# ---- instr_fetch_unit ----
**instr_fetch_unit: the clock network**

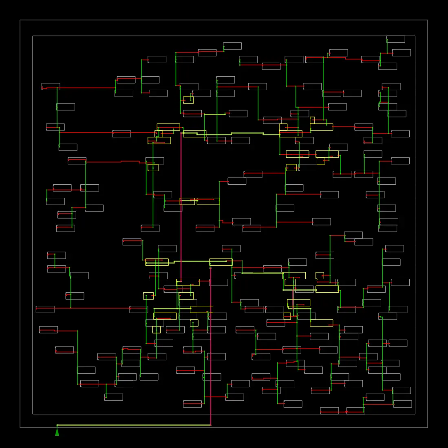

**config.mk**
```make
export PLATFORM = sky130hd
export DESIGN_NAME = instr_fetch_unit
export DESIGN_NICKNAME = d
export VERILOG_FILES = /design/src/rtl/fetch_pkg.sv /design/src/rtl/fetch_pc_reg.sv /design/src/rtl/instr_fetch_unit.sv
export SDC_FILE = /design/constraint.sdc
export NUM_CORES = 1
export LEC_CHECK = 0
export CAP_MARGIN = 20
export CELL_PAD_IN_SITES_DETAIL_PLACEMENT = 1
export CELL_PAD_IN_SITES_GLOBAL_PLACEMENT = 2
export CORE_MARGIN = 5
export CORE_UTILIZATION = 30
export DETAILED_ROUTE_END_ITERATION = 7
export PLACE_DENSITY_LB_ADDON = 0.25
export SLEW_MARGIN = 20
export SYNTH_ARGS = -nofsm -noshare
export SYNTH_HDL_FRONTEND = slang
export SYNTH_HIERARCHICAL = 1
export SYNTH_SLANG_ARGS = --single-unit
```
**constraint.sdc**
```tcl
create_clock -name clk -period 5.3 [get_ports clk]
set_input_delay 1.06 -clock clk [delete_from_list [all_inputs] [get_ports clk]]
set_output_delay 1.06 -clock clk [all_outputs]
set_load 0.01 [all_outputs]
```
**src/rtl/fetch_pkg.sv**
```systemverilog
// Shared types and constants for the instruction fetch front end.
package fetch_pkg;

  typedef enum logic [1:0] {
    StIdle  = 2'd0,
    StIssue = 2'd1,
    StResp  = 2'd2
  } fetch_state_e;

  localparam logic [31:0] NOP_INSTR_DEFAULT = 32'h0000_0013;
  localparam logic [31:0] RESET_PC_DEFAULT  = 32'h0000_0004;
  localparam logic [31:0] WORD_BYTES        = 32'd4;

endpackage

```
**src/rtl/fetch_pc_reg.sv**
```systemverilog
// Program counter with deferred redirect, forced word alignment and sticky
// misalignment flag.
module fetch_pc_reg import fetch_pkg::*; #(
  parameter logic [31:0] RESET_PC = RESET_PC_DEFAULT
) (
  input  logic        clk,
  input  logic        reset,
  input  logic        pc_load_i,
  input  logic [31:0] pc_load_val_i,
  input  logic        busy_i,
  input  logic        advance_i,
  output logic [31:0] pc_o,
  output logic [31:0] pc_next_o,
  output logic        misalign_err_o
);

  logic [31:0] pc_q, pc_d;
  logic [31:0] target_q, target_d;
  logic        pending_q, pending_d;
  logic        misalign_q, misalign_d;
  logic [31:0] aligned;

  assign aligned = {pc_load_val_i[31:2], 2'b00};

  always_comb begin
    pc_d       = pc_q;
    target_d   = target_q;
    pending_d  = pending_q;
    misalign_d = misalign_q | (pc_load_i & (pc_load_val_i[1:0] != 2'b00));
    if (advance_i) begin
      // A load arriving in the same cycle is the newest and overrides the pending one.
      pending_d = 1'b0;
      if (pc_load_i)      pc_d = aligned;
      else if (pending_q) pc_d = target_q;
      else                pc_d = pc_q + WORD_BYTES;
    end else if (pc_load_i) begin
      if (busy_i) begin
        pending_d = 1'b1;
        target_d  = aligned;
      end else begin
        pc_d = aligned;
      end
    end
  end

  always_ff @(posedge clk) begin
    if (!reset) begin
      pc_q       <= RESET_PC;
      target_q   <= '0;
      pending_q  <= 1'b0;
      misalign_q <= 1'b0;
    end else begin
      pc_q       <= pc_d;
      target_q   <= target_d;
      pending_q  <= pending_d;
      misalign_q <= misalign_d;
    end
  end

  assign pc_o           = pc_q;
  assign pc_next_o      = pc_d;
  assign misalign_err_o = misalign_q;

endmodule

```
**src/rtl/instr_fetch_unit.sv**
```systemverilog
// Multicycle fetch front end: issues one ROM read per request and delivers
// the registered instruction with a single-cycle valid pulse.
module instr_fetch_unit import fetch_pkg::*; #(
  parameter logic [31:0] RESET_PC  = RESET_PC_DEFAULT,
  parameter int unsigned ROM_WORDS = 256,
  parameter logic [31:0] NOP_INSTR = NOP_INSTR_DEFAULT
) (
  input  logic        clk,
  input  logic        reset,
  input  logic        fetch_req_i,
  input  logic        pc_load_i,
  input  logic [31:0] pc_load_val_i,
  output logic        hsel_o,
  output logic        rd_en_rom_o,
  output logic [31:0] address_rom_o,
  input  logic [31:0] instruction_i,
  output logic [31:0] ir_o,
  output logic [31:0] ir_pc_o,
  output logic        instr_valid_o,
  output logic [31:0] pc_o,
  output logic        busy_o,
  output logic        misalign_err_o,
  output logic        range_err_o
);

  localparam logic [31:0] RomBytes = 32'(ROM_WORDS) * WORD_BYTES;

  fetch_state_e state_q;
  logic         hsel_q, rd_en_q, oor_q, valid_q, range_err_q;
  logic [31:0]  addr_q, ir_q, ir_pc_q;
  logic [31:0]  pc, pc_next;
  logic         in_range;

  fetch_pc_reg #(
    .RESET_PC(RESET_PC)
  ) u_pc_reg (
    .clk           (clk),
    .reset         (reset),
    .pc_load_i     (pc_load_i),
    .pc_load_val_i (pc_load_val_i),
    .busy_i        (state_q != StIdle),
    .advance_i     (state_q == StResp),
    .pc_o          (pc),
    .pc_next_o     (pc_next),
    .misalign_err_o(misalign_err_o)
  );

  // Range check uses the post-load PC so a same-cycle redirect fetches the new target.
  assign in_range = pc_next < RomBytes;

  always_ff @(posedge clk) begin
    if (!reset) begin
      state_q     <= StIdle;
      hsel_q      <= 1'b0;
      rd_en_q     <= 1'b0;
      addr_q      <= '0;
      oor_q       <= 1'b0;
      ir_q        <= '0;
      ir_pc_q     <= '0;
      valid_q     <= 1'b0;
      range_err_q <= 1'b0;
    end else begin
      valid_q     <= 1'b0;
      range_err_q <= 1'b0;
      unique case (state_q)
        StIdle: begin
          if (fetch_req_i) begin
            state_q <= StIssue;
            hsel_q  <= in_range;
            rd_en_q <= in_range;
            addr_q  <= in_range ? pc_next : '0;
            oor_q   <= ~in_range;
          end
        end
        StIssue: begin
          state_q <= StResp;
          hsel_q  <= 1'b0;
          rd_en_q <= 1'b0;
          addr_q  <= '0;
        end
        StResp: begin
          state_q     <= StIdle;
          ir_q        <= oor_q ? NOP_INSTR : instruction_i;
          ir_pc_q     <= pc;
          valid_q     <= 1'b1;
          range_err_q <= oor_q;
        end
        default: state_q <= StIdle;
      endcase
    end
  end

  assign hsel_o        = hsel_q;
  assign rd_en_rom_o   = rd_en_q;
  assign address_rom_o = addr_q;
  assign ir_o          = ir_q;
  assign ir_pc_o       = ir_pc_q;
  assign instr_valid_o = valid_q;
  assign range_err_o   = range_err_q;
  assign pc_o          = pc;
  assign busy_o        = state_q != StIdle;

endmodule

```
# ---- tt_um_serial_subtractor ----
`src/rtl/tt_um_serial_subtractor.sv`:
```
// Bit-serial 8-bit subtractor (A - B), LSB first, one bit per enabled clock.
// Compile-time option: define SUB_SAT_EN to clamp negative results to 0x00.
module tt_um_serial_subtractor (
  input  logic       clk,
  input  logic       rst_n,
  input  logic       ena,
  input  logic [7:0] ui_in,
  input  logic [7:0] uio_in,
  output logic [7:0] uo_out,
  output logic [7:0] uio_out,
  output logic [7:0] uio_oe
);

  localparam logic [1:0] IDLE  = 2'd0;
  localparam logic [1:0] SHIFT = 2'd1;
  localparam logic [1:0] DONE  = 2'd2;

  logic [1:0] state;
  logic [7:0] a_q;
  logic [7:0] b_q;
  logic [7:0] part_q;
  logic [7:0] result_q;
  logic [2:0] cnt_q;
  logic       bor_q;
  logic       borrow_q;

  logic       load_a;
  logic       load_b;
  logic       start;
  logic       any_load;
  logic       a_bit;
  logic       b_bit;
  logic       d_bit;
  logic       bout;
  logic [7:0] commit_val;
  logic       unused_uio;

  assign load_a     = uio_in[0];
  assign load_b     = uio_in[1];
  assign start      = uio_in[2];
  assign any_load   = load_a | load_b;
  assign unused_uio = &{1'b0, uio_in[7:3]};

  // NOTE: every variable gets a default at the top of always_comb so no path
  // can leave it unassigned and infer a latch.
  always_comb begin
    a_bit      = a_q[cnt_q];
    b_bit      = b_q[cnt_q];
    d_bit      = a_bit ^ b_bit ^ bor_q;
    bout       = (~a_bit & b_bit) | (~(a_bit ^ b_bit) & bor_q);
    commit_val = {d_bit, part_q[6:0]};
`ifdef SUB_SAT_EN
    if (bout) commit_val = 8'h00;
`endif
  end

  // NOTE: all state, including the operand and result registers, is reset so
  // the outputs read zero the moment rst_n falls; sequential state uses <=.
  always_ff @(posedge clk or negedge rst_n) begin
    if (!rst_n) begin
      state    <= IDLE;
      a_q      <= 8'h00;
      b_q      <= 8'h00;
      part_q   <= 8'h00;
      result_q <= 8'h00;
      cnt_q    <= 3'd0;
      bor_q    <= 1'b0;
      borrow_q <= 1'b0;
    end else if (ena) begin
      case (state)
        IDLE, DONE: begin
          if (any_load) begin
            if (load_a) a_q <= ui_in;
            if (load_b) b_q <= ui_in;
            state <= IDLE;
          end else if (start) begin
            cnt_q <= 3'd0;
            bor_q <= 1'b0;
            state <= SHIFT;
          end
        end
        SHIFT: begin
          part_q[cnt_q] <= d_bit;
          bor_q         <= bout;
          cnt_q         <= cnt_q + 3'd1;
          if (cnt_q == 3'd7) begin
            result_q <= commit_val;
            borrow_q <= bout;
            state    <= DONE;
          end
        end
        default: state <= IDLE;
      endcase
    end
  end

  assign uo_out  = result_q;
  assign uio_out = {borrow_q, (state == DONE), (state == SHIFT), 5'b0_0000};
  assign uio_oe  = 8'b1110_0000;

endmodule

```
`config.mk`:
```
export PLATFORM = sky130hd
export DESIGN_NAME = tt_um_serial_subtractor
export DESIGN_NICKNAME = d
export VERILOG_FILES = /design/src/rtl/tt_um_serial_subtractor.sv
export SDC_FILE = /design/constraint.sdc
export NUM_CORES = 1
export LEC_CHECK = 0
export CELL_PAD_IN_SITES_DETAIL_PLACEMENT = 1
export CELL_PAD_IN_SITES_GLOBAL_PLACEMENT = 1
export CORE_ASPECT_RATIO = 0.9
export CORE_MARGIN = 3
export CORE_UTILIZATION = 35
export CTS_BUF_LIST = sky130_fd_sc_hd__clkbuf_4
export CTS_CLUSTER_SIZE = 16
export DETAILED_ROUTE_END_ITERATION = 10
export PLACE_DENSITY_LB_ADDON = 0.1
export SLEW_MARGIN = 20
export SYNTH_ARGS = -nofsm -noshare
export SYNTH_HDL_FRONTEND = slang
export SYNTH_SLANG_ARGS = --single-unit
```
`constraint.sdc`:
```
create_clock -name clk -period 2.62 [get_ports clk]
set_input_delay 0.524 -clock clk [delete_from_list [all_inputs] [get_ports clk]]
set_output_delay 0.524 -clock clk [all_outputs]
set_load 0.03 [all_outputs]
```
# ---- player_speed_ctrl ----
**src/rtl/player_speed_ctrl.sv**
```systemverilog
// Per-frame player car speed generator: accelerate/brake/drag stepping on
// each frame pulse, with a crash hold that forces the speed to zero for a
// fixed number of frames.
module player_speed_ctrl #(
    parameter int unsigned MAX_SPEED    = 1000,
    parameter int unsigned ACCEL_STEP   = 4,
    parameter int unsigned BRAKE_STEP   = 16,
    parameter int unsigned DRAG_STEP    = 1,
    parameter int unsigned CRASH_FRAMES = 60
) (
    input  logic       clk,
    input  logic       reset,
    input  logic       startOfFrame,
    input  logic       accel_key,
    input  logic       brake_key,
    input  logic       crash,
    input  logic       fuel_empty,
    output logic [9:0] player_speed,
    output logic       crashed,
    output logic [1:0] speed_state
);

    localparam int unsigned SPEED_W = 10;
    localparam int unsigned SUM_W   = 11;
    localparam int unsigned CNT_W   = (CRASH_FRAMES < 2) ? 1 : $clog2(CRASH_FRAMES + 1);

    // An accelerate step larger than the ceiling is clamped to the ceiling.
    localparam int unsigned ACCEL_EFF = (ACCEL_STEP > MAX_SPEED) ? MAX_SPEED : ACCEL_STEP;
    localparam logic [SUM_W-1:0]   MAX_S   = SUM_W'(MAX_SPEED);
    localparam logic [SUM_W-1:0]   ACCEL_S = SUM_W'(ACCEL_EFF);
    localparam logic [SPEED_W-1:0] ACCEL_FIRST = SPEED_W'(ACCEL_EFF);
    localparam logic [CNT_W-1:0]   CRASH_LOAD  = CNT_W'(CRASH_FRAMES);

    typedef enum logic [1:0] {
        S_IDLE  = 2'd0,
        S_DRIVE = 2'd1,
        S_CRASH = 2'd2
    } state_t;

    state_t             state;
    logic [CNT_W-1:0]   frame_cnt;

    logic [SUM_W-1:0]   accel_sum;
    logic [SPEED_W-1:0] accel_res;
    logic [SPEED_W-1:0] brake_res;
    logic [SPEED_W-1:0] drag_res;
    logic [SPEED_W-1:0] drive_next;

    // Candidate DRIVE speeds: 11-bit add clamped to the ceiling, subtractions saturate at 0.
    always_comb begin
        accel_sum  = {1'b0, player_speed} + ACCEL_S;
        accel_res  = (accel_sum > MAX_S) ? SPEED_W'(MAX_S) : accel_sum[SPEED_W-1:0];
        brake_res  = (32'(player_speed) > BRAKE_STEP) ? (player_speed - SPEED_W'(BRAKE_STEP)) : '0;
        drag_res   = (32'(player_speed) > DRAG_STEP)  ? (player_speed - SPEED_W'(DRAG_STEP))  : '0;
        drive_next = drag_res;
        if (brake_key) begin
            drive_next = brake_res;
        end else if (accel_key && !fuel_empty) begin
            drive_next = accel_res;
        end
    end

    // Speed FSM: reset beats crash, crash beats the frame step.
    always_ff @(posedge clk) begin
        if (reset) begin
            state        <= S_IDLE;
            player_speed <= '0;
            crashed      <= 1'b0;
            frame_cnt    <= '0;
        end else if (crash) begin
            state        <= S_CRASH;
            player_speed <= '0;
            crashed      <= 1'b1;
            frame_cnt    <= CRASH_LOAD;
        end else if (startOfFrame) begin
            case (state)
                S_IDLE: begin
                    if (accel_key && !brake_key && !fuel_empty) begin
                        state        <= S_DRIVE;
                        player_speed <= ACCEL_FIRST;
                    end
                end
                S_DRIVE: begin
                    player_speed <= drive_next;
                    if (drive_next == '0) begin
                        state <= S_IDLE;
                    end
                end
                S_CRASH: begin
                    if (frame_cnt <= CNT_W'(1)) begin
                        state     <= S_IDLE;
                        crashed   <= 1'b0;
                        frame_cnt <= '0;
                    end else begin
                        frame_cnt <= frame_cnt - CNT_W'(1);
                    end
                end
                default: begin
                    state        <= S_IDLE;
                    player_speed <= '0;
                    crashed      <= 1'b0;
                    frame_cnt    <= '0;
                end
            endcase
        end
    end

    assign speed_state = state;

endmodule

```
**config.mk**
```make
export PLATFORM = sky130hd
export DESIGN_NAME = player_speed_ctrl
export DESIGN_NICKNAME = d
export VERILOG_FILES = /design/src/rtl/player_speed_ctrl.sv
export SDC_FILE = /design/constraint.sdc
export NUM_CORES = 1
export LEC_CHECK = 0
export ABC_AREA = 0
export CAP_MARGIN = 10
export CORE_MARGIN = 4
export CORE_UTILIZATION = 60
export DETAILED_ROUTE_END_ITERATION = 12
export HOLD_SLACK_MARGIN = 0.1
export PLACE_DENSITY = 0.85
export SYNTH_ARGS = -nofsm -noshare
export SYNTH_HDL_FRONTEND = slang
export SYNTH_SLANG_ARGS = --single-unit
```
**constraint.sdc**
```tcl
create_clock -name clk -period 4.4 [get_ports clk]
set_input_delay 0.88 -clock clk [delete_from_list [all_inputs] [get_ports clk]]
set_output_delay 0.88 -clock clk [all_outputs]
set_load 0.02 [all_outputs]
```

==> layout pictures side by side <==
Register map, names as in the netlist.
image #1
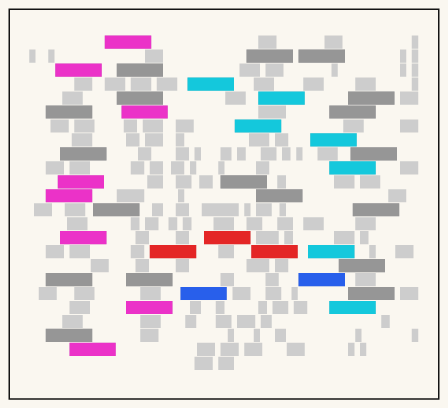
image #2
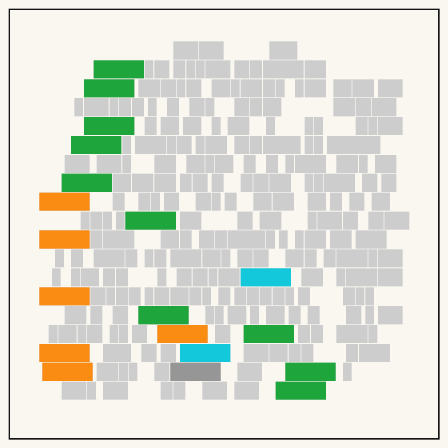
image #3
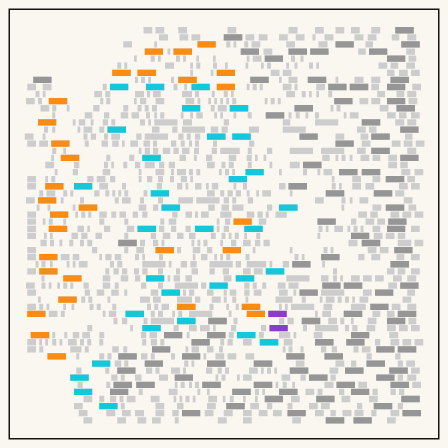
For player_speed_ctrl, see image #2.
For tt_um_serial_subtractor, see image #1.
For instr_fetch_unit, see image #3.
The one with the fewest cells is image #1.

Key to image #2:
Key: frame_cnt = orange [placed flops 6]; player_speed = green [placed flops 10]; speed_state = cyan [placed flops 2]

**player_speed_ctrl: the clock network**

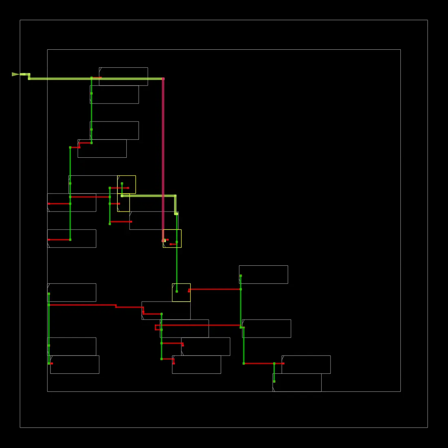
Worst Clk Skew: 15.4 ps
Seq cells: 19
total CTS buffers: 3

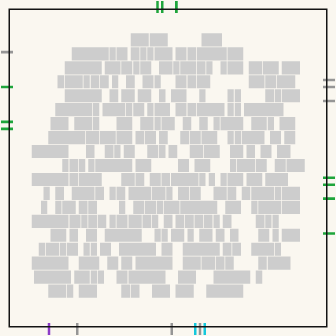
**Above:** player_speed_ctrl (pin map).
Pins as bars across the die edge, other pins in gray.
Key: reset = purple [pins 1, direction input, edge bottom]; player_speed = green [pins 10, direction output, edge 4 right, 3 left, 3 top]; speed_state = cyan [pins 2, direction output, edge bottom]
All pins by edge: 7 right, 6 bottom, 4 left, 3 top.
die width: 61.6 µm
IO buf count: 19

==> job_summary.md, player_speed_ctrl <==
## Implementation flow summary

| Metric | Value |
|---|---|
| Comb gates | 190 |
| CORE AREA | 2760 µm² |
| Clock Root Buffer | clkbuf_4 |
| Non-CTS inverters | 15 |
| Number of enable flip-flop cells | 0 |
| Hold_buf cts | 0 |
| CTS H-tree depth | 1 |
| Pre-CTS setup slack | 1390 ps |
| Worst setup SP type | register |
| Util after Layout | 0.690 |
| Highest routed layer | met4 |
| Flop area | approximately 380 µm² |
| Status | completed |
| Leading cell kind | logic gates |
| First-pass detailed-route iteration total | 4 |
| Worst reg2reg path depth | 10 |
| Pwr Total | 317 µW |
| # Cells Yosys | between 200 and 250 |
| Slew @ Worst Pin | 616 ps |
| Mean Syn Cell Area | 7.24 µm² |
| Wire per inst | 14.9 µm |
| Postcts setup bufs | 0 |
## player_speed_ctrl: cells in the final DEF, fill, tap and decap left out, drive strengths merged, types with 5 or more instances in the layout
master	n
nand3	6
ha	11
nand2	16
nand2b	6
o21ai	20
xnor2	5
o211ai	5
nor3	8
clkdlybuf4s50	19
dfxtp	19
nor2	33
a31oi	9
and3	6
a21oi	16
inv	15
## player_speed_ctrl: where the power goes
group / switching [mW] / leakage (nW) / internal (mW) / total [mW]
Sequential: 0.00610 / 0.155 / 0.177 / 0.183
Combinational: 0.0260 / 0.510 / 0.0211 / 0.0472
Clock: 0.0525 / 0.0177 / 0.0338 / 0.0863
## player_speed_ctrl: logic make-up after synthesis
| kind of cell | Yosys count | share of synthesized area |
|---|---|---|
| adder cells (fa/ha/maj) | 11 | 0.0799 |
| multiplexers | 2 | 0.0123 |
| AND-OR/OR-AND | 77 | 0.310 |
| buffers and inverters | 29 | 0.0777 |
| AND/OR/NAND/NOR | 94 | 0.269 |
| flip-flops | 19 | 0.221 |
| XOR/XNOR | 6 | 0.0305 |
## player_speed_ctrl: sequential cells by signal, indices dropped and copies added (netlist names)
register and flops:
crashed 1, player_speed 10, speed_state 2, frame_cnt 6
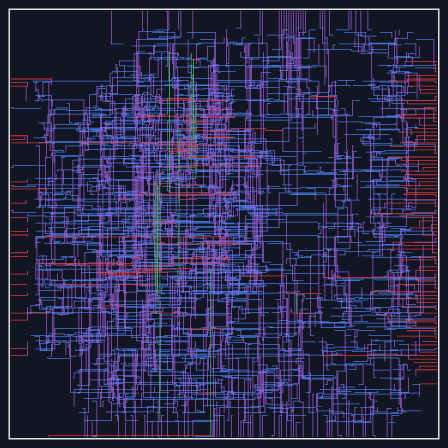
**Above:** instr_fetch_unit (routed metal, one color a layer).
Key: M2 = purple [wire length 12200 µm]; M4 = green [wire length 462 µm]; M1 = blue [wire length 12700 µm]; M3 = red [wire length 2020 µm]
vias: 7058
DRT Wirelength: 27.4 mm
wire per inst: 20.3 µm
Total GRT Usage: 0.201

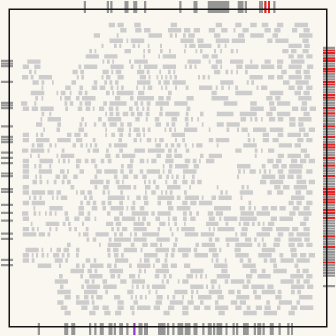
**Above:** instr_fetch_unit (pin map).
Pins as bars across the die edge, other pins in gray.
Key: ir_o = red [pins 32, direction output, edge 30 right, 2 top]; reset = purple [pins 1, direction input, edge bottom]
All pins by edge: 89 right, 56 bottom, 32 top, 25 left.
die height: 164 µm
die width: 164 µm
IO buf count: 201

## Picture notes: 'the clock network' of instr_fetch_unit
TritonCTS Sinks: 166
Seq cells: 166

==> job_summary.md, instr_fetch_unit <==
## Implementation flow summary

| Metric | Value |
|---|---|
| Status | completed |
| First-pass detailed-route iteration total | 5 |
| Maximum number of pins on one net before global-route repair | 72 |
| Met2 Wirelength | 12.2 mm |
| Util after Layout | 0.425 |
| TNS Setup | 0 ps |
| GRT overflow | 0 |
| CTS tree | done |
| Final ANT Viol Nets | 0 |
| Top Layout Cells | clkdlybuf4s50_1 (200), dfxtp_1 (166), nand2_1 (157) |
| Hold crit path type | register to register |
| CORE AREA | 23500 µm² |
| Post-synth regs | about 170 |
| Synth cell count leaders | dfxtp_1 (166), nand2_1 (158), a21oi_1 (75), nand3_1 (48), clkbuf_1 (37) |
| VDD IR max | ~0.19 mV |
| Beginning of the critical path | state_q[0] |
| Top cell area share | 0.466 |
| Setup violations, final | 0 |
| Hold slack | 453 ps |
| # Cells Yosys | 846 |
| Pwr Total | 2.98 mW |
| Power Density | 299 nW/µm² |
| Cell Count, Final, Fillers Out | 1350 |
| Tool warning count | 26 |
==> instr_fetch_unit: cell families (layout without fill, tap and decap cells) <==
logic type	after synthesis	after routing	share of synthesized area
flops	166	166	0.466
xor+xnor	12	12	0.0147
compound gates	215	215	0.203
simple gates	368	368	0.258
mux	4	4	0.00562
buf+inv	80	265	0.0502
fa+ha+maj	1	1	0.00175
==> instr_fetch_unit: worst paths after layout <==
path                                                end  slack, ps  depth (start not counted)
worst max-delay path                        rd_en_rom_o       1340                          9
worst min-delay path            u_pc_reg/misalign_err_o        450                          2
worst max register to register              rd_en_rom_o       1340                          9
worst min register to register  u_pc_reg/misalign_err_o        450                          2
==> instr_fetch_unit: layout make-up <==
class,instances,area (µm²),share of cell area
inverter,15,56.3,0.00565
timing repair buffer,218,2140,0.215
clock buffer,17,425,0.0427
multi-input combinational,600,3470,0.348
tap,319,399,0.0400
sequential,166,3320,0.333
clock inverter,15,154,0.0154
==> instr_fetch_unit: sequential cells by signal (all words and copies together) (netlist names), 2 cells and up <==
| name | cells |
|---|---|
| state_q | 2 |
| ir_o | 32 |
| ir_pc_o | 32 |
| u_pc_reg/target_q | 30 |
| address_rom_o | 32 |
| u_pc_reg/pc_o | 32 |
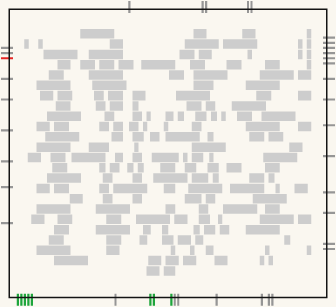
**Above:** tt_um_serial_subtractor (pin map).
Pins as bars across the die edge, other pins in gray.
Key: clk = red [pins 1, direction input, edge left]; uio_in = green [pins 8, direction input, edge bottom]
All pins by edge: 15 bottom, 14 right, 9 left, 5 top.
die height: 75.6 µm
IO buf count: 24

==> job_summary.md, tt_um_serial_subtractor <==
## Implementation flow summary

| Metric | Value |
|---|---|
| Area after DPL | 2120 µm² |
| # Cells Yosys | 151 |
| Hold crit path type | input pin to async pin |
| Top cell area share | 0.504 |
| Main synth FF type | dfrtp_1 |
| Chip Area, Yosys | 1890 µm² |
| Clock-cell share | 0.0242 |
| VDD IR max | 0.425 mV |
| Worst reg2reg path depth | 5 |
| TNS Setup | 0 ps |
| Clock Root Buffer | clkbuf_4 |
| Non-clock buffers | 28 |
| Critical path endpoint category | register |
| RSZ-0062 raised after global routing | false |
| Delay-heaviest family, CP | flip-flops |
| Yosys top cell by instances | dfrtp_1 |
| Yosys Warn Count | 0 |
| Tool warning count | 31 |
| Reg2reg end | part_q[5] |
| Global-route wire length before repair | 5.58 mm |
| # nets final | approximately 200 |
| Most frequent logic cell in the layout | dfrtp_1 |
| Mapped Cells | between 150 and 200 |
| Tap Count | 65 |
| Leading cell kind | registers |
| Worst reg-to-reg setup slack | 280 ps |
| Status | completed |
[tt_um_serial_subtractor: where the power goes]
part | internal [mW] | leakage (nW) | total [mW] | switching [mW]
combinational | 0.555 | 0.453 | 1.10 | 0.546
clock | 0.122 | 0.0322 | 0.296 | 0.174
sequential | 0.840 | 0.473 | 1.03 | 0.193
total | 1.52 | 0.958 | 2.43 | 0.913
[tt_um_serial_subtractor: layer usage]
| metal | global-route usage | up-vias |
|---|---|---|
| li1 | - | 559 |
| met1 | 0.137 | 583 |
| met2 | 0.198 | 29 |
| met3 | 0.0303 | 8 |
| met4 | 0.0544 | 0 |
| met5 | 0 | - |
[tt_um_serial_subtractor: kinds of logic after synthesis]
group | synth area share
simple gates | 0.106
buf+inv | 0.0876
flops | 0.504
fa+ha+maj | 0.0239
other cells | 0.00398
compound gates | 0.0571
mux | 0.217
[tt_um_serial_subtractor: flip-flops by register name (all words and copies together), names as in the netlist]
signal	flops
bor_q	1
a_q	8
b_q	8
cnt_q	3
part_q	7
borrow_q	1
uo_out	8
state	2

# ---- mem_arbiter_flat ----
**mem_arbiter_flat: routed metal, one color a layer**

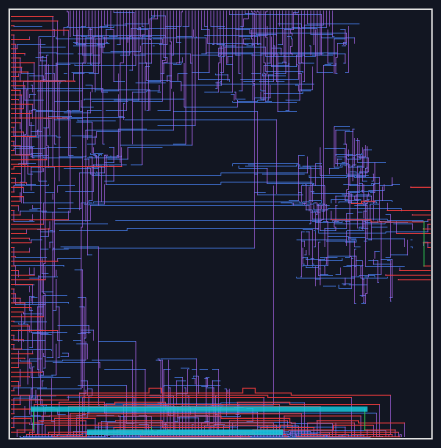

<file path="src/rtl/mem_arb_pkg.sv">
// mem_arb_pkg: shared constants and helpers for the two-master memory arbiter.
// Optional build macro used by this slice: MEM_ARB_FIXED_PRIO_EN.
package mem_arb_pkg;

    localparam int MID_W     = 1;
    localparam logic [MID_W-1:0] M_CPU = 1'b0;
    localparam logic [MID_W-1:0] M_DMA = 1'b1;
    localparam int DEPTH_DEF = 4;

    // Number of bits needed to index v entries (v >= 2).
    function automatic int clog2(input int v);
        int r;
        r = 0;
        while ((1 << r) < v) r++;
        return r;
    endfunction

endpackage

</file>
<file path="src/rtl/mem_arb_if.sv">
// mem_arb_if: one request/response bus. The requester drives the request
// fields; the responder drives accept/busy/ready/rdata.
interface mem_arb_if #(
    parameter int AW = 32
);
    logic          oe;
    logic [AW-1:0] addr;
    logic [31:0]   wdata;
    logic [3:0]    we;
    logic          accept;
    logic          busy;
    logic          ready;
    logic [31:0]   rdata;

    modport master (
        output oe, addr, wdata, we,
        input  accept, busy, ready, rdata
    );

    modport slave (
        input  oe, addr, wdata, we,
        output accept, busy, ready, rdata
    );
endinterface

</file>
<file path="src/rtl/mem_arb_tag_fifo.sv">
// mem_arb_tag_fifo: in-order record of which master issued each outstanding
// access. Push and pop may happen together, including while full.
module mem_arb_tag_fifo
    import mem_arb_pkg::*;
#(
    parameter int DEPTH = DEPTH_DEF
) (
    input  logic                  clk,
    input  logic                  rst,
    input  logic                  push,
    input  logic [MID_W-1:0]      push_tag,
    input  logic                  pop,
    output logic [MID_W-1:0]      pop_tag,
    output logic [clog2(DEPTH):0] count,
    output logic                  full,
    output logic                  empty
);
    localparam int PW = clog2(DEPTH);
    localparam logic [PW:0] FULL_CNT = DEPTH[PW:0];

    logic [MID_W-1:0] mem [DEPTH];
    logic [PW-1:0]    wptr;
    logic [PW-1:0]    rptr;

    // Pointer and occupancy bookkeeping; pointers wrap naturally.
    always_ff @(posedge clk) begin
        if (!rst) begin
            wptr  <= '0;
            rptr  <= '0;
            count <= '0;
        end else begin
            if (push) wptr <= wptr + 1'b1;
            if (pop)  rptr <= rptr + 1'b1;
            case ({push, pop})
                2'b10:   count <= count + 1'b1;
                2'b01:   count <= count - 1'b1;
                default: ;
            endcase
        end
    end

    // Tag storage holds data only, so it is left out of reset.
    always_ff @(posedge clk) begin
        if (push) mem[wptr] <= push_tag;
    end

    assign pop_tag = mem[rptr];
    assign full    = (count == FULL_CNT);
    assign empty   = (count == '0);

endmodule

</file>
<file path="src/rtl/mem_arbiter.sv">
// mem_arbiter: shares one memory/MMIO port between the processor data port
// (m0) and a DMA/loader port (m1). Responses return in order and are steered
// back to the issuing master via a tag FIFO.
// Build macro MEM_ARB_FIXED_PRIO_EN: m0 always wins ties (no round robin).
module mem_arbiter
    import mem_arb_pkg::*;
#(
    parameter int DEPTH = DEPTH_DEF,
    parameter int AW    = 32
) (
    input  logic clk,
    input  logic rst,
    mem_arb_if.slave  m0,
    mem_arb_if.slave  m1,
    mem_arb_if.master s,
    output logic err
);
    logic                  gnt0;
    logic                  gnt1;
    logic                  room;
    logic                  push;
    logic                  pop;
    logic [MID_W-1:0]      push_tag;
    logic [MID_W-1:0]      head_tag;
    logic [clog2(DEPTH):0] fifo_count;
    logic                  fifo_full;
    logic                  fifo_empty;
    logic [AW-1:0]         addr_mux;

`ifndef MEM_ARB_FIXED_PRIO_EN
    logic [MID_W-1:0]      last_grant;
`endif

    // A response retiring this cycle frees its slot for a new request.
    assign room = !fifo_full || s.ready;

    // Grant selection: single requester wins; ties resolved by priority policy.
    always_comb begin
        gnt0 = 1'b0;
        gnt1 = 1'b0;
        if (rst && room && !s.busy) begin
            if (m0.oe && !m1.oe) begin
                gnt0 = 1'b1;
            end else if (m1.oe && !m0.oe) begin
                gnt1 = 1'b1;
            end else if (m0.oe && m1.oe) begin
`ifdef MEM_ARB_FIXED_PRIO_EN
                gnt0 = 1'b1;
`else
                if (last_grant == M_DMA) gnt0 = 1'b1;
                else                     gnt1 = 1'b1;
`endif
            end
        end
    end

`ifndef MEM_ARB_FIXED_PRIO_EN
    // Remember the last winner so the other master wins the next tie.
    always_ff @(posedge clk) begin
        if (!rst)              last_grant <= M_DMA;
        else if (gnt0 || gnt1) last_grant <= gnt1 ? M_DMA : M_CPU;
    end
`endif

    // Request path towards the slave; idle cycles still show m0's fields.
    assign addr_mux = gnt1 ? m1.addr : m0.addr;
    assign s.oe     = gnt0 || gnt1;
    assign s.addr   = addr_mux;
    assign s.wdata  = gnt1 ? m1.wdata : m0.wdata;
    assign s.we     = gnt1 ? m1.we : (gnt0 ? m0.we : 4'h0);

    assign m0.accept = gnt0;
    assign m1.accept = gnt1;
    assign m0.busy   = m0.oe && !gnt0;
    assign m1.busy   = m1.oe && !gnt1;

    assign push     = gnt0 || gnt1;
    assign push_tag = gnt1 ? M_DMA : M_CPU;

    // Responses are only meaningful while something is outstanding.
    assign pop       = rst && s.ready && (fifo_count != '0);
    assign m0.ready  = pop && (head_tag == M_CPU);
    assign m1.ready  = pop && (head_tag == M_DMA);
    assign m0.rdata  = s.rdata;
    assign m1.rdata  = s.rdata;

    mem_arb_tag_fifo #(
        .DEPTH (DEPTH)
    ) u_fifo (
        .clk      (clk),
        .rst      (rst),
        .push     (push),
        .push_tag (push_tag),
        .pop      (pop),
        .pop_tag  (head_tag),
        .count    (fifo_count),
        .full     (fifo_full),
        .empty    (fifo_empty)
    );

    // Sticky flag for a response arriving with nothing outstanding.
    always_ff @(posedge clk) begin
        if (!rst)                    err <= 1'b0;
        else if (s.ready && fifo_empty) err <= 1'b1;
    end

endmodule
</file>
<file path="src/flat_wrapper.sv">
// flat-port wrapper written by rule: the top's interface ports become plain ports
module mem_arbiter_flat import mem_arb_pkg::*;
#(
    parameter int DEPTH = DEPTH_DEF,
    parameter int AW    = 32
)
  (clk, rst, err, m0_oe, m0_addr, m0_wdata, m0_we, m0_accept, m0_busy, m0_ready, m0_rdata, m1_oe, m1_addr, m1_wdata, m1_we, m1_accept, m1_busy, m1_ready, m1_rdata, s_oe, s_addr, s_wdata, s_we, s_accept, s_busy, s_ready, s_rdata);
  mem_arb_if #(.AW(AW)) m0_i ();
  mem_arb_if #(.AW(AW)) m1_i ();
  mem_arb_if #(.AW(AW)) s_i ();
  input  logic clk;
  input  logic rst;
  output logic err;
  input wire logic [$bits(m0_i.oe)-1:0] m0_oe;
  input wire logic [$bits(m0_i.addr)-1:0] m0_addr;
  input wire logic [$bits(m0_i.wdata)-1:0] m0_wdata;
  input wire logic [$bits(m0_i.we)-1:0] m0_we;
  output wire logic [$bits(m0_i.accept)-1:0] m0_accept;
  output wire logic [$bits(m0_i.busy)-1:0] m0_busy;
  output wire logic [$bits(m0_i.ready)-1:0] m0_ready;
  output wire logic [$bits(m0_i.rdata)-1:0] m0_rdata;
  input wire logic [$bits(m1_i.oe)-1:0] m1_oe;
  input wire logic [$bits(m1_i.addr)-1:0] m1_addr;
  input wire logic [$bits(m1_i.wdata)-1:0] m1_wdata;
  input wire logic [$bits(m1_i.we)-1:0] m1_we;
  output wire logic [$bits(m1_i.accept)-1:0] m1_accept;
  output wire logic [$bits(m1_i.busy)-1:0] m1_busy;
  output wire logic [$bits(m1_i.ready)-1:0] m1_ready;
  output wire logic [$bits(m1_i.rdata)-1:0] m1_rdata;
  output wire logic [$bits(s_i.oe)-1:0] s_oe;
  output wire logic [$bits(s_i.addr)-1:0] s_addr;
  output wire logic [$bits(s_i.wdata)-1:0] s_wdata;
  output wire logic [$bits(s_i.we)-1:0] s_we;
  input wire logic [$bits(s_i.accept)-1:0] s_accept;
  input wire logic [$bits(s_i.busy)-1:0] s_busy;
  input wire logic [$bits(s_i.ready)-1:0] s_ready;
  input wire logic [$bits(s_i.rdata)-1:0] s_rdata;
  assign m0_i.oe = m0_oe;
  assign m0_i.addr = m0_addr;
  assign m0_i.wdata = m0_wdata;
  assign m0_i.we = m0_we;
  assign m0_accept = m0_i.accept;
  assign m0_busy = m0_i.busy;
  assign m0_ready = m0_i.ready;
  assign m0_rdata = m0_i.rdata;
  assign m1_i.oe = m1_oe;
  assign m1_i.addr = m1_addr;
  assign m1_i.wdata = m1_wdata;
  assign m1_i.we = m1_we;
  assign m1_accept = m1_i.accept;
  assign m1_busy = m1_i.busy;
  assign m1_ready = m1_i.ready;
  assign m1_rdata = m1_i.rdata;
  assign s_oe = s_i.oe;
  assign s_addr = s_i.addr;
  assign s_wdata = s_i.wdata;
  assign s_we = s_i.we;
  assign s_i.accept = s_accept;
  assign s_i.busy = s_busy;
  assign s_i.ready = s_ready;
  assign s_i.rdata = s_rdata;
  mem_arbiter #(.DEPTH(DEPTH), .AW(AW)) u_core (.clk(clk), .rst(rst), .m0(m0_i), .m1(m1_i), .s(s_i), .err(err));
endmodule
</file>
<file path="config.mk">
export PLATFORM = sky130hd
export DESIGN_NAME = mem_arbiter_flat
export DESIGN_NICKNAME = d
export VERILOG_FILES = /design/src/rtl/mem_arb_pkg.sv /design/src/rtl/mem_arb_if.sv /design/src/rtl/mem_arb_tag_fifo.sv /design/src/rtl/mem_arbiter.sv /design/src/flat_wrapper.sv
export SDC_FILE = /design/constraint.sdc
export NUM_CORES = 1
export LEC_CHECK = 0
export CAP_MARGIN = 20
export CORE_AREA = 2 2 122 124
export DETAILED_ROUTE_END_ITERATION = 10
export DIE_AREA = 0 0 124 126
export GPL_TIMING_DRIVEN = 0
export REMOVE_ABC_BUFFERS = 1
export SKIP_CTS_REPAIR_TIMING = 1
export SYNTH_ARGS = -nofsm -noshare
export SYNTH_HDL_FRONTEND = slang
export SYNTH_SLANG_ARGS = --single-unit
export TNS_END_PERCENT = 10
</file>
<file path="constraint.sdc">
create_clock -name clk -period 2.7 [get_ports clk]
set_clock_uncertainty 0.1 [all_clocks]
set_input_delay 0.27 -clock clk [delete_from_list [all_inputs] [get_ports clk]]
set_output_delay 0.27 -clock clk [all_outputs]
set_load 0.005 [all_outputs]
</file>
# ---- mm_line_requester_flat ----
===== src/rtl/mm_line_requester_if.sv =====
// Main-memory port bundle between a line requester (master) and memory (slave).
// The requester issues 128-bit beat requests; memory returns read beats tagged by ID and address.
interface mm_line_requester_if #(
  parameter int PADDR_WIDTH = 64,
  parameter int MM_ID_WIDTH = 8
);
  logic                   mm_req_valid;
  logic                   mm_req_is_write;
  logic [MM_ID_WIDTH-1:0] mm_req_id;
  logic [PADDR_WIDTH-1:0] mm_req_paddr;
  logic [127:0]           mm_req_data;
  logic                   mm_ready;
  logic                   mm_res_valid;
  logic [MM_ID_WIDTH-1:0] mm_res_id;
  logic [PADDR_WIDTH-1:0] mm_res_paddr;
  logic [127:0]           mm_res_data;

  modport master (
    output mm_req_valid, mm_req_is_write, mm_req_id, mm_req_paddr, mm_req_data,
    input  mm_ready, mm_res_valid, mm_res_id, mm_res_paddr, mm_res_data
  );

  modport slave (
    input  mm_req_valid, mm_req_is_write, mm_req_id, mm_req_paddr, mm_req_data,
    output mm_ready, mm_res_valid, mm_res_id, mm_res_paddr, mm_res_data
  );
endinterface


===== src/rtl/mm_line_requester.sv =====
// L2-side main-memory requester: splits one 64-byte line into four 128-bit beats,
// collects read beats by address (any order), and reports one completion per line.
// All outputs are registered from the next-state values so they are 0 during reset.
module mm_line_requester #(
  parameter int PADDR_WIDTH    = 64,
  parameter int TAG_WIDTH      = 6,
  parameter int MM_ID_WIDTH    = 8,
  parameter int TIMEOUT_CYCLES = 1024
) (
  input  logic                   clock,
  input  logic                   reset,
  input  logic                   line_req_valid,
  output logic                   line_req_ready,
  input  logic                   line_req_is_write,
  input  logic [PADDR_WIDTH-1:0] line_req_paddr,
  input  logic [511:0]           line_req_data,
  input  logic [TAG_WIDTH-1:0]   line_req_tag,
  output logic                   line_res_valid,
  output logic                   line_res_is_write,
  output logic                   line_res_error,
  output logic [TAG_WIDTH-1:0]   line_res_tag,
  output logic [PADDR_WIDTH-1:0] line_res_paddr,
  output logic [511:0]           line_res_data,
  mm_line_requester_if.master    mm,
  output logic                   err_unexpected_res
);
  localparam int CNT_WIDTH  = $clog2(TIMEOUT_CYCLES + 1);
  localparam int LINE_WIDTH = PADDR_WIDTH - 6;

  typedef enum logic [1:0] {IDLE = 2'd0, ISSUE = 2'd1, WAIT = 2'd2, DONE = 2'd3} state_t;

  state_t                 state_r, state_s;
  logic                   is_write_r, is_write_s;
  logic [LINE_WIDTH-1:0]  line_r, line_s;
  logic [TAG_WIDTH-1:0]   tag_r, tag_s;
  logic [511:0]           wdata_r, wdata_s;
  logic [1:0]             beat_r, beat_s;
  logic [3:0]             mask_r, mask_s;
  logic [511:0]           rbuf_r, rbuf_s;
  logic [CNT_WIDTH-1:0]   tmo_r, tmo_s;
  logic                   timeout_s;

  logic                   collecting_s, match_s, unexpected_s, unused_s;
  logic [1:0]             res_beat_s;

  logic                   req_ready_r, req_ready_s;
  logic                   mm_req_valid_r, mm_req_valid_s;
  logic                   mm_req_is_write_r, mm_req_is_write_s;
  logic [MM_ID_WIDTH-1:0] mm_req_id_r, mm_req_id_s;
  logic [PADDR_WIDTH-1:0] mm_req_paddr_r, mm_req_paddr_s;
  logic [127:0]           mm_req_data_r, mm_req_data_s;
  logic                   res_valid_r, res_valid_s;
  logic                   res_is_write_r, res_is_write_s;
  logic                   res_error_r, res_error_s;
  logic [TAG_WIDTH-1:0]   res_tag_r, res_tag_s;
  logic [PADDR_WIDTH-1:0] res_paddr_r, res_paddr_s;
  logic [511:0]           res_data_r, res_data_s;
  logic                   err_r, err_s;

  // A response belongs to this line when tag and line address both match; the
  // beat slot comes from the address, not the ID, so reordered IDs still land right.
  assign collecting_s = (state_r == ISSUE) || (state_r == WAIT);
  assign res_beat_s   = mm.mm_res_paddr[5:4];
  assign match_s      = mm.mm_res_valid && collecting_s &&
                        (mm.mm_res_id[TAG_WIDTH+1:2] == tag_r) &&
                        (mm.mm_res_paddr[PADDR_WIDTH-1:6] == line_r);
  assign unexpected_s = mm.mm_res_valid && (!match_s || mask_r[res_beat_s]);
  assign unused_s     = ^{line_req_paddr[5:0], mm.mm_res_id, mm.mm_res_paddr[3:0]};

  // Next-state logic: line capture, beat sequencing, read collection and timeout.
  always_comb begin
    state_s    = state_r;
    is_write_s = is_write_r;
    line_s     = line_r;
    tag_s      = tag_r;
    wdata_s    = wdata_r;
    beat_s     = beat_r;
    mask_s     = mask_r;
    rbuf_s     = rbuf_r;
    tmo_s      = tmo_r;
    timeout_s  = 1'b0;
    if (match_s) begin
      mask_s[res_beat_s]                  = 1'b1;
      rbuf_s[{res_beat_s, 7'd0} +: 128]   = mm.mm_res_data;
    end else begin
      mask_s = mask_r;
    end
    case (state_r)
      IDLE: begin
        if (line_req_valid) begin
          is_write_s = line_req_is_write;
          line_s     = line_req_paddr[PADDR_WIDTH-1:6];
          tag_s      = line_req_tag;
          wdata_s    = line_req_data;
          beat_s     = 2'd0;
          mask_s     = 4'b0000;
          rbuf_s     = {512{1'b0}};
          tmo_s      = {CNT_WIDTH{1'b0}};
          state_s    = ISSUE;
        end else begin
          state_s = IDLE;
        end
      end
      ISSUE: begin
        if (mm.mm_ready) begin
          if (beat_r == 2'd3) begin
            if (is_write_r || (mask_s == 4'b1111)) begin
              state_s = DONE;
            end else begin
              state_s = WAIT;
            end
          end else begin
            beat_s = beat_r + 2'd1;
          end
        end else begin
          state_s = ISSUE;
        end
      end
      WAIT: begin
        if (mask_s == 4'b1111) begin
          state_s = DONE;
        end else if (tmo_r == CNT_WIDTH'(TIMEOUT_CYCLES - 1)) begin
          state_s   = DONE;
          timeout_s = 1'b1;
        end else begin
          tmo_s = tmo_r + CNT_WIDTH'(1);
        end
      end
      DONE: begin
        state_s = IDLE;
      end
      default: begin
        state_s = IDLE;
      end
    endcase
  end

  // Output values for the coming cycle, derived from the next state.
  always_comb begin
    req_ready_s       = (state_s == IDLE);
    mm_req_valid_s    = 1'b0;
    mm_req_is_write_s = 1'b0;
    mm_req_id_s       = {MM_ID_WIDTH{1'b0}};
    mm_req_paddr_s    = {PADDR_WIDTH{1'b0}};
    mm_req_data_s     = 128'd0;
    res_valid_s       = 1'b0;
    res_is_write_s    = 1'b0;
    res_error_s       = 1'b0;
    res_tag_s         = {TAG_WIDTH{1'b0}};
    res_paddr_s       = {PADDR_WIDTH{1'b0}};
    res_data_s        = {512{1'b0}};
    err_s             = err_r | unexpected_s;
    if (state_s == ISSUE) begin
      mm_req_valid_s    = 1'b1;
      mm_req_is_write_s = is_write_s;
      mm_req_id_s       = MM_ID_WIDTH'({tag_s, beat_s});
      mm_req_paddr_s    = {line_s, beat_s, 4'b0000};
      mm_req_data_s     = is_write_s ? wdata_s[{beat_s, 7'd0} +: 128] : 128'd0;
    end else begin
      mm_req_valid_s = 1'b0;
    end
    if (state_s == DONE) begin
      res_valid_s    = 1'b1;
      res_is_write_s = is_write_s;
      res_error_s    = timeout_s;
      res_tag_s      = tag_s;
      res_paddr_s    = {line_s, 6'b000000};
      res_data_s     = is_write_s ? {512{1'b0}} : rbuf_s;
    end else begin
      res_valid_s = 1'b0;
    end
  end

  // State, line context and output registers; reset abandons any line in flight.
  always_ff @(posedge clock or posedge reset) begin
    if (reset) begin
      state_r           <= IDLE;
      is_write_r        <= 1'b0;
      line_r            <= {LINE_WIDTH{1'b0}};
      tag_r             <= {TAG_WIDTH{1'b0}};
      wdata_r           <= {512{1'b0}};
      beat_r            <= 2'd0;
      mask_r            <= 4'b0000;
      rbuf_r            <= {512{1'b0}};
      tmo_r             <= {CNT_WIDTH{1'b0}};
      req_ready_r       <= 1'b0;
      mm_req_valid_r    <= 1'b0;
      mm_req_is_write_r <= 1'b0;
      mm_req_id_r       <= {MM_ID_WIDTH{1'b0}};
      mm_req_paddr_r    <= {PADDR_WIDTH{1'b0}};
      mm_req_data_r     <= 128'd0;
      res_valid_r       <= 1'b0;
      res_is_write_r    <= 1'b0;
      res_error_r       <= 1'b0;
      res_tag_r         <= {TAG_WIDTH{1'b0}};
      res_paddr_r       <= {PADDR_WIDTH{1'b0}};
      res_data_r        <= {512{1'b0}};
      err_r             <= 1'b0;
    end else begin
      state_r           <= state_s;
      is_write_r        <= is_write_s;
      line_r            <= line_s;
      tag_r             <= tag_s;
      wdata_r           <= wdata_s;
      beat_r            <= beat_s;
      mask_r            <= mask_s;
      rbuf_r            <= rbuf_s;
      tmo_r             <= tmo_s;
      req_ready_r       <= req_ready_s;
      mm_req_valid_r    <= mm_req_valid_s;
      mm_req_is_write_r <= mm_req_is_write_s;
      mm_req_id_r       <= mm_req_id_s;
      mm_req_paddr_r    <= mm_req_paddr_s;
      mm_req_data_r     <= mm_req_data_s;
      res_valid_r       <= res_valid_s;
      res_is_write_r    <= res_is_write_s;
      res_error_r       <= res_error_s;
      res_tag_r         <= res_tag_s;
      res_paddr_r       <= res_paddr_s;
      res_data_r        <= res_data_s;
      err_r             <= err_s;
    end
  end

  assign line_req_ready     = req_ready_r;
  assign mm.mm_req_valid    = mm_req_valid_r;
  assign mm.mm_req_is_write = mm_req_is_write_r;
  assign mm.mm_req_id       = mm_req_id_r;
  assign mm.mm_req_paddr    = mm_req_paddr_r;
  assign mm.mm_req_data     = mm_req_data_r;
  assign line_res_valid     = res_valid_r;
  assign line_res_is_write  = res_is_write_r;
  assign line_res_error     = res_error_r;
  assign line_res_tag       = res_tag_r;
  assign line_res_paddr     = res_paddr_r;
  assign line_res_data      = res_data_r;
  assign err_unexpected_res = err_r;
endmodule


===== src/flat_wrapper.sv =====
// flat-port wrapper written by rule: the top's interface ports become plain ports
module mm_line_requester_flat 
#(
  parameter int PADDR_WIDTH    = 64,
  parameter int TAG_WIDTH      = 6,
  parameter int MM_ID_WIDTH    = 8,
  parameter int TIMEOUT_CYCLES = 1024
)
  (clock, reset, line_req_valid, line_req_ready, line_req_is_write, line_req_paddr, line_req_data, line_req_tag, line_res_valid, line_res_is_write, line_res_error, line_res_tag, line_res_paddr, line_res_data, err_unexpected_res, mm_mm_req_valid, mm_mm_req_is_write, mm_mm_req_id, mm_mm_req_paddr, mm_mm_req_data, mm_mm_ready, mm_mm_res_valid, mm_mm_res_id, mm_mm_res_paddr, mm_mm_res_data);
  mm_line_requester_if #(.PADDR_WIDTH(PADDR_WIDTH), .MM_ID_WIDTH(MM_ID_WIDTH)) mm_i ();
  input  logic clock;
  input  logic reset;
  input  logic line_req_valid;
  output logic line_req_ready;
  input  logic line_req_is_write;
  input  logic [PADDR_WIDTH-1:0] line_req_paddr;
  input  logic [511:0] line_req_data;
  input  logic [TAG_WIDTH-1:0] line_req_tag;
  output logic line_res_valid;
  output logic line_res_is_write;
  output logic line_res_error;
  output logic [TAG_WIDTH-1:0] line_res_tag;
  output logic [PADDR_WIDTH-1:0] line_res_paddr;
  output logic [511:0] line_res_data;
  output logic err_unexpected_res;
  output wire logic [$bits(mm_i.mm_req_valid)-1:0] mm_mm_req_valid;
  output wire logic [$bits(mm_i.mm_req_is_write)-1:0] mm_mm_req_is_write;
  output wire logic [$bits(mm_i.mm_req_id)-1:0] mm_mm_req_id;
  output wire logic [$bits(mm_i.mm_req_paddr)-1:0] mm_mm_req_paddr;
  output wire logic [$bits(mm_i.mm_req_data)-1:0] mm_mm_req_data;
  input wire logic [$bits(mm_i.mm_ready)-1:0] mm_mm_ready;
  input wire logic [$bits(mm_i.mm_res_valid)-1:0] mm_mm_res_valid;
  input wire logic [$bits(mm_i.mm_res_id)-1:0] mm_mm_res_id;
  input wire logic [$bits(mm_i.mm_res_paddr)-1:0] mm_mm_res_paddr;
  input wire logic [$bits(mm_i.mm_res_data)-1:0] mm_mm_res_data;
  assign mm_mm_req_valid = mm_i.mm_req_valid;
  assign mm_mm_req_is_write = mm_i.mm_req_is_write;
  assign mm_mm_req_id = mm_i.mm_req_id;
  assign mm_mm_req_paddr = mm_i.mm_req_paddr;
  assign mm_mm_req_data = mm_i.mm_req_data;
  assign mm_i.mm_ready = mm_mm_ready;
  assign mm_i.mm_res_valid = mm_mm_res_valid;
  assign mm_i.mm_res_id = mm_mm_res_id;
  assign mm_i.mm_res_paddr = mm_mm_res_paddr;
  assign mm_i.mm_res_data = mm_mm_res_data;
  mm_line_requester #(.PADDR_WIDTH(PADDR_WIDTH), .TAG_WIDTH(TAG_WIDTH), .MM_ID_WIDTH(MM_ID_WIDTH), .TIMEOUT_CYCLES(TIMEOUT_CYCLES)) u_core (.clock(clock), .reset(reset), .line_req_valid(line_req_valid), .line_req_ready(line_req_ready), .line_req_is_write(line_req_is_write), .line_req_paddr(line_req_paddr), .line_req_data(line_req_data), .line_req_tag(line_req_tag), .line_res_valid(line_res_valid), .line_res_is_write(line_res_is_write), .line_res_error(line_res_error), .line_res_tag(line_res_tag), .line_res_paddr(line_res_paddr), .line_res_data(line_res_data), .mm(mm_i), .err_unexpected_res(err_unexpected_res));
endmodule

===== config.mk =====
export PLATFORM = sky130hd
export DESIGN_NAME = mm_line_requester_flat
export DESIGN_NICKNAME = d
export VERILOG_FILES = /design/src/rtl/mm_line_requester_if.sv /design/src/rtl/mm_line_requester.sv /design/src/flat_wrapper.sv
export SDC_FILE = /design/constraint.sdc
export NUM_CORES = 2
export LEC_CHECK = 0
export CAP_MARGIN = 20
export CORE_AREA = 4 4 615 617
export DETAILED_ROUTE_END_ITERATION = 10
export DIE_AREA = 0 0 619 621
export PLACE_DENSITY = 0.42
export SLEW_MARGIN = 20
export SYNTH_ARGS = -nofsm -noshare
export SYNTH_HDL_FRONTEND = slang
export SYNTH_SLANG_ARGS = --single-unit

===== constraint.sdc =====
create_clock -name clock -period 156.3 [get_ports clock]
set_input_delay 46.89 -clock clock [delete_from_list [all_inputs] [get_ports clock]]
set_output_delay 46.89 -clock clock [all_outputs]
set_load 0.01 [all_outputs]

# ---- rx_cmd_ctrl ----
## config.mk

```make
export PLATFORM = sky130hd
export DESIGN_NAME = rx_cmd_ctrl
export DESIGN_NICKNAME = d
export VERILOG_FILES = /design/src/rtl/uart_sys_pkg.sv /design/src/rtl/rx_cmd_ctrl_frame_timer.sv /design/src/rtl/rx_cmd_ctrl.sv
export SDC_FILE = /design/constraint.sdc
export NUM_CORES = 1
export LEC_CHECK = 0
export CORE_ASPECT_RATIO = 1.25
export CORE_UTILIZATION = 50
export CTS_CLUSTER_DIAMETER = 150
export DETAILED_ROUTE_END_ITERATION = 10
export PLACE_DENSITY = 0.78
export SYNTH_ARGS = -nofsm -noshare
export SYNTH_HDL_FRONTEND = slang
export SYNTH_SLANG_ARGS = --single-unit
export TNS_END_PERCENT = 20
```

## constraint.sdc

```tcl
create_clock -name clk -period 1.9 [get_ports clk]
set_input_delay 0.285 -clock clk [delete_from_list [all_inputs] [get_ports clk]]
set_output_delay 0.285 -clock clk [all_outputs]
set_load 0.005 [all_outputs]
```

## src/rtl/uart_sys_pkg.sv

```systemverilog
// -----------------------------------------------------------------------------
// uart_sys_pkg
// Shared definitions for the UART receive-command path:
//   - command byte codes recognised by rx_cmd_ctrl
//   - register-file addresses that receive the two ALU operands
//   - the command FSM state enum and small decode helpers
// -----------------------------------------------------------------------------
package uart_sys_pkg;

    // Command codes, the first byte of every frame
    localparam logic [7:0] CMD_RF_WR   = 8'hAA;
    localparam logic [7:0] CMD_RF_RD   = 8'hBB;
    localparam logic [7:0] CMD_ALU_OPS = 8'hCC;
    localparam logic [7:0] CMD_ALU_FUN = 8'hDD;

    // Register-file slots that hold the ALU operands
    localparam int unsigned ALU_OPA_ADDR = 32'd0;
    localparam int unsigned ALU_OPB_ADDR = 32'd1;

    // Command FSM states
    typedef enum logic [2:0] {
        IDLE     = 3'd0,
        WR_ADDR  = 3'd1,
        WR_DATA  = 3'd2,
        RD_ADDR  = 3'd3,
        ALU_OPA  = 3'd4,
        ALU_OPB  = 3'd5,
        ALU_FUNC = 3'd6
    } rx_state_e;

    // Maps a command byte to the first state of its frame; IDLE means unknown
    function automatic rx_state_e decode_cmd(input logic [7:0] cmd);
        rx_state_e nxt;
        case (cmd)
            CMD_RF_WR:   nxt = WR_ADDR;
            CMD_RF_RD:   nxt = RD_ADDR;
            CMD_ALU_OPS: nxt = ALU_OPA;
            CMD_ALU_FUN: nxt = ALU_FUNC;
            default:     nxt = IDLE;
        endcase
        return nxt;
    endfunction

    // True for the states belonging to an ALU frame (ALU clock must run)
    function automatic logic is_alu_state(input rx_state_e st);
        return (st == ALU_OPA) || (st == ALU_OPB) || (st == ALU_FUNC);
    endfunction

endpackage

```

## src/rtl/rx_cmd_ctrl_frame_timer.sv

```systemverilog
// -----------------------------------------------------------------------------
// frame_timer
// Inter-byte gap counter. Counts clock cycles while 'run' is high and flags
// 'expired' once the count reaches TIMEOUT_CYC-1. The count restarts from zero
// on 'clr', whenever 'run' is low, and right after expiry.
// Ports:
//   clk      in   clock
//   rst      in   synchronous active-high reset
//   clr      in   restart the gap (a byte was accepted)
//   run      in   a frame is in progress
//   expired  out  gap limit reached this cycle (combinational)
// -----------------------------------------------------------------------------
module frame_timer
    import uart_sys_pkg::*;
#(
    parameter int unsigned TIMEOUT_CYC = 1024
) (
    input  logic clk,
    input  logic rst,
    input  logic clr,
    input  logic run,
    output logic expired
);

    localparam int unsigned CNT_W = (TIMEOUT_CYC > 32'd1) ? $clog2(TIMEOUT_CYC) : 32'd1;
    localparam logic [CNT_W-1:0] CNT_LIMIT = CNT_W'(TIMEOUT_CYC - 32'd1);

    logic [CNT_W-1:0] cnt_q;
    logic [CNT_W-1:0] cnt_d;

    // Expiry only matters while a frame is open
    assign expired = run && (cnt_q == CNT_LIMIT);

    // Next count: restart on clear, idle or expiry, otherwise advance
    always_comb begin
        cnt_d = cnt_q;
        if (clr || !run || expired) begin
            cnt_d = {CNT_W{1'b0}};
        end else begin
            cnt_d = cnt_q + CNT_W'(1);
        end
    end

    // Count register
    always_ff @(posedge clk) begin
        if (rst) begin
            cnt_q <= {CNT_W{1'b0}};
        end else begin
            cnt_q <= cnt_d;
        end
    end

endmodule

```

## src/rtl/rx_cmd_ctrl.sv

```systemverilog
// -----------------------------------------------------------------------------
// rx_cmd_ctrl
// Turns the byte stream of a UART receiver into register-file and ALU
// commands. Frames:
//   AA addr data        -> register write
//   BB addr             -> register read
//   CC opA opB fun      -> write opA to RF[0], opB to RF[1], then ALU op
//   DD fun              -> ALU op on the operands already stored
// A byte with a parity/stop error, or a too-long gap inside a frame, aborts
// the frame with a frm_err pulse. Unknown command bytes pulse cmd_err.
// Ports:
//   clk, rst                  clock, synchronous active-high reset
//   RX_P_DATA/RX_D_VLD        received byte and its valid level
//   RX_PAR_Err/RX_STP_Err     error flags for the current byte
//   RF_WrEn/RF_RdEn           register-file strobes
//   RF_Address/RF_WrData      register-file address / write data (held)
//   ALU_EN/ALU_FUN            ALU strobe and function code (held)
//   ALU_CLK_EN                ALU clock enable for the duration of an ALU frame
//   cmd_err/frm_err           unknown-command and frame-abort pulses
// All outputs are registered; strobes appear the cycle after the byte is taken.
// -----------------------------------------------------------------------------
module rx_cmd_ctrl
    import uart_sys_pkg::*;
#(
    parameter int unsigned DATA_WIDTH  = 8,
    parameter int unsigned ADDR_WIDTH  = 4,
    parameter int unsigned TIMEOUT_CYC = 1024
) (
    input  logic                  clk,
    input  logic                  rst,
    input  logic [DATA_WIDTH-1:0] RX_P_DATA,
    input  logic                  RX_D_VLD,
    input  logic                  RX_PAR_Err,
    input  logic                  RX_STP_Err,
    output logic                  RF_WrEn,
    output logic                  RF_RdEn,
    output logic [ADDR_WIDTH-1:0] RF_Address,
    output logic [DATA_WIDTH-1:0] RF_WrData,
    output logic                  ALU_EN,
    output logic [3:0]            ALU_FUN,
    output logic                  ALU_CLK_EN,
    output logic                  cmd_err,
    output logic                  frm_err
);

    rx_state_e             state_q,   state_d;
    logic                  vld_q;
    logic [ADDR_WIDTH-1:0] wr_addr_q, wr_addr_d;
    logic                  wr_en_q,   wr_en_d;
    logic                  rd_en_q,   rd_en_d;
    logic [ADDR_WIDTH-1:0] rf_addr_q, rf_addr_d;
    logic [DATA_WIDTH-1:0] wr_data_q, wr_data_d;
    logic                  alu_en_q,  alu_en_d;
    logic [3:0]            alu_fun_q, alu_fun_d;
    logic                  clk_en_q,  clk_en_d;
    logic                  cmd_err_q, cmd_err_d;
    logic                  frm_err_q, frm_err_d;

    logic      accept_s;
    logic      byte_err_s;
    logic      upper_zero_s;
    rx_state_e cmd_state_s;
    logic      timer_run_s;
    logic      expired_s;

    // A byte is taken only on the rising edge of the valid level
    assign accept_s   = RX_D_VLD && !vld_q;
    assign byte_err_s = RX_PAR_Err || RX_STP_Err;

    // Command codes are 8-bit; wider bytes must carry zeros above bit 7
    assign upper_zero_s = ((RX_P_DATA >> 4'd8) == {DATA_WIDTH{1'b0}});
    assign cmd_state_s  = upper_zero_s ? decode_cmd(RX_P_DATA[7:0]) : IDLE;

    assign timer_run_s = (state_q != IDLE);

    frame_timer #(
        .TIMEOUT_CYC (TIMEOUT_CYC)
    ) u_frame_timer (
        .clk     (clk),
        .rst     (rst),
        .clr     (accept_s),
        .run     (timer_run_s),
        .expired (expired_s)
    );

    // Next state and next output values; an accepted byte outranks a timeout
    always_comb begin
        state_d   = state_q;
        wr_addr_d = wr_addr_q;
        wr_en_d   = 1'b0;
        rd_en_d   = 1'b0;
        alu_en_d  = 1'b0;
        cmd_err_d = 1'b0;
        frm_err_d = 1'b0;
        rf_addr_d = rf_addr_q;
        wr_data_d = wr_data_q;
        alu_fun_d = alu_fun_q;

        if (accept_s) begin
            if (byte_err_s) begin
                frm_err_d = 1'b1;
                state_d   = IDLE;
            end else begin
                case (state_q)
                    IDLE: begin
                        if (cmd_state_s == IDLE) begin
                            cmd_err_d = 1'b1;
                        end else begin
                            cmd_err_d = 1'b0;
                        end
                        state_d = cmd_state_s;
                    end
                    WR_ADDR: begin
                        wr_addr_d = RX_P_DATA[ADDR_WIDTH-1:0];
                        state_d   = WR_DATA;
                    end
                    WR_DATA: begin
                        wr_en_d   = 1'b1;
                        rf_addr_d = wr_addr_q;
                        wr_data_d = RX_P_DATA;
                        state_d   = IDLE;
                    end
                    RD_ADDR: begin
                        rd_en_d   = 1'b1;
                        rf_addr_d = RX_P_DATA[ADDR_WIDTH-1:0];
                        state_d   = IDLE;
                    end
                    ALU_OPA: begin
                        wr_en_d   = 1'b1;
                        rf_addr_d = ADDR_WIDTH'(ALU_OPA_ADDR);
                        wr_data_d = RX_P_DATA;
                        state_d   = ALU_OPB;
                    end
                    ALU_OPB: begin
                        wr_en_d   = 1'b1;
                        rf_addr_d = ADDR_WIDTH'(ALU_OPB_ADDR);
                        wr_data_d = RX_P_DATA;
                        state_d   = ALU_FUNC;
                    end
                    ALU_FUNC: begin
                        alu_en_d  = 1'b1;
                        alu_fun_d = RX_P_DATA[3:0];
                        state_d   = IDLE;
                    end
                    default: begin
                        state_d = IDLE;
                    end
                endcase
            end
        end else if (expired_s) begin
            frm_err_d = 1'b1;
            state_d   = IDLE;
        end else begin
            state_d = state_q;
        end

        // ALU clock runs while an ALU frame is open and through the ALU_EN cycle
        clk_en_d = is_alu_state(state_d) || alu_en_d;
    end

    // State, edge detector and output registers
    always_ff @(posedge clk) begin
        if (rst) begin
            state_q   <= IDLE;
            vld_q     <= 1'b0;
            wr_addr_q <= {ADDR_WIDTH{1'b0}};
            wr_en_q   <= 1'b0;
            rd_en_q   <= 1'b0;
            rf_addr_q <= {ADDR_WIDTH{1'b0}};
            wr_data_q <= {DATA_WIDTH{1'b0}};
            alu_en_q  <= 1'b0;
            alu_fun_q <= 4'd0;
            clk_en_q  <= 1'b0;
            cmd_err_q <= 1'b0;
            frm_err_q <= 1'b0;
        end else begin
            state_q   <= state_d;
            vld_q     <= RX_D_VLD;
            wr_addr_q <= wr_addr_d;
            wr_en_q   <= wr_en_d;
            rd_en_q   <= rd_en_d;
            rf_addr_q <= rf_addr_d;
            wr_data_q <= wr_data_d;
            alu_en_q  <= alu_en_d;
            alu_fun_q <= alu_fun_d;
            clk_en_q  <= clk_en_d;
            cmd_err_q <= cmd_err_d;
            frm_err_q <= frm_err_d;
        end
    end

    assign RF_WrEn    = wr_en_q;
    assign RF_RdEn    = rd_en_q;
    assign RF_Address = rf_addr_q;
    assign RF_WrData  = wr_data_q;
    assign ALU_EN     = alu_en_q;
    assign ALU_FUN    = alu_fun_q;
    assign ALU_CLK_EN = clk_en_q;
    assign cmd_err    = cmd_err_q;
    assign frm_err    = frm_err_q;

endmodule

```


==> notes/layouts.md <==
Pictures saved along the way, in no particular order.

The clock network.
Plate I
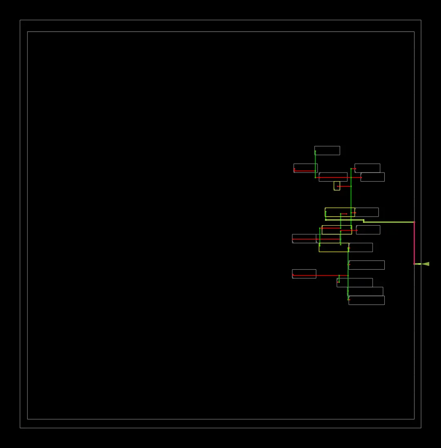
Plate II
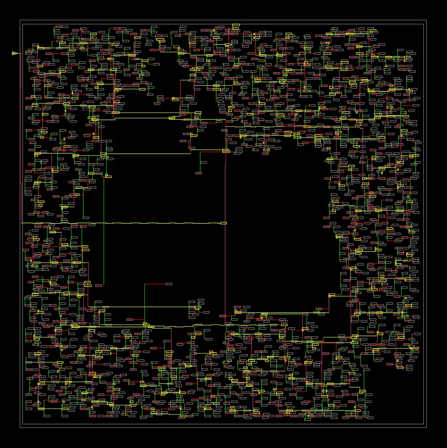
Plate III
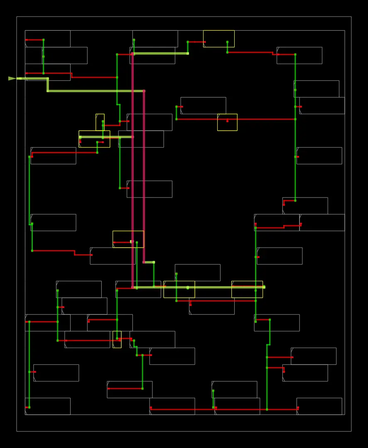
mm_line_requester_flat is Plate II.
mem_arbiter_flat is Plate I.
rx_cmd_ctrl is Plate III.

**mem_arbiter_flat: selected gate families**

The bar under the picture is 20 µm long.
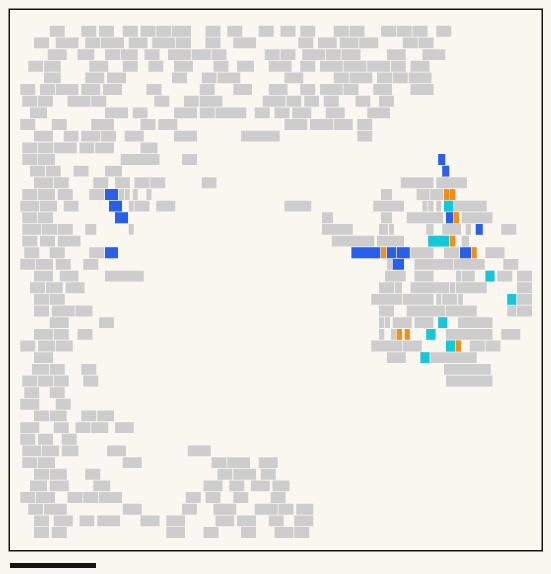
Key: and/or cells = cyan [cells 8, where middle right]; inv cells = orange [cells 9, where middle right]; aoi and oai cells = blue [cells 13]
Cell Count, Final, Fillers Out: 569
Comb area share: 0.299
most frequent logic cell in the layout: clkdlybuf4s50_1

Notes on 'routed metal, one color a layer' of mem_arbiter_flat above:
Key: M3 = red [wire length 1830 µm]; M5 = cyan [wire length 154 µm]; M1 = blue [wire length 4600 µm]; M2 = purple [wire length 5210 µm]; M4 = green [wire length 32.7 µm]
vias: 2251
wire per inst: 20.8 µm

==> job_summary.md, mem_arbiter_flat <==
## Implementation flow summary

| Metric | Value |
|---|---|
| Beginning of the critical path | u_core.u_fifo.count[0] |
| CORE AREA | 14300 µm² |
| Clk latency late pin | 240 ps |
| Mean Syn Cell Area | 10.3 µm² |
| Yosys Warn Count | 0 |
| # Cells Yosys | 225 |
| Slew @ Worst Pin | 487 ps |
| CTS Buffer Depth | 2 |
| Endpoints failing hold | 0 |
| Total GRT Usage | 0.128 |
| Met2 Track Usage GR | 0.183 |
| Final min period | between 2000 and 3000 ps |
| Num ports | 315 |
| Power Density | roughly 240 nW/µm² |
| Status | complete, but fails checks |
| Drt via density | 3.96 |
| Setup violations, final | 6 |
| Failing checks | setup timing |
| Setup ws final | -12.4 ps |
| Clock Root Buffer | clkbuf_16 |
mem_arbiter_flat: cell type report:
class	count	area share
Clock buffer	3	0.0164
Timing Repair Buffer	229	0.550
Sequential cell	15	0.0757
Clock inverter	1	0.00109
Tap cell	184	0.0503
Multi-Input combinational cell	128	0.299
Inverter	9	0.00738
mem_arbiter_flat: power by group through the flow:
stage | registers, mW | logic (mW) | clock network, mW
final | 0.263 | 0.576 | 0.279
after global routing | 0.266 | 0.620 | 0.296
after CTS | 0.261 | 0.576 | 0.286
after detailed placement | 0.265 | 0.573 | 0
after global placement | 0.264 | 0.567 | 0
after floorplan | 0.262 | 0.179 | 0
mem_arbiter_flat: critical path: cells and delay by family (launching register included):
| family | cells | cell delay (ps) |
|---|---|---|
| DFF | 1 | 360 |
| buffers and inverters | 2 | 660 |
| and+or+nand+nor | 2 | 760 |
| muxes | 1 | 320 |
mem_arbiter_flat: logic make-up after synthesis:
| logic type | Yosys count |
|---|---|
| xor gates and xnor gates | 3 |
| buffers and inverters | 83 |
| adders and majority gates | 6 |
| AOI/OAI and AO/OA | 14 |
| DFF | 15 |
| muxes | 68 |
| and+or+nand+nor | 36 |
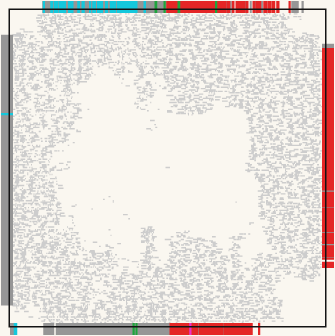
**Above:** mm_line_requester_flat (pin map).
Pins as bars across the die edge, other pins in gray.
Key: mm_mm_req_id = green [pins 8, direction output, edge 6 top, 2 bottom]; line_req_ready = magenta [pins 1, direction output, edge bottom]; line_res_data = red [pins 512, direction output, edge 261 right, 126 top, 125 bottom]; mm_mm_res_paddr = cyan [pins 64, direction input, edge 59 top, 4 bottom, 1 left]
All pins by edge: 454 top, 420 bottom, 389 left, 314 right.
die width: 619 µm
IO buf count: 1554
die height: 621 µm

==> job_summary.md, mm_line_requester_flat <==
## Implementation flow summary

| Metric | Value |
|---|---|
| CTS H-tree depth | 4 |
| Comb gates | between 4000 and 5000 |
| MaxCap Viol Count | 0 |
| Max_slew headroom | 0.230 |
| GPL Wtd Cong | 0.947 |
| CTS tree | done |
| Die Size | 384000 µm² |
| CTS clock-pin slew for the worst setup and hold paths | 60 ps |
| Synth async-reset ratio | 1.00 |
| CTS Buffer Depth | 4 |
| GRT overflow | 0 |
| Non-clock buffers | 1676 |
| Number of global-route vias before repair | approximately 61000 |
| CP arrival | 53670 ps |
| Status | completed |
| Number of enable flip-flop cells | 0 |
## mm_line_requester_flat: synthesized netlist by cell type, drive strengths merged (3+ instances only)
cell and number:
dfrtp 1885, clkbuf 411, nor2b 34, o22ai 3, nor3b 3, nor4b 640
xor2 23, a21oi 16, buf 166, mux4 129, nand4 15, nor4 21
nand2 1556, xnor2 21, nor2 529, ha 13, nand3 3, nand2b 15
and2 515, or4 5, nor3 138, and3 4, a2111oi 4, o21ai 4
inv 88, a41oi 4, mux2i 581
## mm_line_requester_flat: metal layers
metal / share of wire / wire (µm) / track usage / vias up
met5: 0.0024 / 870 / 0 / -
met2: 0.51 / 182000 / 0.316 / 1636
met4: 0.033 / 11700 / 0.0580 / 130
met1: 0.38 / 138000 / 0.210 / 29800
li1: - / - / - / 25700
met3: 0.073 / 26300 / 0.0543 / 521
## mm_line_requester_flat: worst max-delay path, delay by kind of cell
family                    cells  cell delay (ps)
and+or+nand+nor               5              730
AOI/OAI and AO/OA             2              970
xor gates and xnor gates      1              410
buffers and inverters         7             4390
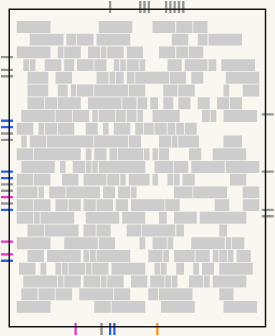
**Above:** rx_cmd_ctrl (pin map).
Pins as bars across the die edge, other pins in gray.
Key: RF_WrData = blue [pins 8, direction output, edge 6 left, 2 bottom]; ALU_FUN = magenta [pins 4, direction output, edge 3 left, 1 bottom]; RF_WrEn = orange [pins 1, direction output, edge bottom]
All pins by edge: 17 left, 9 top, 5 bottom, 4 right.
die height: 67.5 µm
IO buf count: 34
die width: 54.4 µm

==> job_summary.md, rx_cmd_ctrl <==
## Implementation flow summary

| Metric | Value |
|---|---|
| Area after DPL | 2240 µm² |
| Total CTS buffers | 5 |
| TNS Setup | 0 ps |
| Status | completed |
| Final period utilization | 0.954 |
| Highest routed layer | met4 |
| Dpl hpwl | ~3.0 mm |
| Logic area | 936 µm² |
| Ranking of synthesized cells by area | dfxtp_1 (47%), mux2i_1 (11%), nor2_1 (8.3%) |
| CTS H-tree depth | 2 |
| Register share of total power | 0.561 |
| Leakage | 0.969 nW |
| CP most frequent cell | a21o_1 |
| DR iter-0 viols | 27 |
| Die Size | 3680 µm² |
| Number of enable flip-flop cells | 0 |
| Cell Rows | 23 |
| Power Density | roughly 630 nW/µm² |
| NetSw | 337 µW |
| Mean Syn Cell Area | 9.76 µm² |
| Post-synth regs | 40 |
| Worst hold path cell count | 3 |
[rx_cmd_ctrl: cells by family after synthesis]
group,after synthesis,synth area share
buffers and inverters,9,0.0204
AND-OR/OR-AND,18,0.0845
multiplexers,19,0.111
XOR/XNOR,9,0.0459
flip-flops,40,0.466
AND/OR/NAND/NOR,78,0.251
adder cells (fa/ha/maj),3,0.0219
[rx_cmd_ctrl: layout by cell type (no fill, tap or decap), types with 2 or more instances in the layout]
cell type / Yosys / routed
nor3_1: 3 / 3
and3_1: 2 / 2
xnor2_1: 2 / 2
clkdlybuf4s50_1: 0 / 31
dlymetal6s2s_1: 0 / 3
o21ai_0: 4 / 3
nand2_1: 6 / 6
nor2b_1: 5 / 5
nand3_1: 6 / 6
inv_1: 4 / 4
dfxtp_1: 40 / 40
mux2i_1: 19 / 19
nor2_1: 38 / 38
buf_4: 0 / 21
clkbuf_1: 4 / 2
ha_1: 3 / 2
nand4bb_4: 0 / 2
a21o_1: 2 / 2
xor2_1: 7 / 7
clkbuf_8: 0 / 5
and4_1: 2 / 2
a211oi_1: 4 / 4
[rx_cmd_ctrl: what timing repair did]
action,in CTS,in global routing
pin swaps,0,1
setup endpoints to repair,1,1
gates resized,2,8

# ---- regfile_writeback_ctrl ----
**regfile_writeback_ctrl: pin map**

Pins as bars across the die edge, other pins in gray.
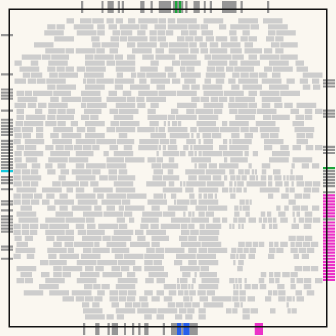

[src/rtl/regfile_writeback_ctrl.sv]
// rtl/regfile_writeback_ctrl.sv - single write-port arbiter for the 32x32 register file
// Loads take the port unconditionally; ALU results bypass when idle or queue in a small FIFO.
module regfile_writeback_ctrl #(
  parameter int DEPTH  = 4,
  parameter int DATA_W = 32,
  parameter int ADDR_W = 5
) (
  input  logic                      clock,
  input  logic                      reset,
  input  logic                      alu_valid,
  input  logic [ADDR_W-1:0]         alu_rd,
  input  logic [DATA_W-1:0]         alu_data,
  output logic                      alu_ready,
  input  logic                      mem_valid,
  input  logic [ADDR_W-1:0]         mem_rd,
  input  logic [DATA_W-1:0]         mem_data,
  output logic                      regwrite,
  output logic [ADDR_W-1:0]         write_reg,
  output logic [DATA_W-1:0]         write_data,
  output logic [31:0]               pending_mask,
  output logic [$clog2(DEPTH):0]    fifo_count
);

  localparam int PTR_W = $clog2(DEPTH);
  localparam int CNT_W = PTR_W + 1;
  localparam logic [CNT_W-1:0] DEPTH_C = CNT_W'(DEPTH);

  logic                 regwrite_q, regwrite_d;
  logic [ADDR_W-1:0]    write_reg_q, write_reg_d;
  logic [DATA_W-1:0]    write_data_q, write_data_d;
  logic [PTR_W-1:0]     rd_ptr_q, rd_ptr_d;
  logic [PTR_W-1:0]     wr_ptr_q, wr_ptr_d;
  logic [CNT_W-1:0]     count_q, count_d;
  logic [DEPTH-1:0]     valid_q, valid_d;
  logic [ADDR_W-1:0]    fifo_rd_q   [DEPTH];
  logic [DATA_W-1:0]    fifo_data_q [DEPTH];

  logic alu_accept;
  logic alu_live;
  logic mem_issue;
  logic fifo_empty;
  logic push;
  logic pop;

  assign fifo_empty = (count_q == '0);
  assign alu_ready  = (count_q < DEPTH_C) || (alu_rd == '0);
  assign alu_accept = alu_valid && alu_ready;
  // rd == 0 requests are acknowledged but never written or queued
  assign alu_live   = alu_accept && (alu_rd != '0);
  assign mem_issue  = mem_valid && (mem_rd != '0);

  always_comb begin
    regwrite_d   = 1'b0;
    write_reg_d  = write_reg_q;
    write_data_d = write_data_q;
    push         = 1'b0;
    pop          = 1'b0;
    if (mem_issue) begin
      regwrite_d   = 1'b1;
      write_reg_d  = mem_rd;
      write_data_d = mem_data;
      push         = alu_live;
    end else if (!fifo_empty) begin
      regwrite_d   = 1'b1;
      write_reg_d  = fifo_rd_q[rd_ptr_q];
      write_data_d = fifo_data_q[rd_ptr_q];
      pop          = 1'b1;
      push         = alu_live;
    end else if (alu_live) begin
      regwrite_d   = 1'b1;
      write_reg_d  = alu_rd;
      write_data_d = alu_data;
    end
  end

  always_comb begin
    rd_ptr_d = rd_ptr_q;
    wr_ptr_d = wr_ptr_q;
    valid_d  = valid_q;
    count_d  = count_q + CNT_W'(push) - CNT_W'(pop);
    // push and pop never hit the same slot: push needs a free slot, pop an occupied one
    if (pop) begin
      valid_d[rd_ptr_q] = 1'b0;
      rd_ptr_d          = rd_ptr_q + 1'b1;
    end
    if (push) begin
      valid_d[wr_ptr_q] = 1'b1;
      wr_ptr_d          = wr_ptr_q + 1'b1;
    end
  end

  always_ff @(posedge clock or posedge reset) begin
    if (reset) begin
      regwrite_q   <= 1'b0;
      write_reg_q  <= '0;
      write_data_q <= '0;
      rd_ptr_q     <= '0;
      wr_ptr_q     <= '0;
      count_q      <= '0;
      valid_q      <= '0;
      for (int i = 0; i < DEPTH; i++) begin
        fifo_rd_q[i]   <= '0;
        fifo_data_q[i] <= '0;
      end
    end else begin
      regwrite_q   <= regwrite_d;
      write_reg_q  <= write_reg_d;
      write_data_q <= write_data_d;
      rd_ptr_q     <= rd_ptr_d;
      wr_ptr_q     <= wr_ptr_d;
      count_q      <= count_d;
      valid_q      <= valid_d;
      if (push) begin
        fifo_rd_q[wr_ptr_q]   <= alu_rd;
        fifo_data_q[wr_ptr_q] <= alu_data;
      end
    end
  end

  always_comb begin
    pending_mask = '0;
    for (int i = 0; i < DEPTH; i++) begin
      if (valid_q[i]) begin
        pending_mask[fifo_rd_q[i]] = 1'b1;
      end
    end
  end

  assign regwrite   = regwrite_q;
  assign write_reg  = write_reg_q;
  assign write_data = write_data_q;
  assign fifo_count = count_q;

endmodule

[config.mk]
export PLATFORM = sky130hd
export DESIGN_NAME = regfile_writeback_ctrl
export DESIGN_NICKNAME = d
export VERILOG_FILES = /design/src/rtl/regfile_writeback_ctrl.sv
export SDC_FILE = /design/constraint.sdc
export NUM_CORES = 1
export LEC_CHECK = 0
export CAP_MARGIN = 20
export CORE_UTILIZATION = 53
export DETAILED_ROUTE_END_ITERATION = 12
export PLACE_DENSITY = 0.78
export SYNTH_ARGS = -nofsm -noshare
export SYNTH_HDL_FRONTEND = slang
export SYNTH_SLANG_ARGS = --single-unit
[constraint.sdc]
create_clock -name clock -period 14.9 [get_ports clock]
set_clock_uncertainty 0.2 [all_clocks]
set_input_delay 1.49 -clock clock [delete_from_list [all_inputs] [get_ports clock]]
set_output_delay 1.49 -clock clock [all_outputs]
set_load 0.01 [all_outputs]
# ---- reg_feeder ----
--- src/rtl/reg_feeder.sv ---
// reg_feeder: FIFO-buffered feeder that loads a register one word at a time with a programmable hold gap.
// Optional readback check: define REG_FEEDER_CHECK_EN to compare reg_q against each loaded word.
// Ports:
//   clk, rst_n           clock (rising edge) and asynchronous active-low reset
//   in_valid/in_ready    upstream handshake; in_data is the offered word
//   reg_en, reg_d        register load enable (one-cycle pulse) and data
//   reg_q                register output used for the readback check
//   count                FIFO occupancy (0..DEPTH)
//   busy                 FSM not idle or FIFO non-empty
//   err_flag, err_cnt    sticky mismatch flag and saturating mismatch count (0 when check disabled)
module reg_feeder #(
    parameter int DWIDTH      = 8,
    parameter int DEPTH       = 4,
    parameter int HOLD_CYCLES = 2
) (
    input  logic                     clk,
    input  logic                     rst_n,
    input  logic                     in_valid,
    output logic                     in_ready,
    input  logic [DWIDTH-1:0]        in_data,
    output logic                     reg_en,
    output logic [DWIDTH-1:0]        reg_d,
    input  logic [DWIDTH-1:0]        reg_q,
    output logic [$clog2(DEPTH):0]   count,
    output logic                     busy,
    output logic                     err_flag,
    output logic [15:0]              err_cnt
);
    localparam int AW = $clog2(DEPTH);
    localparam int HW = $clog2(HOLD_CYCLES + 1) + 1;
    localparam logic [AW:0] FULL = DEPTH[AW:0];
    localparam logic [HW-1:0] HOLD_INIT = HOLD_CYCLES[HW-1:0];

    typedef enum logic [1:0] {IDLE, LOAD, HOLD} state_t;

    state_t            state, state_nx;
    logic [DWIDTH-1:0] mem [DEPTH];
    logic [AW-1:0]     wr_ptr, rd_ptr;
    logic [HW-1:0]     hold_cnt, hold_nx;
    logic              push, pop;

    assign in_ready = count != FULL;
    assign push     = in_valid && in_ready;
    // pop uses the registered count, so a word is never loaded on the edge it arrives
    assign pop      = (state == IDLE) && (count != '0);
    assign busy     = (state != IDLE) || (count != '0);

    always_comb begin
        state_nx = state;
        hold_nx  = hold_cnt;
        case (state)
            IDLE: state_nx = pop ? LOAD : IDLE;
            LOAD: begin
                hold_nx  = HOLD_INIT;
                state_nx = (HOLD_CYCLES > 0) ? HOLD : IDLE;
            end
            HOLD: begin
                hold_nx  = hold_cnt - 1'b1;
                state_nx = (hold_cnt == HW'(1)) ? IDLE : HOLD;
            end
            default: state_nx = IDLE;
        endcase
    end

    always_ff @(posedge clk or negedge rst_n) begin
        if (!rst_n) begin
            state    <= IDLE;
            hold_cnt <= '0;
            reg_en   <= 1'b0;
            reg_d    <= '0;
            wr_ptr   <= '0;
            rd_ptr   <= '0;
            count    <= '0;
        end else begin
            state    <= state_nx;
            hold_cnt <= hold_nx;
            reg_en   <= pop;
            if (pop) begin
                reg_d  <= mem[rd_ptr];
                rd_ptr <= rd_ptr + 1'b1;
            end
            if (push) wr_ptr <= wr_ptr + 1'b1;
            count <= count + (AW+1)'(push) - (AW+1)'(pop);
        end
    end

    always_ff @(posedge clk) begin
        if (push) mem[wr_ptr] <= in_data;
    end

`ifdef REG_FEEDER_CHECK_EN
    logic chk;

    // chk marks the cycle after LOAD; reg_d still holds the loaded word then, even with no hold gap
    always_ff @(posedge clk or negedge rst_n) begin
        if (!rst_n) begin
            chk      <= 1'b0;
            err_flag <= 1'b0;
            err_cnt  <= '0;
        end else begin
            chk <= state == LOAD;
            if (chk && reg_q != reg_d) begin
                err_flag <= 1'b1;
                err_cnt  <= err_cnt + 16'(err_cnt != 16'hFFFF);
            end
        end
    end
`else
    logic unused_q;

    assign unused_q = ^reg_q;
    assign err_flag = 1'b0;
    assign err_cnt  = '0;
`endif
endmodule

--- config.mk ---
export PLATFORM = sky130hd
export DESIGN_NAME = reg_feeder
export DESIGN_NICKNAME = d
export VERILOG_FILES = /design/src/rtl/reg_feeder.sv
export SDC_FILE = /design/constraint.sdc
export NUM_CORES = 1
export LEC_CHECK = 0
export ABC_CLOCK_PERIOD_IN_PS = 6500
export CAP_MARGIN = 15
export CORE_MARGIN = 5
export CORE_UTILIZATION = 45
export DETAILED_ROUTE_END_ITERATION = 7
export PLACE_DENSITY = 0.77
export REMOVE_ABC_BUFFERS = 1
export SKIP_CTS_REPAIR_TIMING = 1
export SYNTH_ARGS = -nofsm -noshare
export SYNTH_HDL_FRONTEND = slang
export SYNTH_SLANG_ARGS = --single-unit
--- constraint.sdc ---
create_clock -name clk -period 6.5 [get_ports clk]
set_input_delay 1.3 -clock clk [delete_from_list [all_inputs] [get_ports clk]]
set_output_delay 1.3 -clock clk [all_outputs]
set_load 0.005 [all_outputs]
# ---- quad_phase_sequencer ----
[config.mk]
export PLATFORM = sky130hd
export DESIGN_NAME = quad_phase_sequencer
export DESIGN_NICKNAME = d
export VERILOG_FILES = /design/src/rtl/quad_phase_sequencer.sv
export SDC_FILE = /design/constraint.sdc
export NUM_CORES = 1
export LEC_CHECK = 0
export CORE_AREA = 2 2 128 130
export CTS_CLUSTER_SIZE = 30
export DETAILED_ROUTE_END_ITERATION = 12
export DIE_AREA = 0 0 130 132
export PLACE_DENSITY_LB_ADDON = 0.25
export SKIP_CTS_REPAIR_TIMING = 1
export SYNTH_ARGS = -nofsm -noshare
export SYNTH_HDL_FRONTEND = slang
export SYNTH_SLANG_ARGS = --single-unit
[constraint.sdc]
create_clock -name clk_i -period 4.34 [get_ports clk_i]
set_clock_uncertainty 0.15 [all_clocks]
set_input_delay 0.434 -clock clk_i [delete_from_list [all_inputs] [get_ports clk_i]]
set_output_delay 0.434 -clock clk_i [all_outputs]
set_load 0.03 [all_outputs]
[src/rtl/quad_phase_sequencer.sv]
// quad_phase_sequencer
//   Sine/cosine table-index generator. Two modular counters (SIN, COS) walk a period of P+1
//   samples (0..P); COS leads SIN by a programmable offset. Period, step and offset are
//   runtime-programmable through a one-deep shadow register with a valid/ready handshake.
//   A new config is applied on a SIN wrap, or immediately while the counters are halted.
//
// Optional feature: define COUNTER_SYNC_EN to add the sync_i realign strobe.
//
// Ports:
//   clk_i          clock, rising edge
//   rst_i          synchronous reset, active-high
//   sync_i         realign strobe (COUNTER_SYNC_EN only)
//   en_i           advance enable; counters hold when low
//   cfg_valid_i    new config offered
//   cfg_ready_o    config slot free
//   cfg_period_i   new P (last index)
//   cfg_offset_i   new COS offset
//   cfg_step_i     new increment
//   cfg_err_o      1-cycle pulse: offered config rejected
//   phase_start_o  1-cycle pulse: SIN wrapped (or was realigned) at the previous edge
//   sin_counter_o  sine index
//   cos_counter_o  cosine index
module quad_phase_sequencer #(
  parameter int unsigned WIDTH            = 8,
  parameter int unsigned THRESHOLD        = 39,
  parameter int unsigned QUADRATURE_START = 10,
  parameter int unsigned STEP_DEFAULT     = 1
) (
  input  logic             clk_i,
  input  logic             rst_i,
`ifdef COUNTER_SYNC_EN
  input  logic             sync_i,
`endif
  input  logic             en_i,
  input  logic             cfg_valid_i,
  output logic             cfg_ready_o,
  input  logic [WIDTH-1:0] cfg_period_i,
  input  logic [WIDTH-1:0] cfg_offset_i,
  input  logic [WIDTH-1:0] cfg_step_i,
  output logic             cfg_err_o,
  output logic             phase_start_o,
  output logic [WIDTH-1:0] sin_counter_o,
  output logic [WIDTH-1:0] cos_counter_o
);

  localparam logic [WIDTH-1:0] PeriodRst = WIDTH'(THRESHOLD);
  localparam logic [WIDTH-1:0] OffsetRst = WIDTH'(QUADRATURE_START);
  localparam logic [WIDTH-1:0] StepRst   = WIDTH'(STEP_DEFAULT);

  typedef enum logic [0:0] {StEmpty, StFull} shadow_st_e;

  shadow_st_e       st_d, st_q;
  logic [WIDTH-1:0] p_d, p_q;
  logic [WIDTH-1:0] step_d, step_q;
  logic [WIDTH-1:0] sin_d, sin_q;
  logic [WIDTH-1:0] cos_d, cos_q;
  logic [WIDTH-1:0] sh_p_d, sh_p_q;
  logic [WIDTH-1:0] sh_off_d, sh_off_q;
  logic [WIDTH-1:0] sh_step_d, sh_step_q;
  logic             ps_d, ps_q;
  logic             err_d, err_q;
  logic             sync;
`ifdef COUNTER_SYNC_EN
  // Active offset is only observable through a realign, so it exists only with sync.
  logic [WIDTH-1:0] off_d, off_q;
  assign sync = sync_i;
`else
  assign sync = 1'b0;
`endif

  logic [WIDTH:0] sin_sum;
  logic           sin_wrap;
  logic           apply;
  logic           cfg_ok;

  // Step <= P guarantees one subtraction is enough to bring the sum back into 0..P.
  function automatic logic [WIDTH-1:0] mod_add(input logic [WIDTH-1:0] cnt,
                                               input logic [WIDTH-1:0] inc,
                                               input logic [WIDTH-1:0] last);
    logic [WIDTH:0] nxt;
    nxt = {1'b0, cnt} + {1'b0, inc};
    if (nxt > {1'b0, last}) begin
      nxt = nxt - ({1'b0, last} + (WIDTH+1)'(1));
    end
    return nxt[WIDTH-1:0];
  endfunction

  assign sin_sum  = {1'b0, sin_q} + {1'b0, step_q};
  assign sin_wrap = sin_sum > {1'b0, p_q};
  assign apply    = (st_q == StFull) && (!en_i || sin_wrap || sync);
  assign cfg_ok   = (cfg_step_i != '0) && (cfg_step_i <= cfg_period_i) &&
                    (cfg_offset_i <= cfg_period_i);

  always_comb begin
    st_d      = st_q;
    p_d       = p_q;
    step_d    = step_q;
    sin_d     = sin_q;
    cos_d     = cos_q;
    sh_p_d    = sh_p_q;
    sh_off_d  = sh_off_q;
    sh_step_d = sh_step_q;
    ps_d      = (en_i && sin_wrap) || sync;
    err_d     = 1'b0;
`ifdef COUNTER_SYNC_EN
    off_d     = off_q;
`endif

    if (apply) begin
      p_d    = sh_p_q;
      step_d = sh_step_q;
      sin_d  = '0;
      cos_d  = sh_off_q;
      st_d   = StEmpty;
`ifdef COUNTER_SYNC_EN
      off_d  = sh_off_q;
    end else if (sync) begin
      sin_d = '0;
      cos_d = off_q;
`endif
    end else if (en_i) begin
      sin_d = mod_add(sin_q, step_q, p_q);
      cos_d = mod_add(cos_q, step_q, p_q);
    end

    // Transfer only possible while the shadow is empty, so it never collides with apply.
    if (cfg_valid_i && (st_q == StEmpty)) begin
      if (cfg_ok) begin
        sh_p_d    = cfg_period_i;
        sh_off_d  = cfg_offset_i;
        sh_step_d = cfg_step_i;
        st_d      = StFull;
      end else begin
        err_d = 1'b1;
      end
    end
  end

  always_ff @(posedge clk_i) begin
    if (rst_i) begin
      st_q      <= StEmpty;
      p_q       <= PeriodRst;
      step_q    <= StepRst;
      sin_q     <= '0;
      cos_q     <= OffsetRst;
      sh_p_q    <= '0;
      sh_off_q  <= '0;
      sh_step_q <= '0;
      ps_q      <= 1'b0;
      err_q     <= 1'b0;
`ifdef COUNTER_SYNC_EN
      off_q     <= OffsetRst;
`endif
    end else begin
      st_q      <= st_d;
      p_q       <= p_d;
      step_q    <= step_d;
      sin_q     <= sin_d;
      cos_q     <= cos_d;
      sh_p_q    <= sh_p_d;
      sh_off_q  <= sh_off_d;
      sh_step_q <= sh_step_d;
      ps_q      <= ps_d;
      err_q     <= err_d;
`ifdef COUNTER_SYNC_EN
      off_q     <= off_d;
`endif
    end
  end

  assign cfg_ready_o   = (st_q == StEmpty);
  assign cfg_err_o     = err_q;
  assign phase_start_o = ps_q;
  assign sin_counter_o = sin_q;
  assign cos_counter_o = cos_q;

endmodule

# ---- prog_load_ctrl ----
`src/rtl/prog_load_ctrl.sv`:
```
// prog_load_ctrl: boot/load sequencer for the program memory.
// Holds the core in reset and streams instruction words into consecutive
// program-memory addresses. It then releases the core and forwards its fetch
// requests to the memory read port.
//
// Optional feature macro: PROG_LOAD_CHECKSUM_EN. When it is defined, the
// controller takes one trailing checksum word after the data and enters ERR
// if that word does not match.
//
// Ports:
//   clk, rst            clock, synchronous active-high reset
//   start, load_len     begin a load of load_len words (clamped to 2^ADDR_W)
//   s_valid/s_ready/s_data  loader word stream
//   mem_wr_addr/mem_wr_data/mem_we  program-memory write port (registered)
//   fetch_req, fetch_pc core fetch request
//   mem_rden, mem_rd_addr  program-memory read port (pass-through in RUN)
//   core_rst, busy, done, err  status
module prog_load_ctrl #(
    parameter int unsigned ADDR_W = 8,
    parameter int unsigned DATA_W = 16
) (
    input  logic              clk,
    input  logic              rst,
    input  logic              start,
    input  logic [ADDR_W:0]   load_len,
    input  logic              s_valid,
    output logic              s_ready,
    input  logic [DATA_W-1:0] s_data,
    output logic [ADDR_W-1:0] mem_wr_addr,
    output logic [DATA_W-1:0] mem_wr_data,
    output logic [1:0]        mem_we,
    input  logic              fetch_req,
    input  logic [ADDR_W-1:0] fetch_pc,
    output logic              mem_rden,
    output logic [ADDR_W-1:0] mem_rd_addr,
    output logic              core_rst,
    output logic              busy,
    output logic              done,
    output logic              err
);

    localparam int unsigned DEPTH = 1 << ADDR_W;

    typedef enum logic [2:0] {
        S_IDLE,
        S_LOAD,
        S_CHECK,
        S_FLUSH,
        S_RUN,
        S_ERR
    } state_t;

    state_t            state;
    state_t            state_nxt;
    logic [ADDR_W-1:0] wr_ptr;
    logic [ADDR_W:0]   remain;
    logic [ADDR_W:0]   len_clamped;
    logic              handshake;
    logic              start_ok;

    assign len_clamped = (load_len > (ADDR_W+1)'(DEPTH)) ? (ADDR_W+1)'(DEPTH) : load_len;
    assign handshake   = s_valid & s_ready;
    assign start_ok    = start & ((state == S_IDLE) | (state == S_RUN) | (state == S_ERR));

`ifdef PROG_LOAD_CHECKSUM_EN
    logic [DATA_W-1:0] csum;
    logic              err_q;
    assign err = err_q;
`else
    assign err = 1'b0;
`endif

    // Read port is live only while the core runs.
    assign mem_rden    = (state == S_RUN) & fetch_req;
    assign mem_rd_addr = (state == S_RUN) ? fetch_pc : '0;

    // Next-state decode.
    always_comb begin
        state_nxt = state;
        case (state)
            S_IDLE, S_RUN: begin
                if (start) state_nxt = (len_clamped == '0) ? S_FLUSH : S_LOAD;
            end
            S_LOAD: begin
                if (handshake && remain == (ADDR_W+1)'(1)) begin
`ifdef PROG_LOAD_CHECKSUM_EN
                    state_nxt = S_CHECK;
`else
                    state_nxt = S_FLUSH;
`endif
                end
            end
`ifdef PROG_LOAD_CHECKSUM_EN
            S_CHECK: begin
                if (handshake) state_nxt = (s_data == csum) ? S_FLUSH : S_ERR;
            end
            S_ERR: begin
                if (start) state_nxt = (len_clamped == '0) ? S_FLUSH : S_LOAD;
            end
`endif
            S_FLUSH: state_nxt = S_RUN;
            default: state_nxt = S_IDLE;
        endcase
    end

    // State, registered status outputs and the write datapath.
    always_ff @(posedge clk) begin
        if (rst) begin
            state       <= S_IDLE;
            s_ready     <= 1'b0;
            busy        <= 1'b0;
            done        <= 1'b0;
            core_rst    <= 1'b1;
            mem_we      <= 2'b00;
            mem_wr_addr <= '0;
            mem_wr_data <= '0;
            wr_ptr      <= '0;
            remain      <= '0;
`ifdef PROG_LOAD_CHECKSUM_EN
            csum        <= '0;
            err_q       <= 1'b0;
`endif
        end else begin
            state    <= state_nxt;
            s_ready  <= (state_nxt == S_LOAD) | (state_nxt == S_CHECK);
            busy     <= (state_nxt == S_LOAD) | (state_nxt == S_CHECK) | (state_nxt == S_FLUSH);
            done     <= (state_nxt == S_RUN);
            core_rst <= (state_nxt != S_RUN);
`ifdef PROG_LOAD_CHECKSUM_EN
            err_q    <= (state_nxt == S_ERR);
`endif
            mem_we   <= 2'b00;

            if (start_ok) begin
                remain <= len_clamped;
                wr_ptr <= '0;
`ifdef PROG_LOAD_CHECKSUM_EN
                csum   <= '0;
`endif
            end

            // A data word is written one cycle after its handshake.
            if (state == S_LOAD && handshake) begin
                mem_we      <= 2'b11;
                mem_wr_addr <= wr_ptr;
                mem_wr_data <= s_data;
                wr_ptr      <= wr_ptr + ADDR_W'(1);
                remain      <= remain - (ADDR_W+1)'(1);
`ifdef PROG_LOAD_CHECKSUM_EN
                csum        <= csum + s_data;
`endif
            end
        end
    end

endmodule

```
`config.mk`:
```
export PLATFORM = sky130hd
export DESIGN_NAME = prog_load_ctrl
export DESIGN_NICKNAME = d
export VERILOG_FILES = /design/src/rtl/prog_load_ctrl.sv
export SDC_FILE = /design/constraint.sdc
export NUM_CORES = 1
export LEC_CHECK = 0
export CORE_ASPECT_RATIO = 1.25
export CORE_MARGIN = 4
export CORE_UTILIZATION = 39
export CTS_CLUSTER_SIZE = 24
export DETAILED_ROUTE_END_ITERATION = 6
export DONT_BUFFER_PORTS = 1
export SYNTH_ARGS = -nofsm -noshare
export SYNTH_HDL_FRONTEND = slang
export SYNTH_SLANG_ARGS = --single-unit
export TNS_END_PERCENT = 1
```
`constraint.sdc`:
```
create_clock -name clk -period 1.7 [get_ports clk]
set_input_delay 0.17 -clock clk [delete_from_list [all_inputs] [get_ports clk]]
set_output_delay 0.17 -clock clk [all_outputs]
set_load 0.01 [all_outputs]
```
**prog_load_ctrl: routed metal, one color a layer**

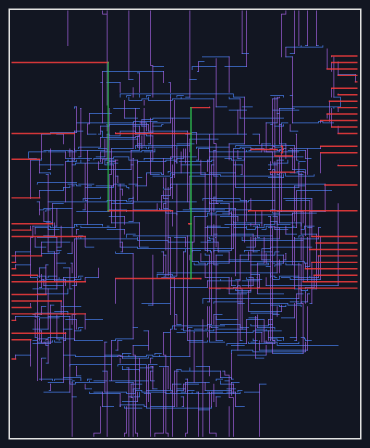
Key: M2 = purple [wire length 2330 µm]; M3 = red [wire length 440 µm]; M4 = green [wire length 67.3 µm]; M1 = blue [wire length 2160 µm]
wire per inst: 14.6 µm
DRT Wirelength: 5.00 mm
vias: 1836
Total GRT Usage: 0.158

==> job_summary.md, prog_load_ctrl <==
## Implementation flow summary

| Metric | Value |
|---|---|
| Status | completed |
| First-pass detailed-route iteration total | 4 |
| Area after DPL | 2250 µm² |
| WP buf/inv | 0 |
| Final min period | 1640 ps |
| Seq cells | about 50 |
| CTS H-tree depth | 2 |
| Clk latency late pin | 300 ps |
| IO buf count | 0 |
| Pwr Total | 2.27 mW |
| CTS clock-pin slew for the worst setup and hold paths | around 90 ps |
| Non-CTS inverters | 5 |
| # Cells Yosys | 254 |
| # fillers | around 500 |
| Mean Syn Cell Area | about 8.3 µm² |
| Beginning of the critical path | remain[4] |
| Crit-path cells | or4_1 -> or4_1 -> a31oi_1 |
| Total CTS buffers | 5 |
prog_load_ctrl: logic make-up after synthesis:
group,count (synthesis),share of synthesized area
compound gates,57,0.167
fa+ha+maj,3,0.0178
buf+inv,21,0.0450
flops,49,0.464
mux,4,0.0207
other cells,1,0.00177
simple gates,119,0.284
prog_load_ctrl: layout by cell type (no fill, tap or decap), types with 5 or more instances in the layout:
master,netlist,final
a21oi_1,30,30
a31oi_1,6,6
and2_1,9,9
buf_4,2,15
clkbuf_8,0,6
dfxtp_1,49,49
dlygate4sd3_1,0,17
inv_1,5,5
nand2_1,58,57
nand2b_1,5,5
nand3_1,7,7
nor2_1,10,10
or3_1,7,7
prog_load_ctrl: layer usage:
layer	wire length, µm	track usage	vias to the layer above
li1	-	-	932
met1	2160	0.205	833
met2	2330	0.246	65
met3	439	0.0457	6
met4	67	0.0529	0
met5	0	0	-
prog_load_ctrl: registers in the layout (all words and copies together) (netlist names):
register and flops:
busy 1, mem_we 1, state 3, s_ready 1
mem_wr_data 16, mem_wr_addr 8, remain 9, wr_ptr 8
done 1, core_rst 1
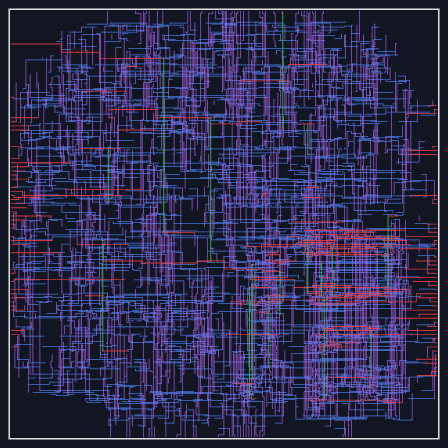
**Above:** regfile_writeback_ctrl (routed metal, one color a layer).
Key: M4 = green [wire length 439 µm]; M1 = blue [wire length 10300 µm]; M2 = purple [wire length 13200 µm]; M3 = red [wire length 1570 µm]
vias: 6987
Total GRT Usage: 0.270
DRT Wirelength: 25.5 mm
wire per inst: 22.2 µm

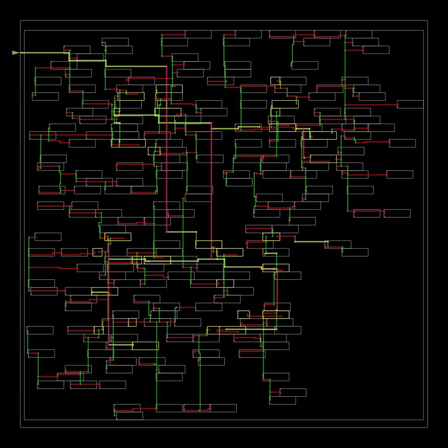
**Above:** regfile_writeback_ctrl (the clock network).
clk latency late pin: 430 ps
final-layout clock buffer total: 17
TritonCTS Sinks: 197
Power Clock: 444 µW
total CTS buffers: 17

Notes on 'pin map' of regfile_writeback_ctrl above:
Key: mem_rd = blue [pins 5, direction input, edge bottom]; fifo_count = green [pins 3, direction output, edge 2 top, 1 right]; pending_mask = magenta [pins 32, direction output, edge 28 right, 4 bottom]; reset = cyan [pins 1, direction input, edge left]
All pins by edge: 46 right, 40 left, 36 top, 30 bottom.
die height: 142 µm
IO buf count: 151

==> job_summary.md, regfile_writeback_ctrl <==
## Implementation flow summary

| Metric | Value |
|---|---|
| Status | completed |
| Max incr delay on CP | around 630 ps |
| # fillers | 1392 |
| Worst setup path end | alu_ready |
| CP arrival | 3580 ps |
| VDD IR max | between 0.1 and 0.15 mV |
| Postcts setup bufs | 0 |
| Final non-filler cell area | 12700 µm² |
| Worst reg2reg path depth | 9 |
| DR iter-0 viols | 398 |
| GRT overflow | 0 |
| GPL Wtd Cong | 0.893 |
| Floorplan Nets | 832 |
| Top Layout Cells | mux2_2 (206), dfrtp_1 (195), clkdlybuf4s50_1 (151) |
| Initial antenna violation count | 0 |
| TNS Setup | 0 ps |
==> regfile_writeback_ctrl: per-layer routing <==
layer	part of all wire	vias up
met5	0	-
li1	-	3088
met1	0.41	3595
met2	0.52	267
met4	0.017	0
met3	0.062	37
==> regfile_writeback_ctrl: metrics by stage <==
step                      hold slack, ps   util
final                                291  0.669
after global routing                 313  0.669
after CTS                            293  0.668
after detailed placement             276  0.638
after global placement               268  0.636
after floorplan                      259      -
==> regfile_writeback_ctrl: cell type report <==
class | instances | area, µm² | share of cell area
Clock buffer | 17 | 425 | 0.0335
Clock inverter | 15 | 146 | 0.0115
Inverter | 15 | 63.8 | 0.00503
Multi-Input combinational cell | 478 | 5150 | 0.406
Sequential cell | 197 | 4930 | 0.389
Tap cell | 260 | 325 | 0.0256
Timing Repair Buffer | 166 | 1640 | 0.129
==> regfile_writeback_ctrl: report_power, final <==
part	internal (mW)	leakage [nW]	total [mW]	switching, mW
Combinational	0.770	2.63	1.26	0.490
Clock	0.222	0.271	0.444	0.222
Sequential	0.806	2.36	1.04	0.230
Total	1.80	5.26	2.74	0.943
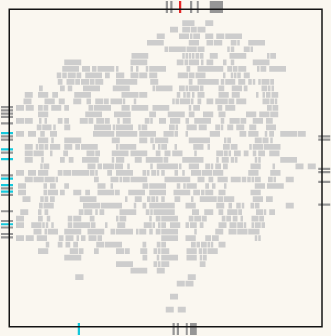
**Above:** quad_phase_sequencer (pin map).
Pins as bars across the die edge, other pins in gray.
Key: cfg_err_o = red [pins 1, direction output, edge top]; cfg_period_i = cyan [pins 8, direction input, edge 7 left, 1 bottom]
die height: 132 µm
IO buf count: 46

==> job_summary.md, quad_phase_sequencer <==
## Implementation flow summary

| Metric | Value |
|---|---|
| Tap Count | 216 |
| # nets final | slightly below 700 |
| Main synth FF type | dfxtp_1 |
| Comb area share | 0.571 |
| MaxCap Viol Count | 0 |
| Most Used Layer, Global Route | met2 |
| WP buf/inv | 0 |
| Yosys Warn Count | 0 |
| Synth Seq Share | 0.254 |
| Clock Root Buffer | clkbuf_16 |
| Status | completed |
| Initial antenna violation count | 0 |
| Power Density | 543 nW/µm² |
| DR iter-0 viols | between 150 and 200 |
| Reg2reg end | cos_counter_o[3] |
| Mapped Cells | 543 |
| Endpoints failing hold | 0 |
-- quad_phase_sequencer: worst reg2reg max path, delay by kind of cell (launching register included) --
family | cells | cell delay [ps]
XOR/XNOR | 1 | 210
AND-OR/OR-AND | 8 | 1630
multiplexers | 1 | 230
flip-flops | 1 | 360
AND/OR/NAND/NOR | 1 | 300
adder cells (fa/ha/maj) | 3 | 1060
-- quad_phase_sequencer: report_power, final --
part | internal [mW] | leakage, nW | switching (mW) | total, mW
sequential | 0.613 | 0.482 | 0.0792 | 0.692
combinational | 0.687 | 1.79 | 0.875 | 1.56
clock | 0.589 | 0.168 | 0.254 | 0.842
total | 1.89 | 2.44 | 1.21 | 3.10
-- quad_phase_sequencer: cells by family (layout without fill, tap and decap cells) --
logic type / count (synthesis) / in the layout / synth area share
AND-OR/OR-AND: 106 / 106 / 0.160
XOR/XNOR: 26 / 26 / 0.0490
adder cells (fa/ha/maj): 67 / 67 / 0.187
buffers and inverters: 58 / 105 / 0.0511
flip-flops: 59 / 59 / 0.254
multiplexers: 47 / 47 / 0.101
AND/OR/NAND/NOR: 180 / 180 / 0.198
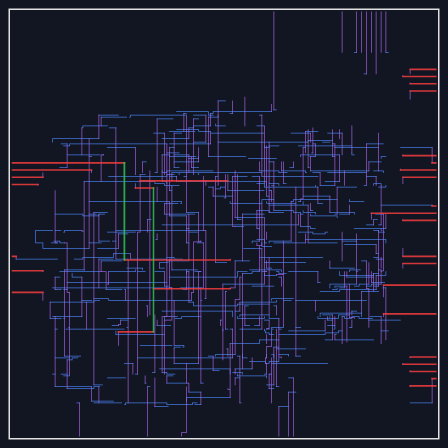
**Above:** reg_feeder (routed metal, one color a layer).
Key: M3 = red [wire length 233 µm]; M1 = blue [wire length 1450 µm]; M2 = purple [wire length 1550 µm]; M4 = green [wire length 45.6 µm]
Total GRT Usage: 0.113
DRT Wirelength: 3.27 mm
wire per inst: 13.1 µm
vias: 1137

==> job_summary.md, reg_feeder <==
## Implementation flow summary

| Metric | Value |
|---|---|
| Status | completed |
| Slew @ Worst Pin | 865 ps |
| Met3 WL | about 230 µm |
| NetSw | roughly 370 µW |
| Drt via density | roughly 4.6 |
| Final slew viol count | 0 |
| Power Clock | 181 µW |
| Main synth FF type | edfxtp_1 |
| CTS clock-pin slew for the worst setup and hold paths | 90 ps |
| Met2 Wirelength | around 1.5 mm |
| Reg2reg end | count[2] |
| Cell count along the critical path | 9 |
| Main logic family | multiplexers |
| Worst Clk Skew | 6.89 ps |
| First-pass detailed-route iteration total | 4 |
| Synth Seq Share | 0.646 |
| GRT overflow | 0 |
| Beginning of the critical path | in_valid |
| Met1 Track Usage GR | 0.147 |
| TNS Setup | 0 ps |
| Fmax | 332 MHz |
| GPL Wtd Cong | a little under 0.7 |
| DR iter-0 viols | 51 |
==> reg_feeder: synth_stat cells (all sizes together), types with 2 or more instances <==
cell type  number  area, µm²
edfxtp         32        961
nand2          27        101
dfrtp          20        500
buf            18        133
inv            13       48.8
ha             10        125
mux4            8        180
and3            4       30.0
xnor2           4       35.0
o21ai           2       10.0
==> reg_feeder: through the flow <==
step                hold slack [ps]  total power, mW  setup slack [ps]
global route                    519             1.24              3410
floorplan                       450            0.809              3790
finish                          481             1.14              3480
detailed placement              461            0.978              3180
CTS                             485             1.16              3480
global placement                459            0.962              3210
==> reg_feeder: flip-flops by register name, indices dropped and copies added, names as in the netlist <==
register  flops
count         3
mem          32
wr_ptr        2
hold_cnt      3
rd_ptr        2
reg_d         8
state         2
==> reg_feeder: worst reg2reg max path, stage by stage (launching register included) <==
cell	delay, ps
dfrtp_1	460
o31ai_4	490
inv_2	200
ha_1	330
inv_1	40
ha_1	180
fa_1	380
xor2_1	160
xnor2_1	130
==> reg_feeder: final cells by class <==
type                       count  area, µm²
multi-input combinational     85        677
timing repair buffer          24        240
tap                           67       83.8
clock buffer                   5       68.8
inverter                      13       48.8
sequential                    52       1460
clock inverter                 3       23.8
fill                         409       2210

==> gallery <==
Register map, names as in the netlist.
panel A
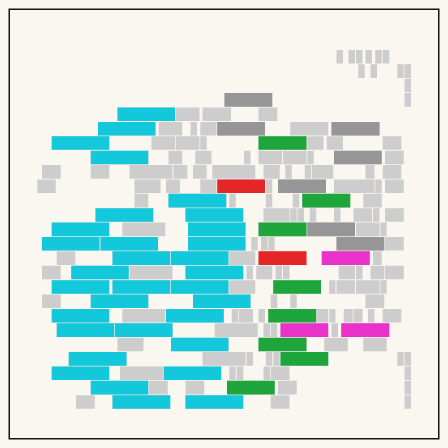
panel B
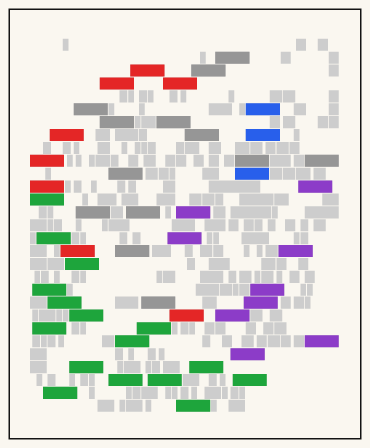
panel C
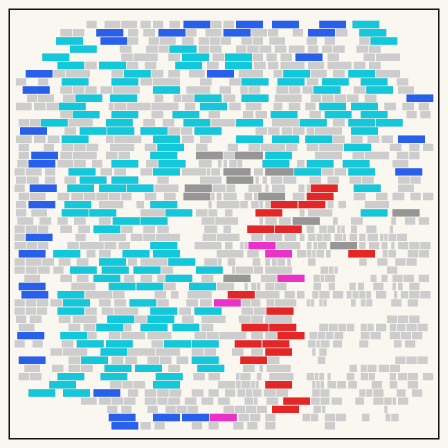
- most sequential cells: panel C
- fewest cells: panel A
Panel B is prog_load_ctrl.
Panel C is regfile_writeback_ctrl.
Panel A is reg_feeder.



==> screenshots <==
Pin map.
Pins as bars across the die edge, other pins in gray.
shot_01.png
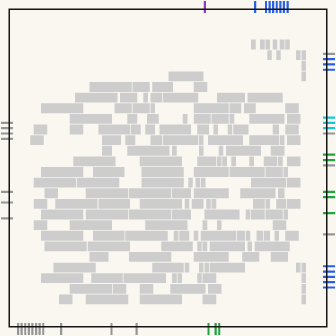
shot_02.png
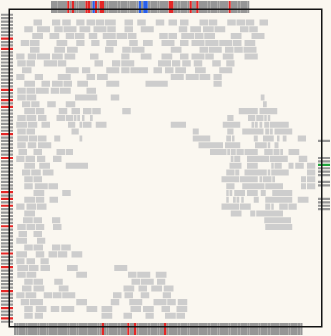
shot_03.png
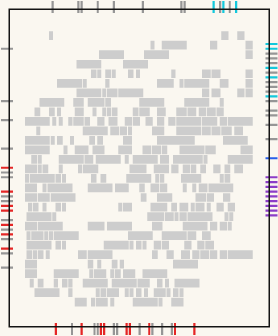
shot_02.png -> mem_arbiter_flat
shot_01.png -> reg_feeder
shot_03.png -> prog_load_ctrl


==> layout pictures side by side <==
Selected gate families.
picture 1
The bar under the picture is 50 µm long.
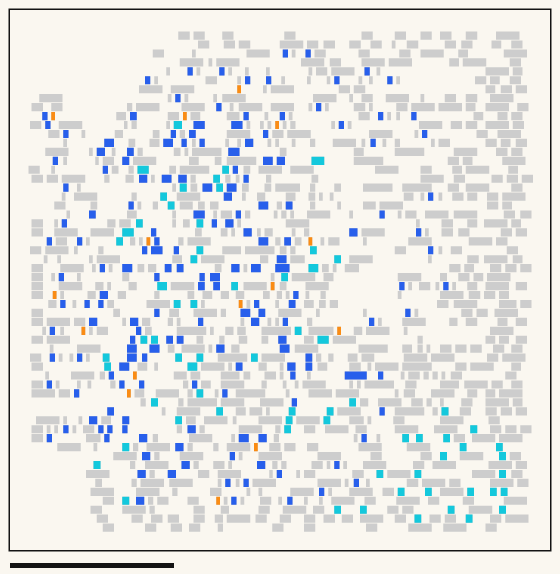
picture 2
The bar under the picture is 20 µm long.
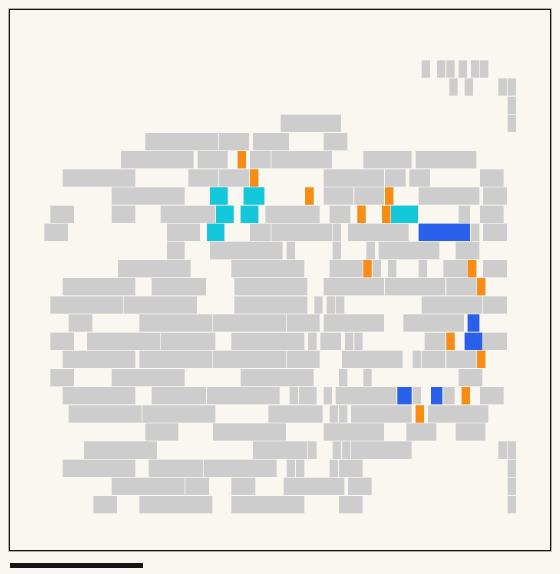
picture 3
The bar under the picture is 20 µm long.
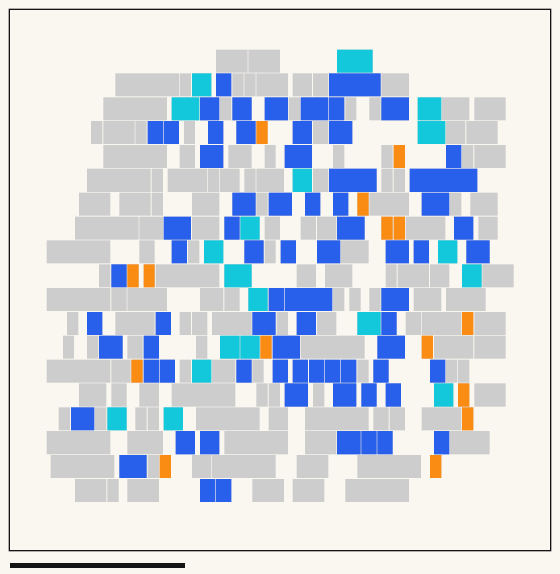
picture 4
The bar under the picture is 20 µm long.
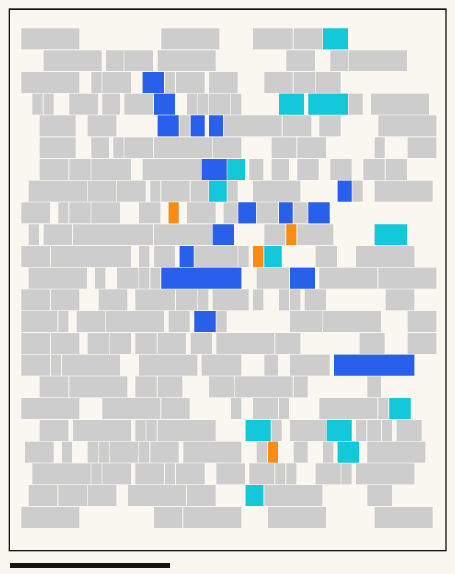
picture 5
The bar under the picture is 50 µm long.
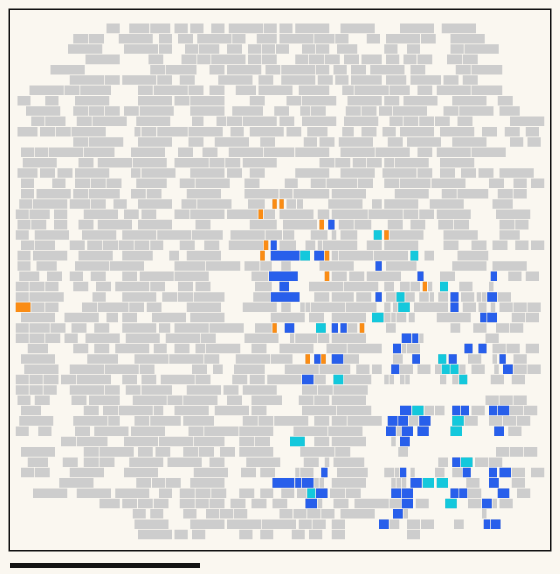
picture 6
The bar under the picture is 50 µm long.
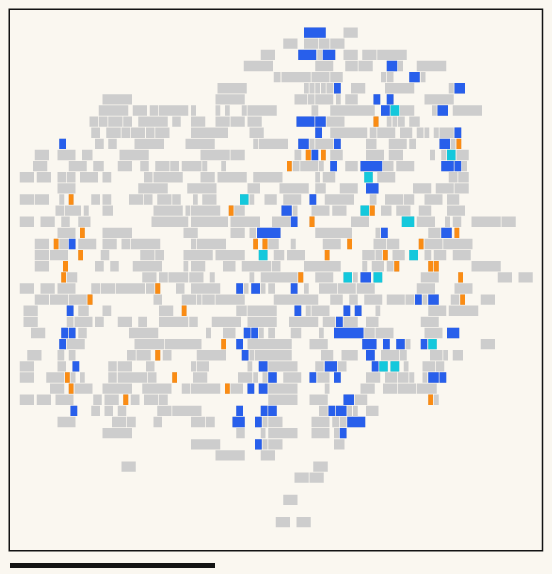
- picture 4 = rx_cmd_ctrl
- picture 6 = quad_phase_sequencer
- picture 1 = instr_fetch_unit
- picture 3 = player_speed_ctrl
- picture 5 = regfile_writeback_ctrl
- picture 2 = reg_feeder
Of these, most cells: picture 1
Of these, largest die: picture 1

Key to picture 2:
Key: aoi and oai cells = blue [cells 5, where middle right]; inv cells = orange [cells 13]; and/or cells = cyan [cells 6]

Power figures rest on the tool's default switching activity, not on a simulated workload.
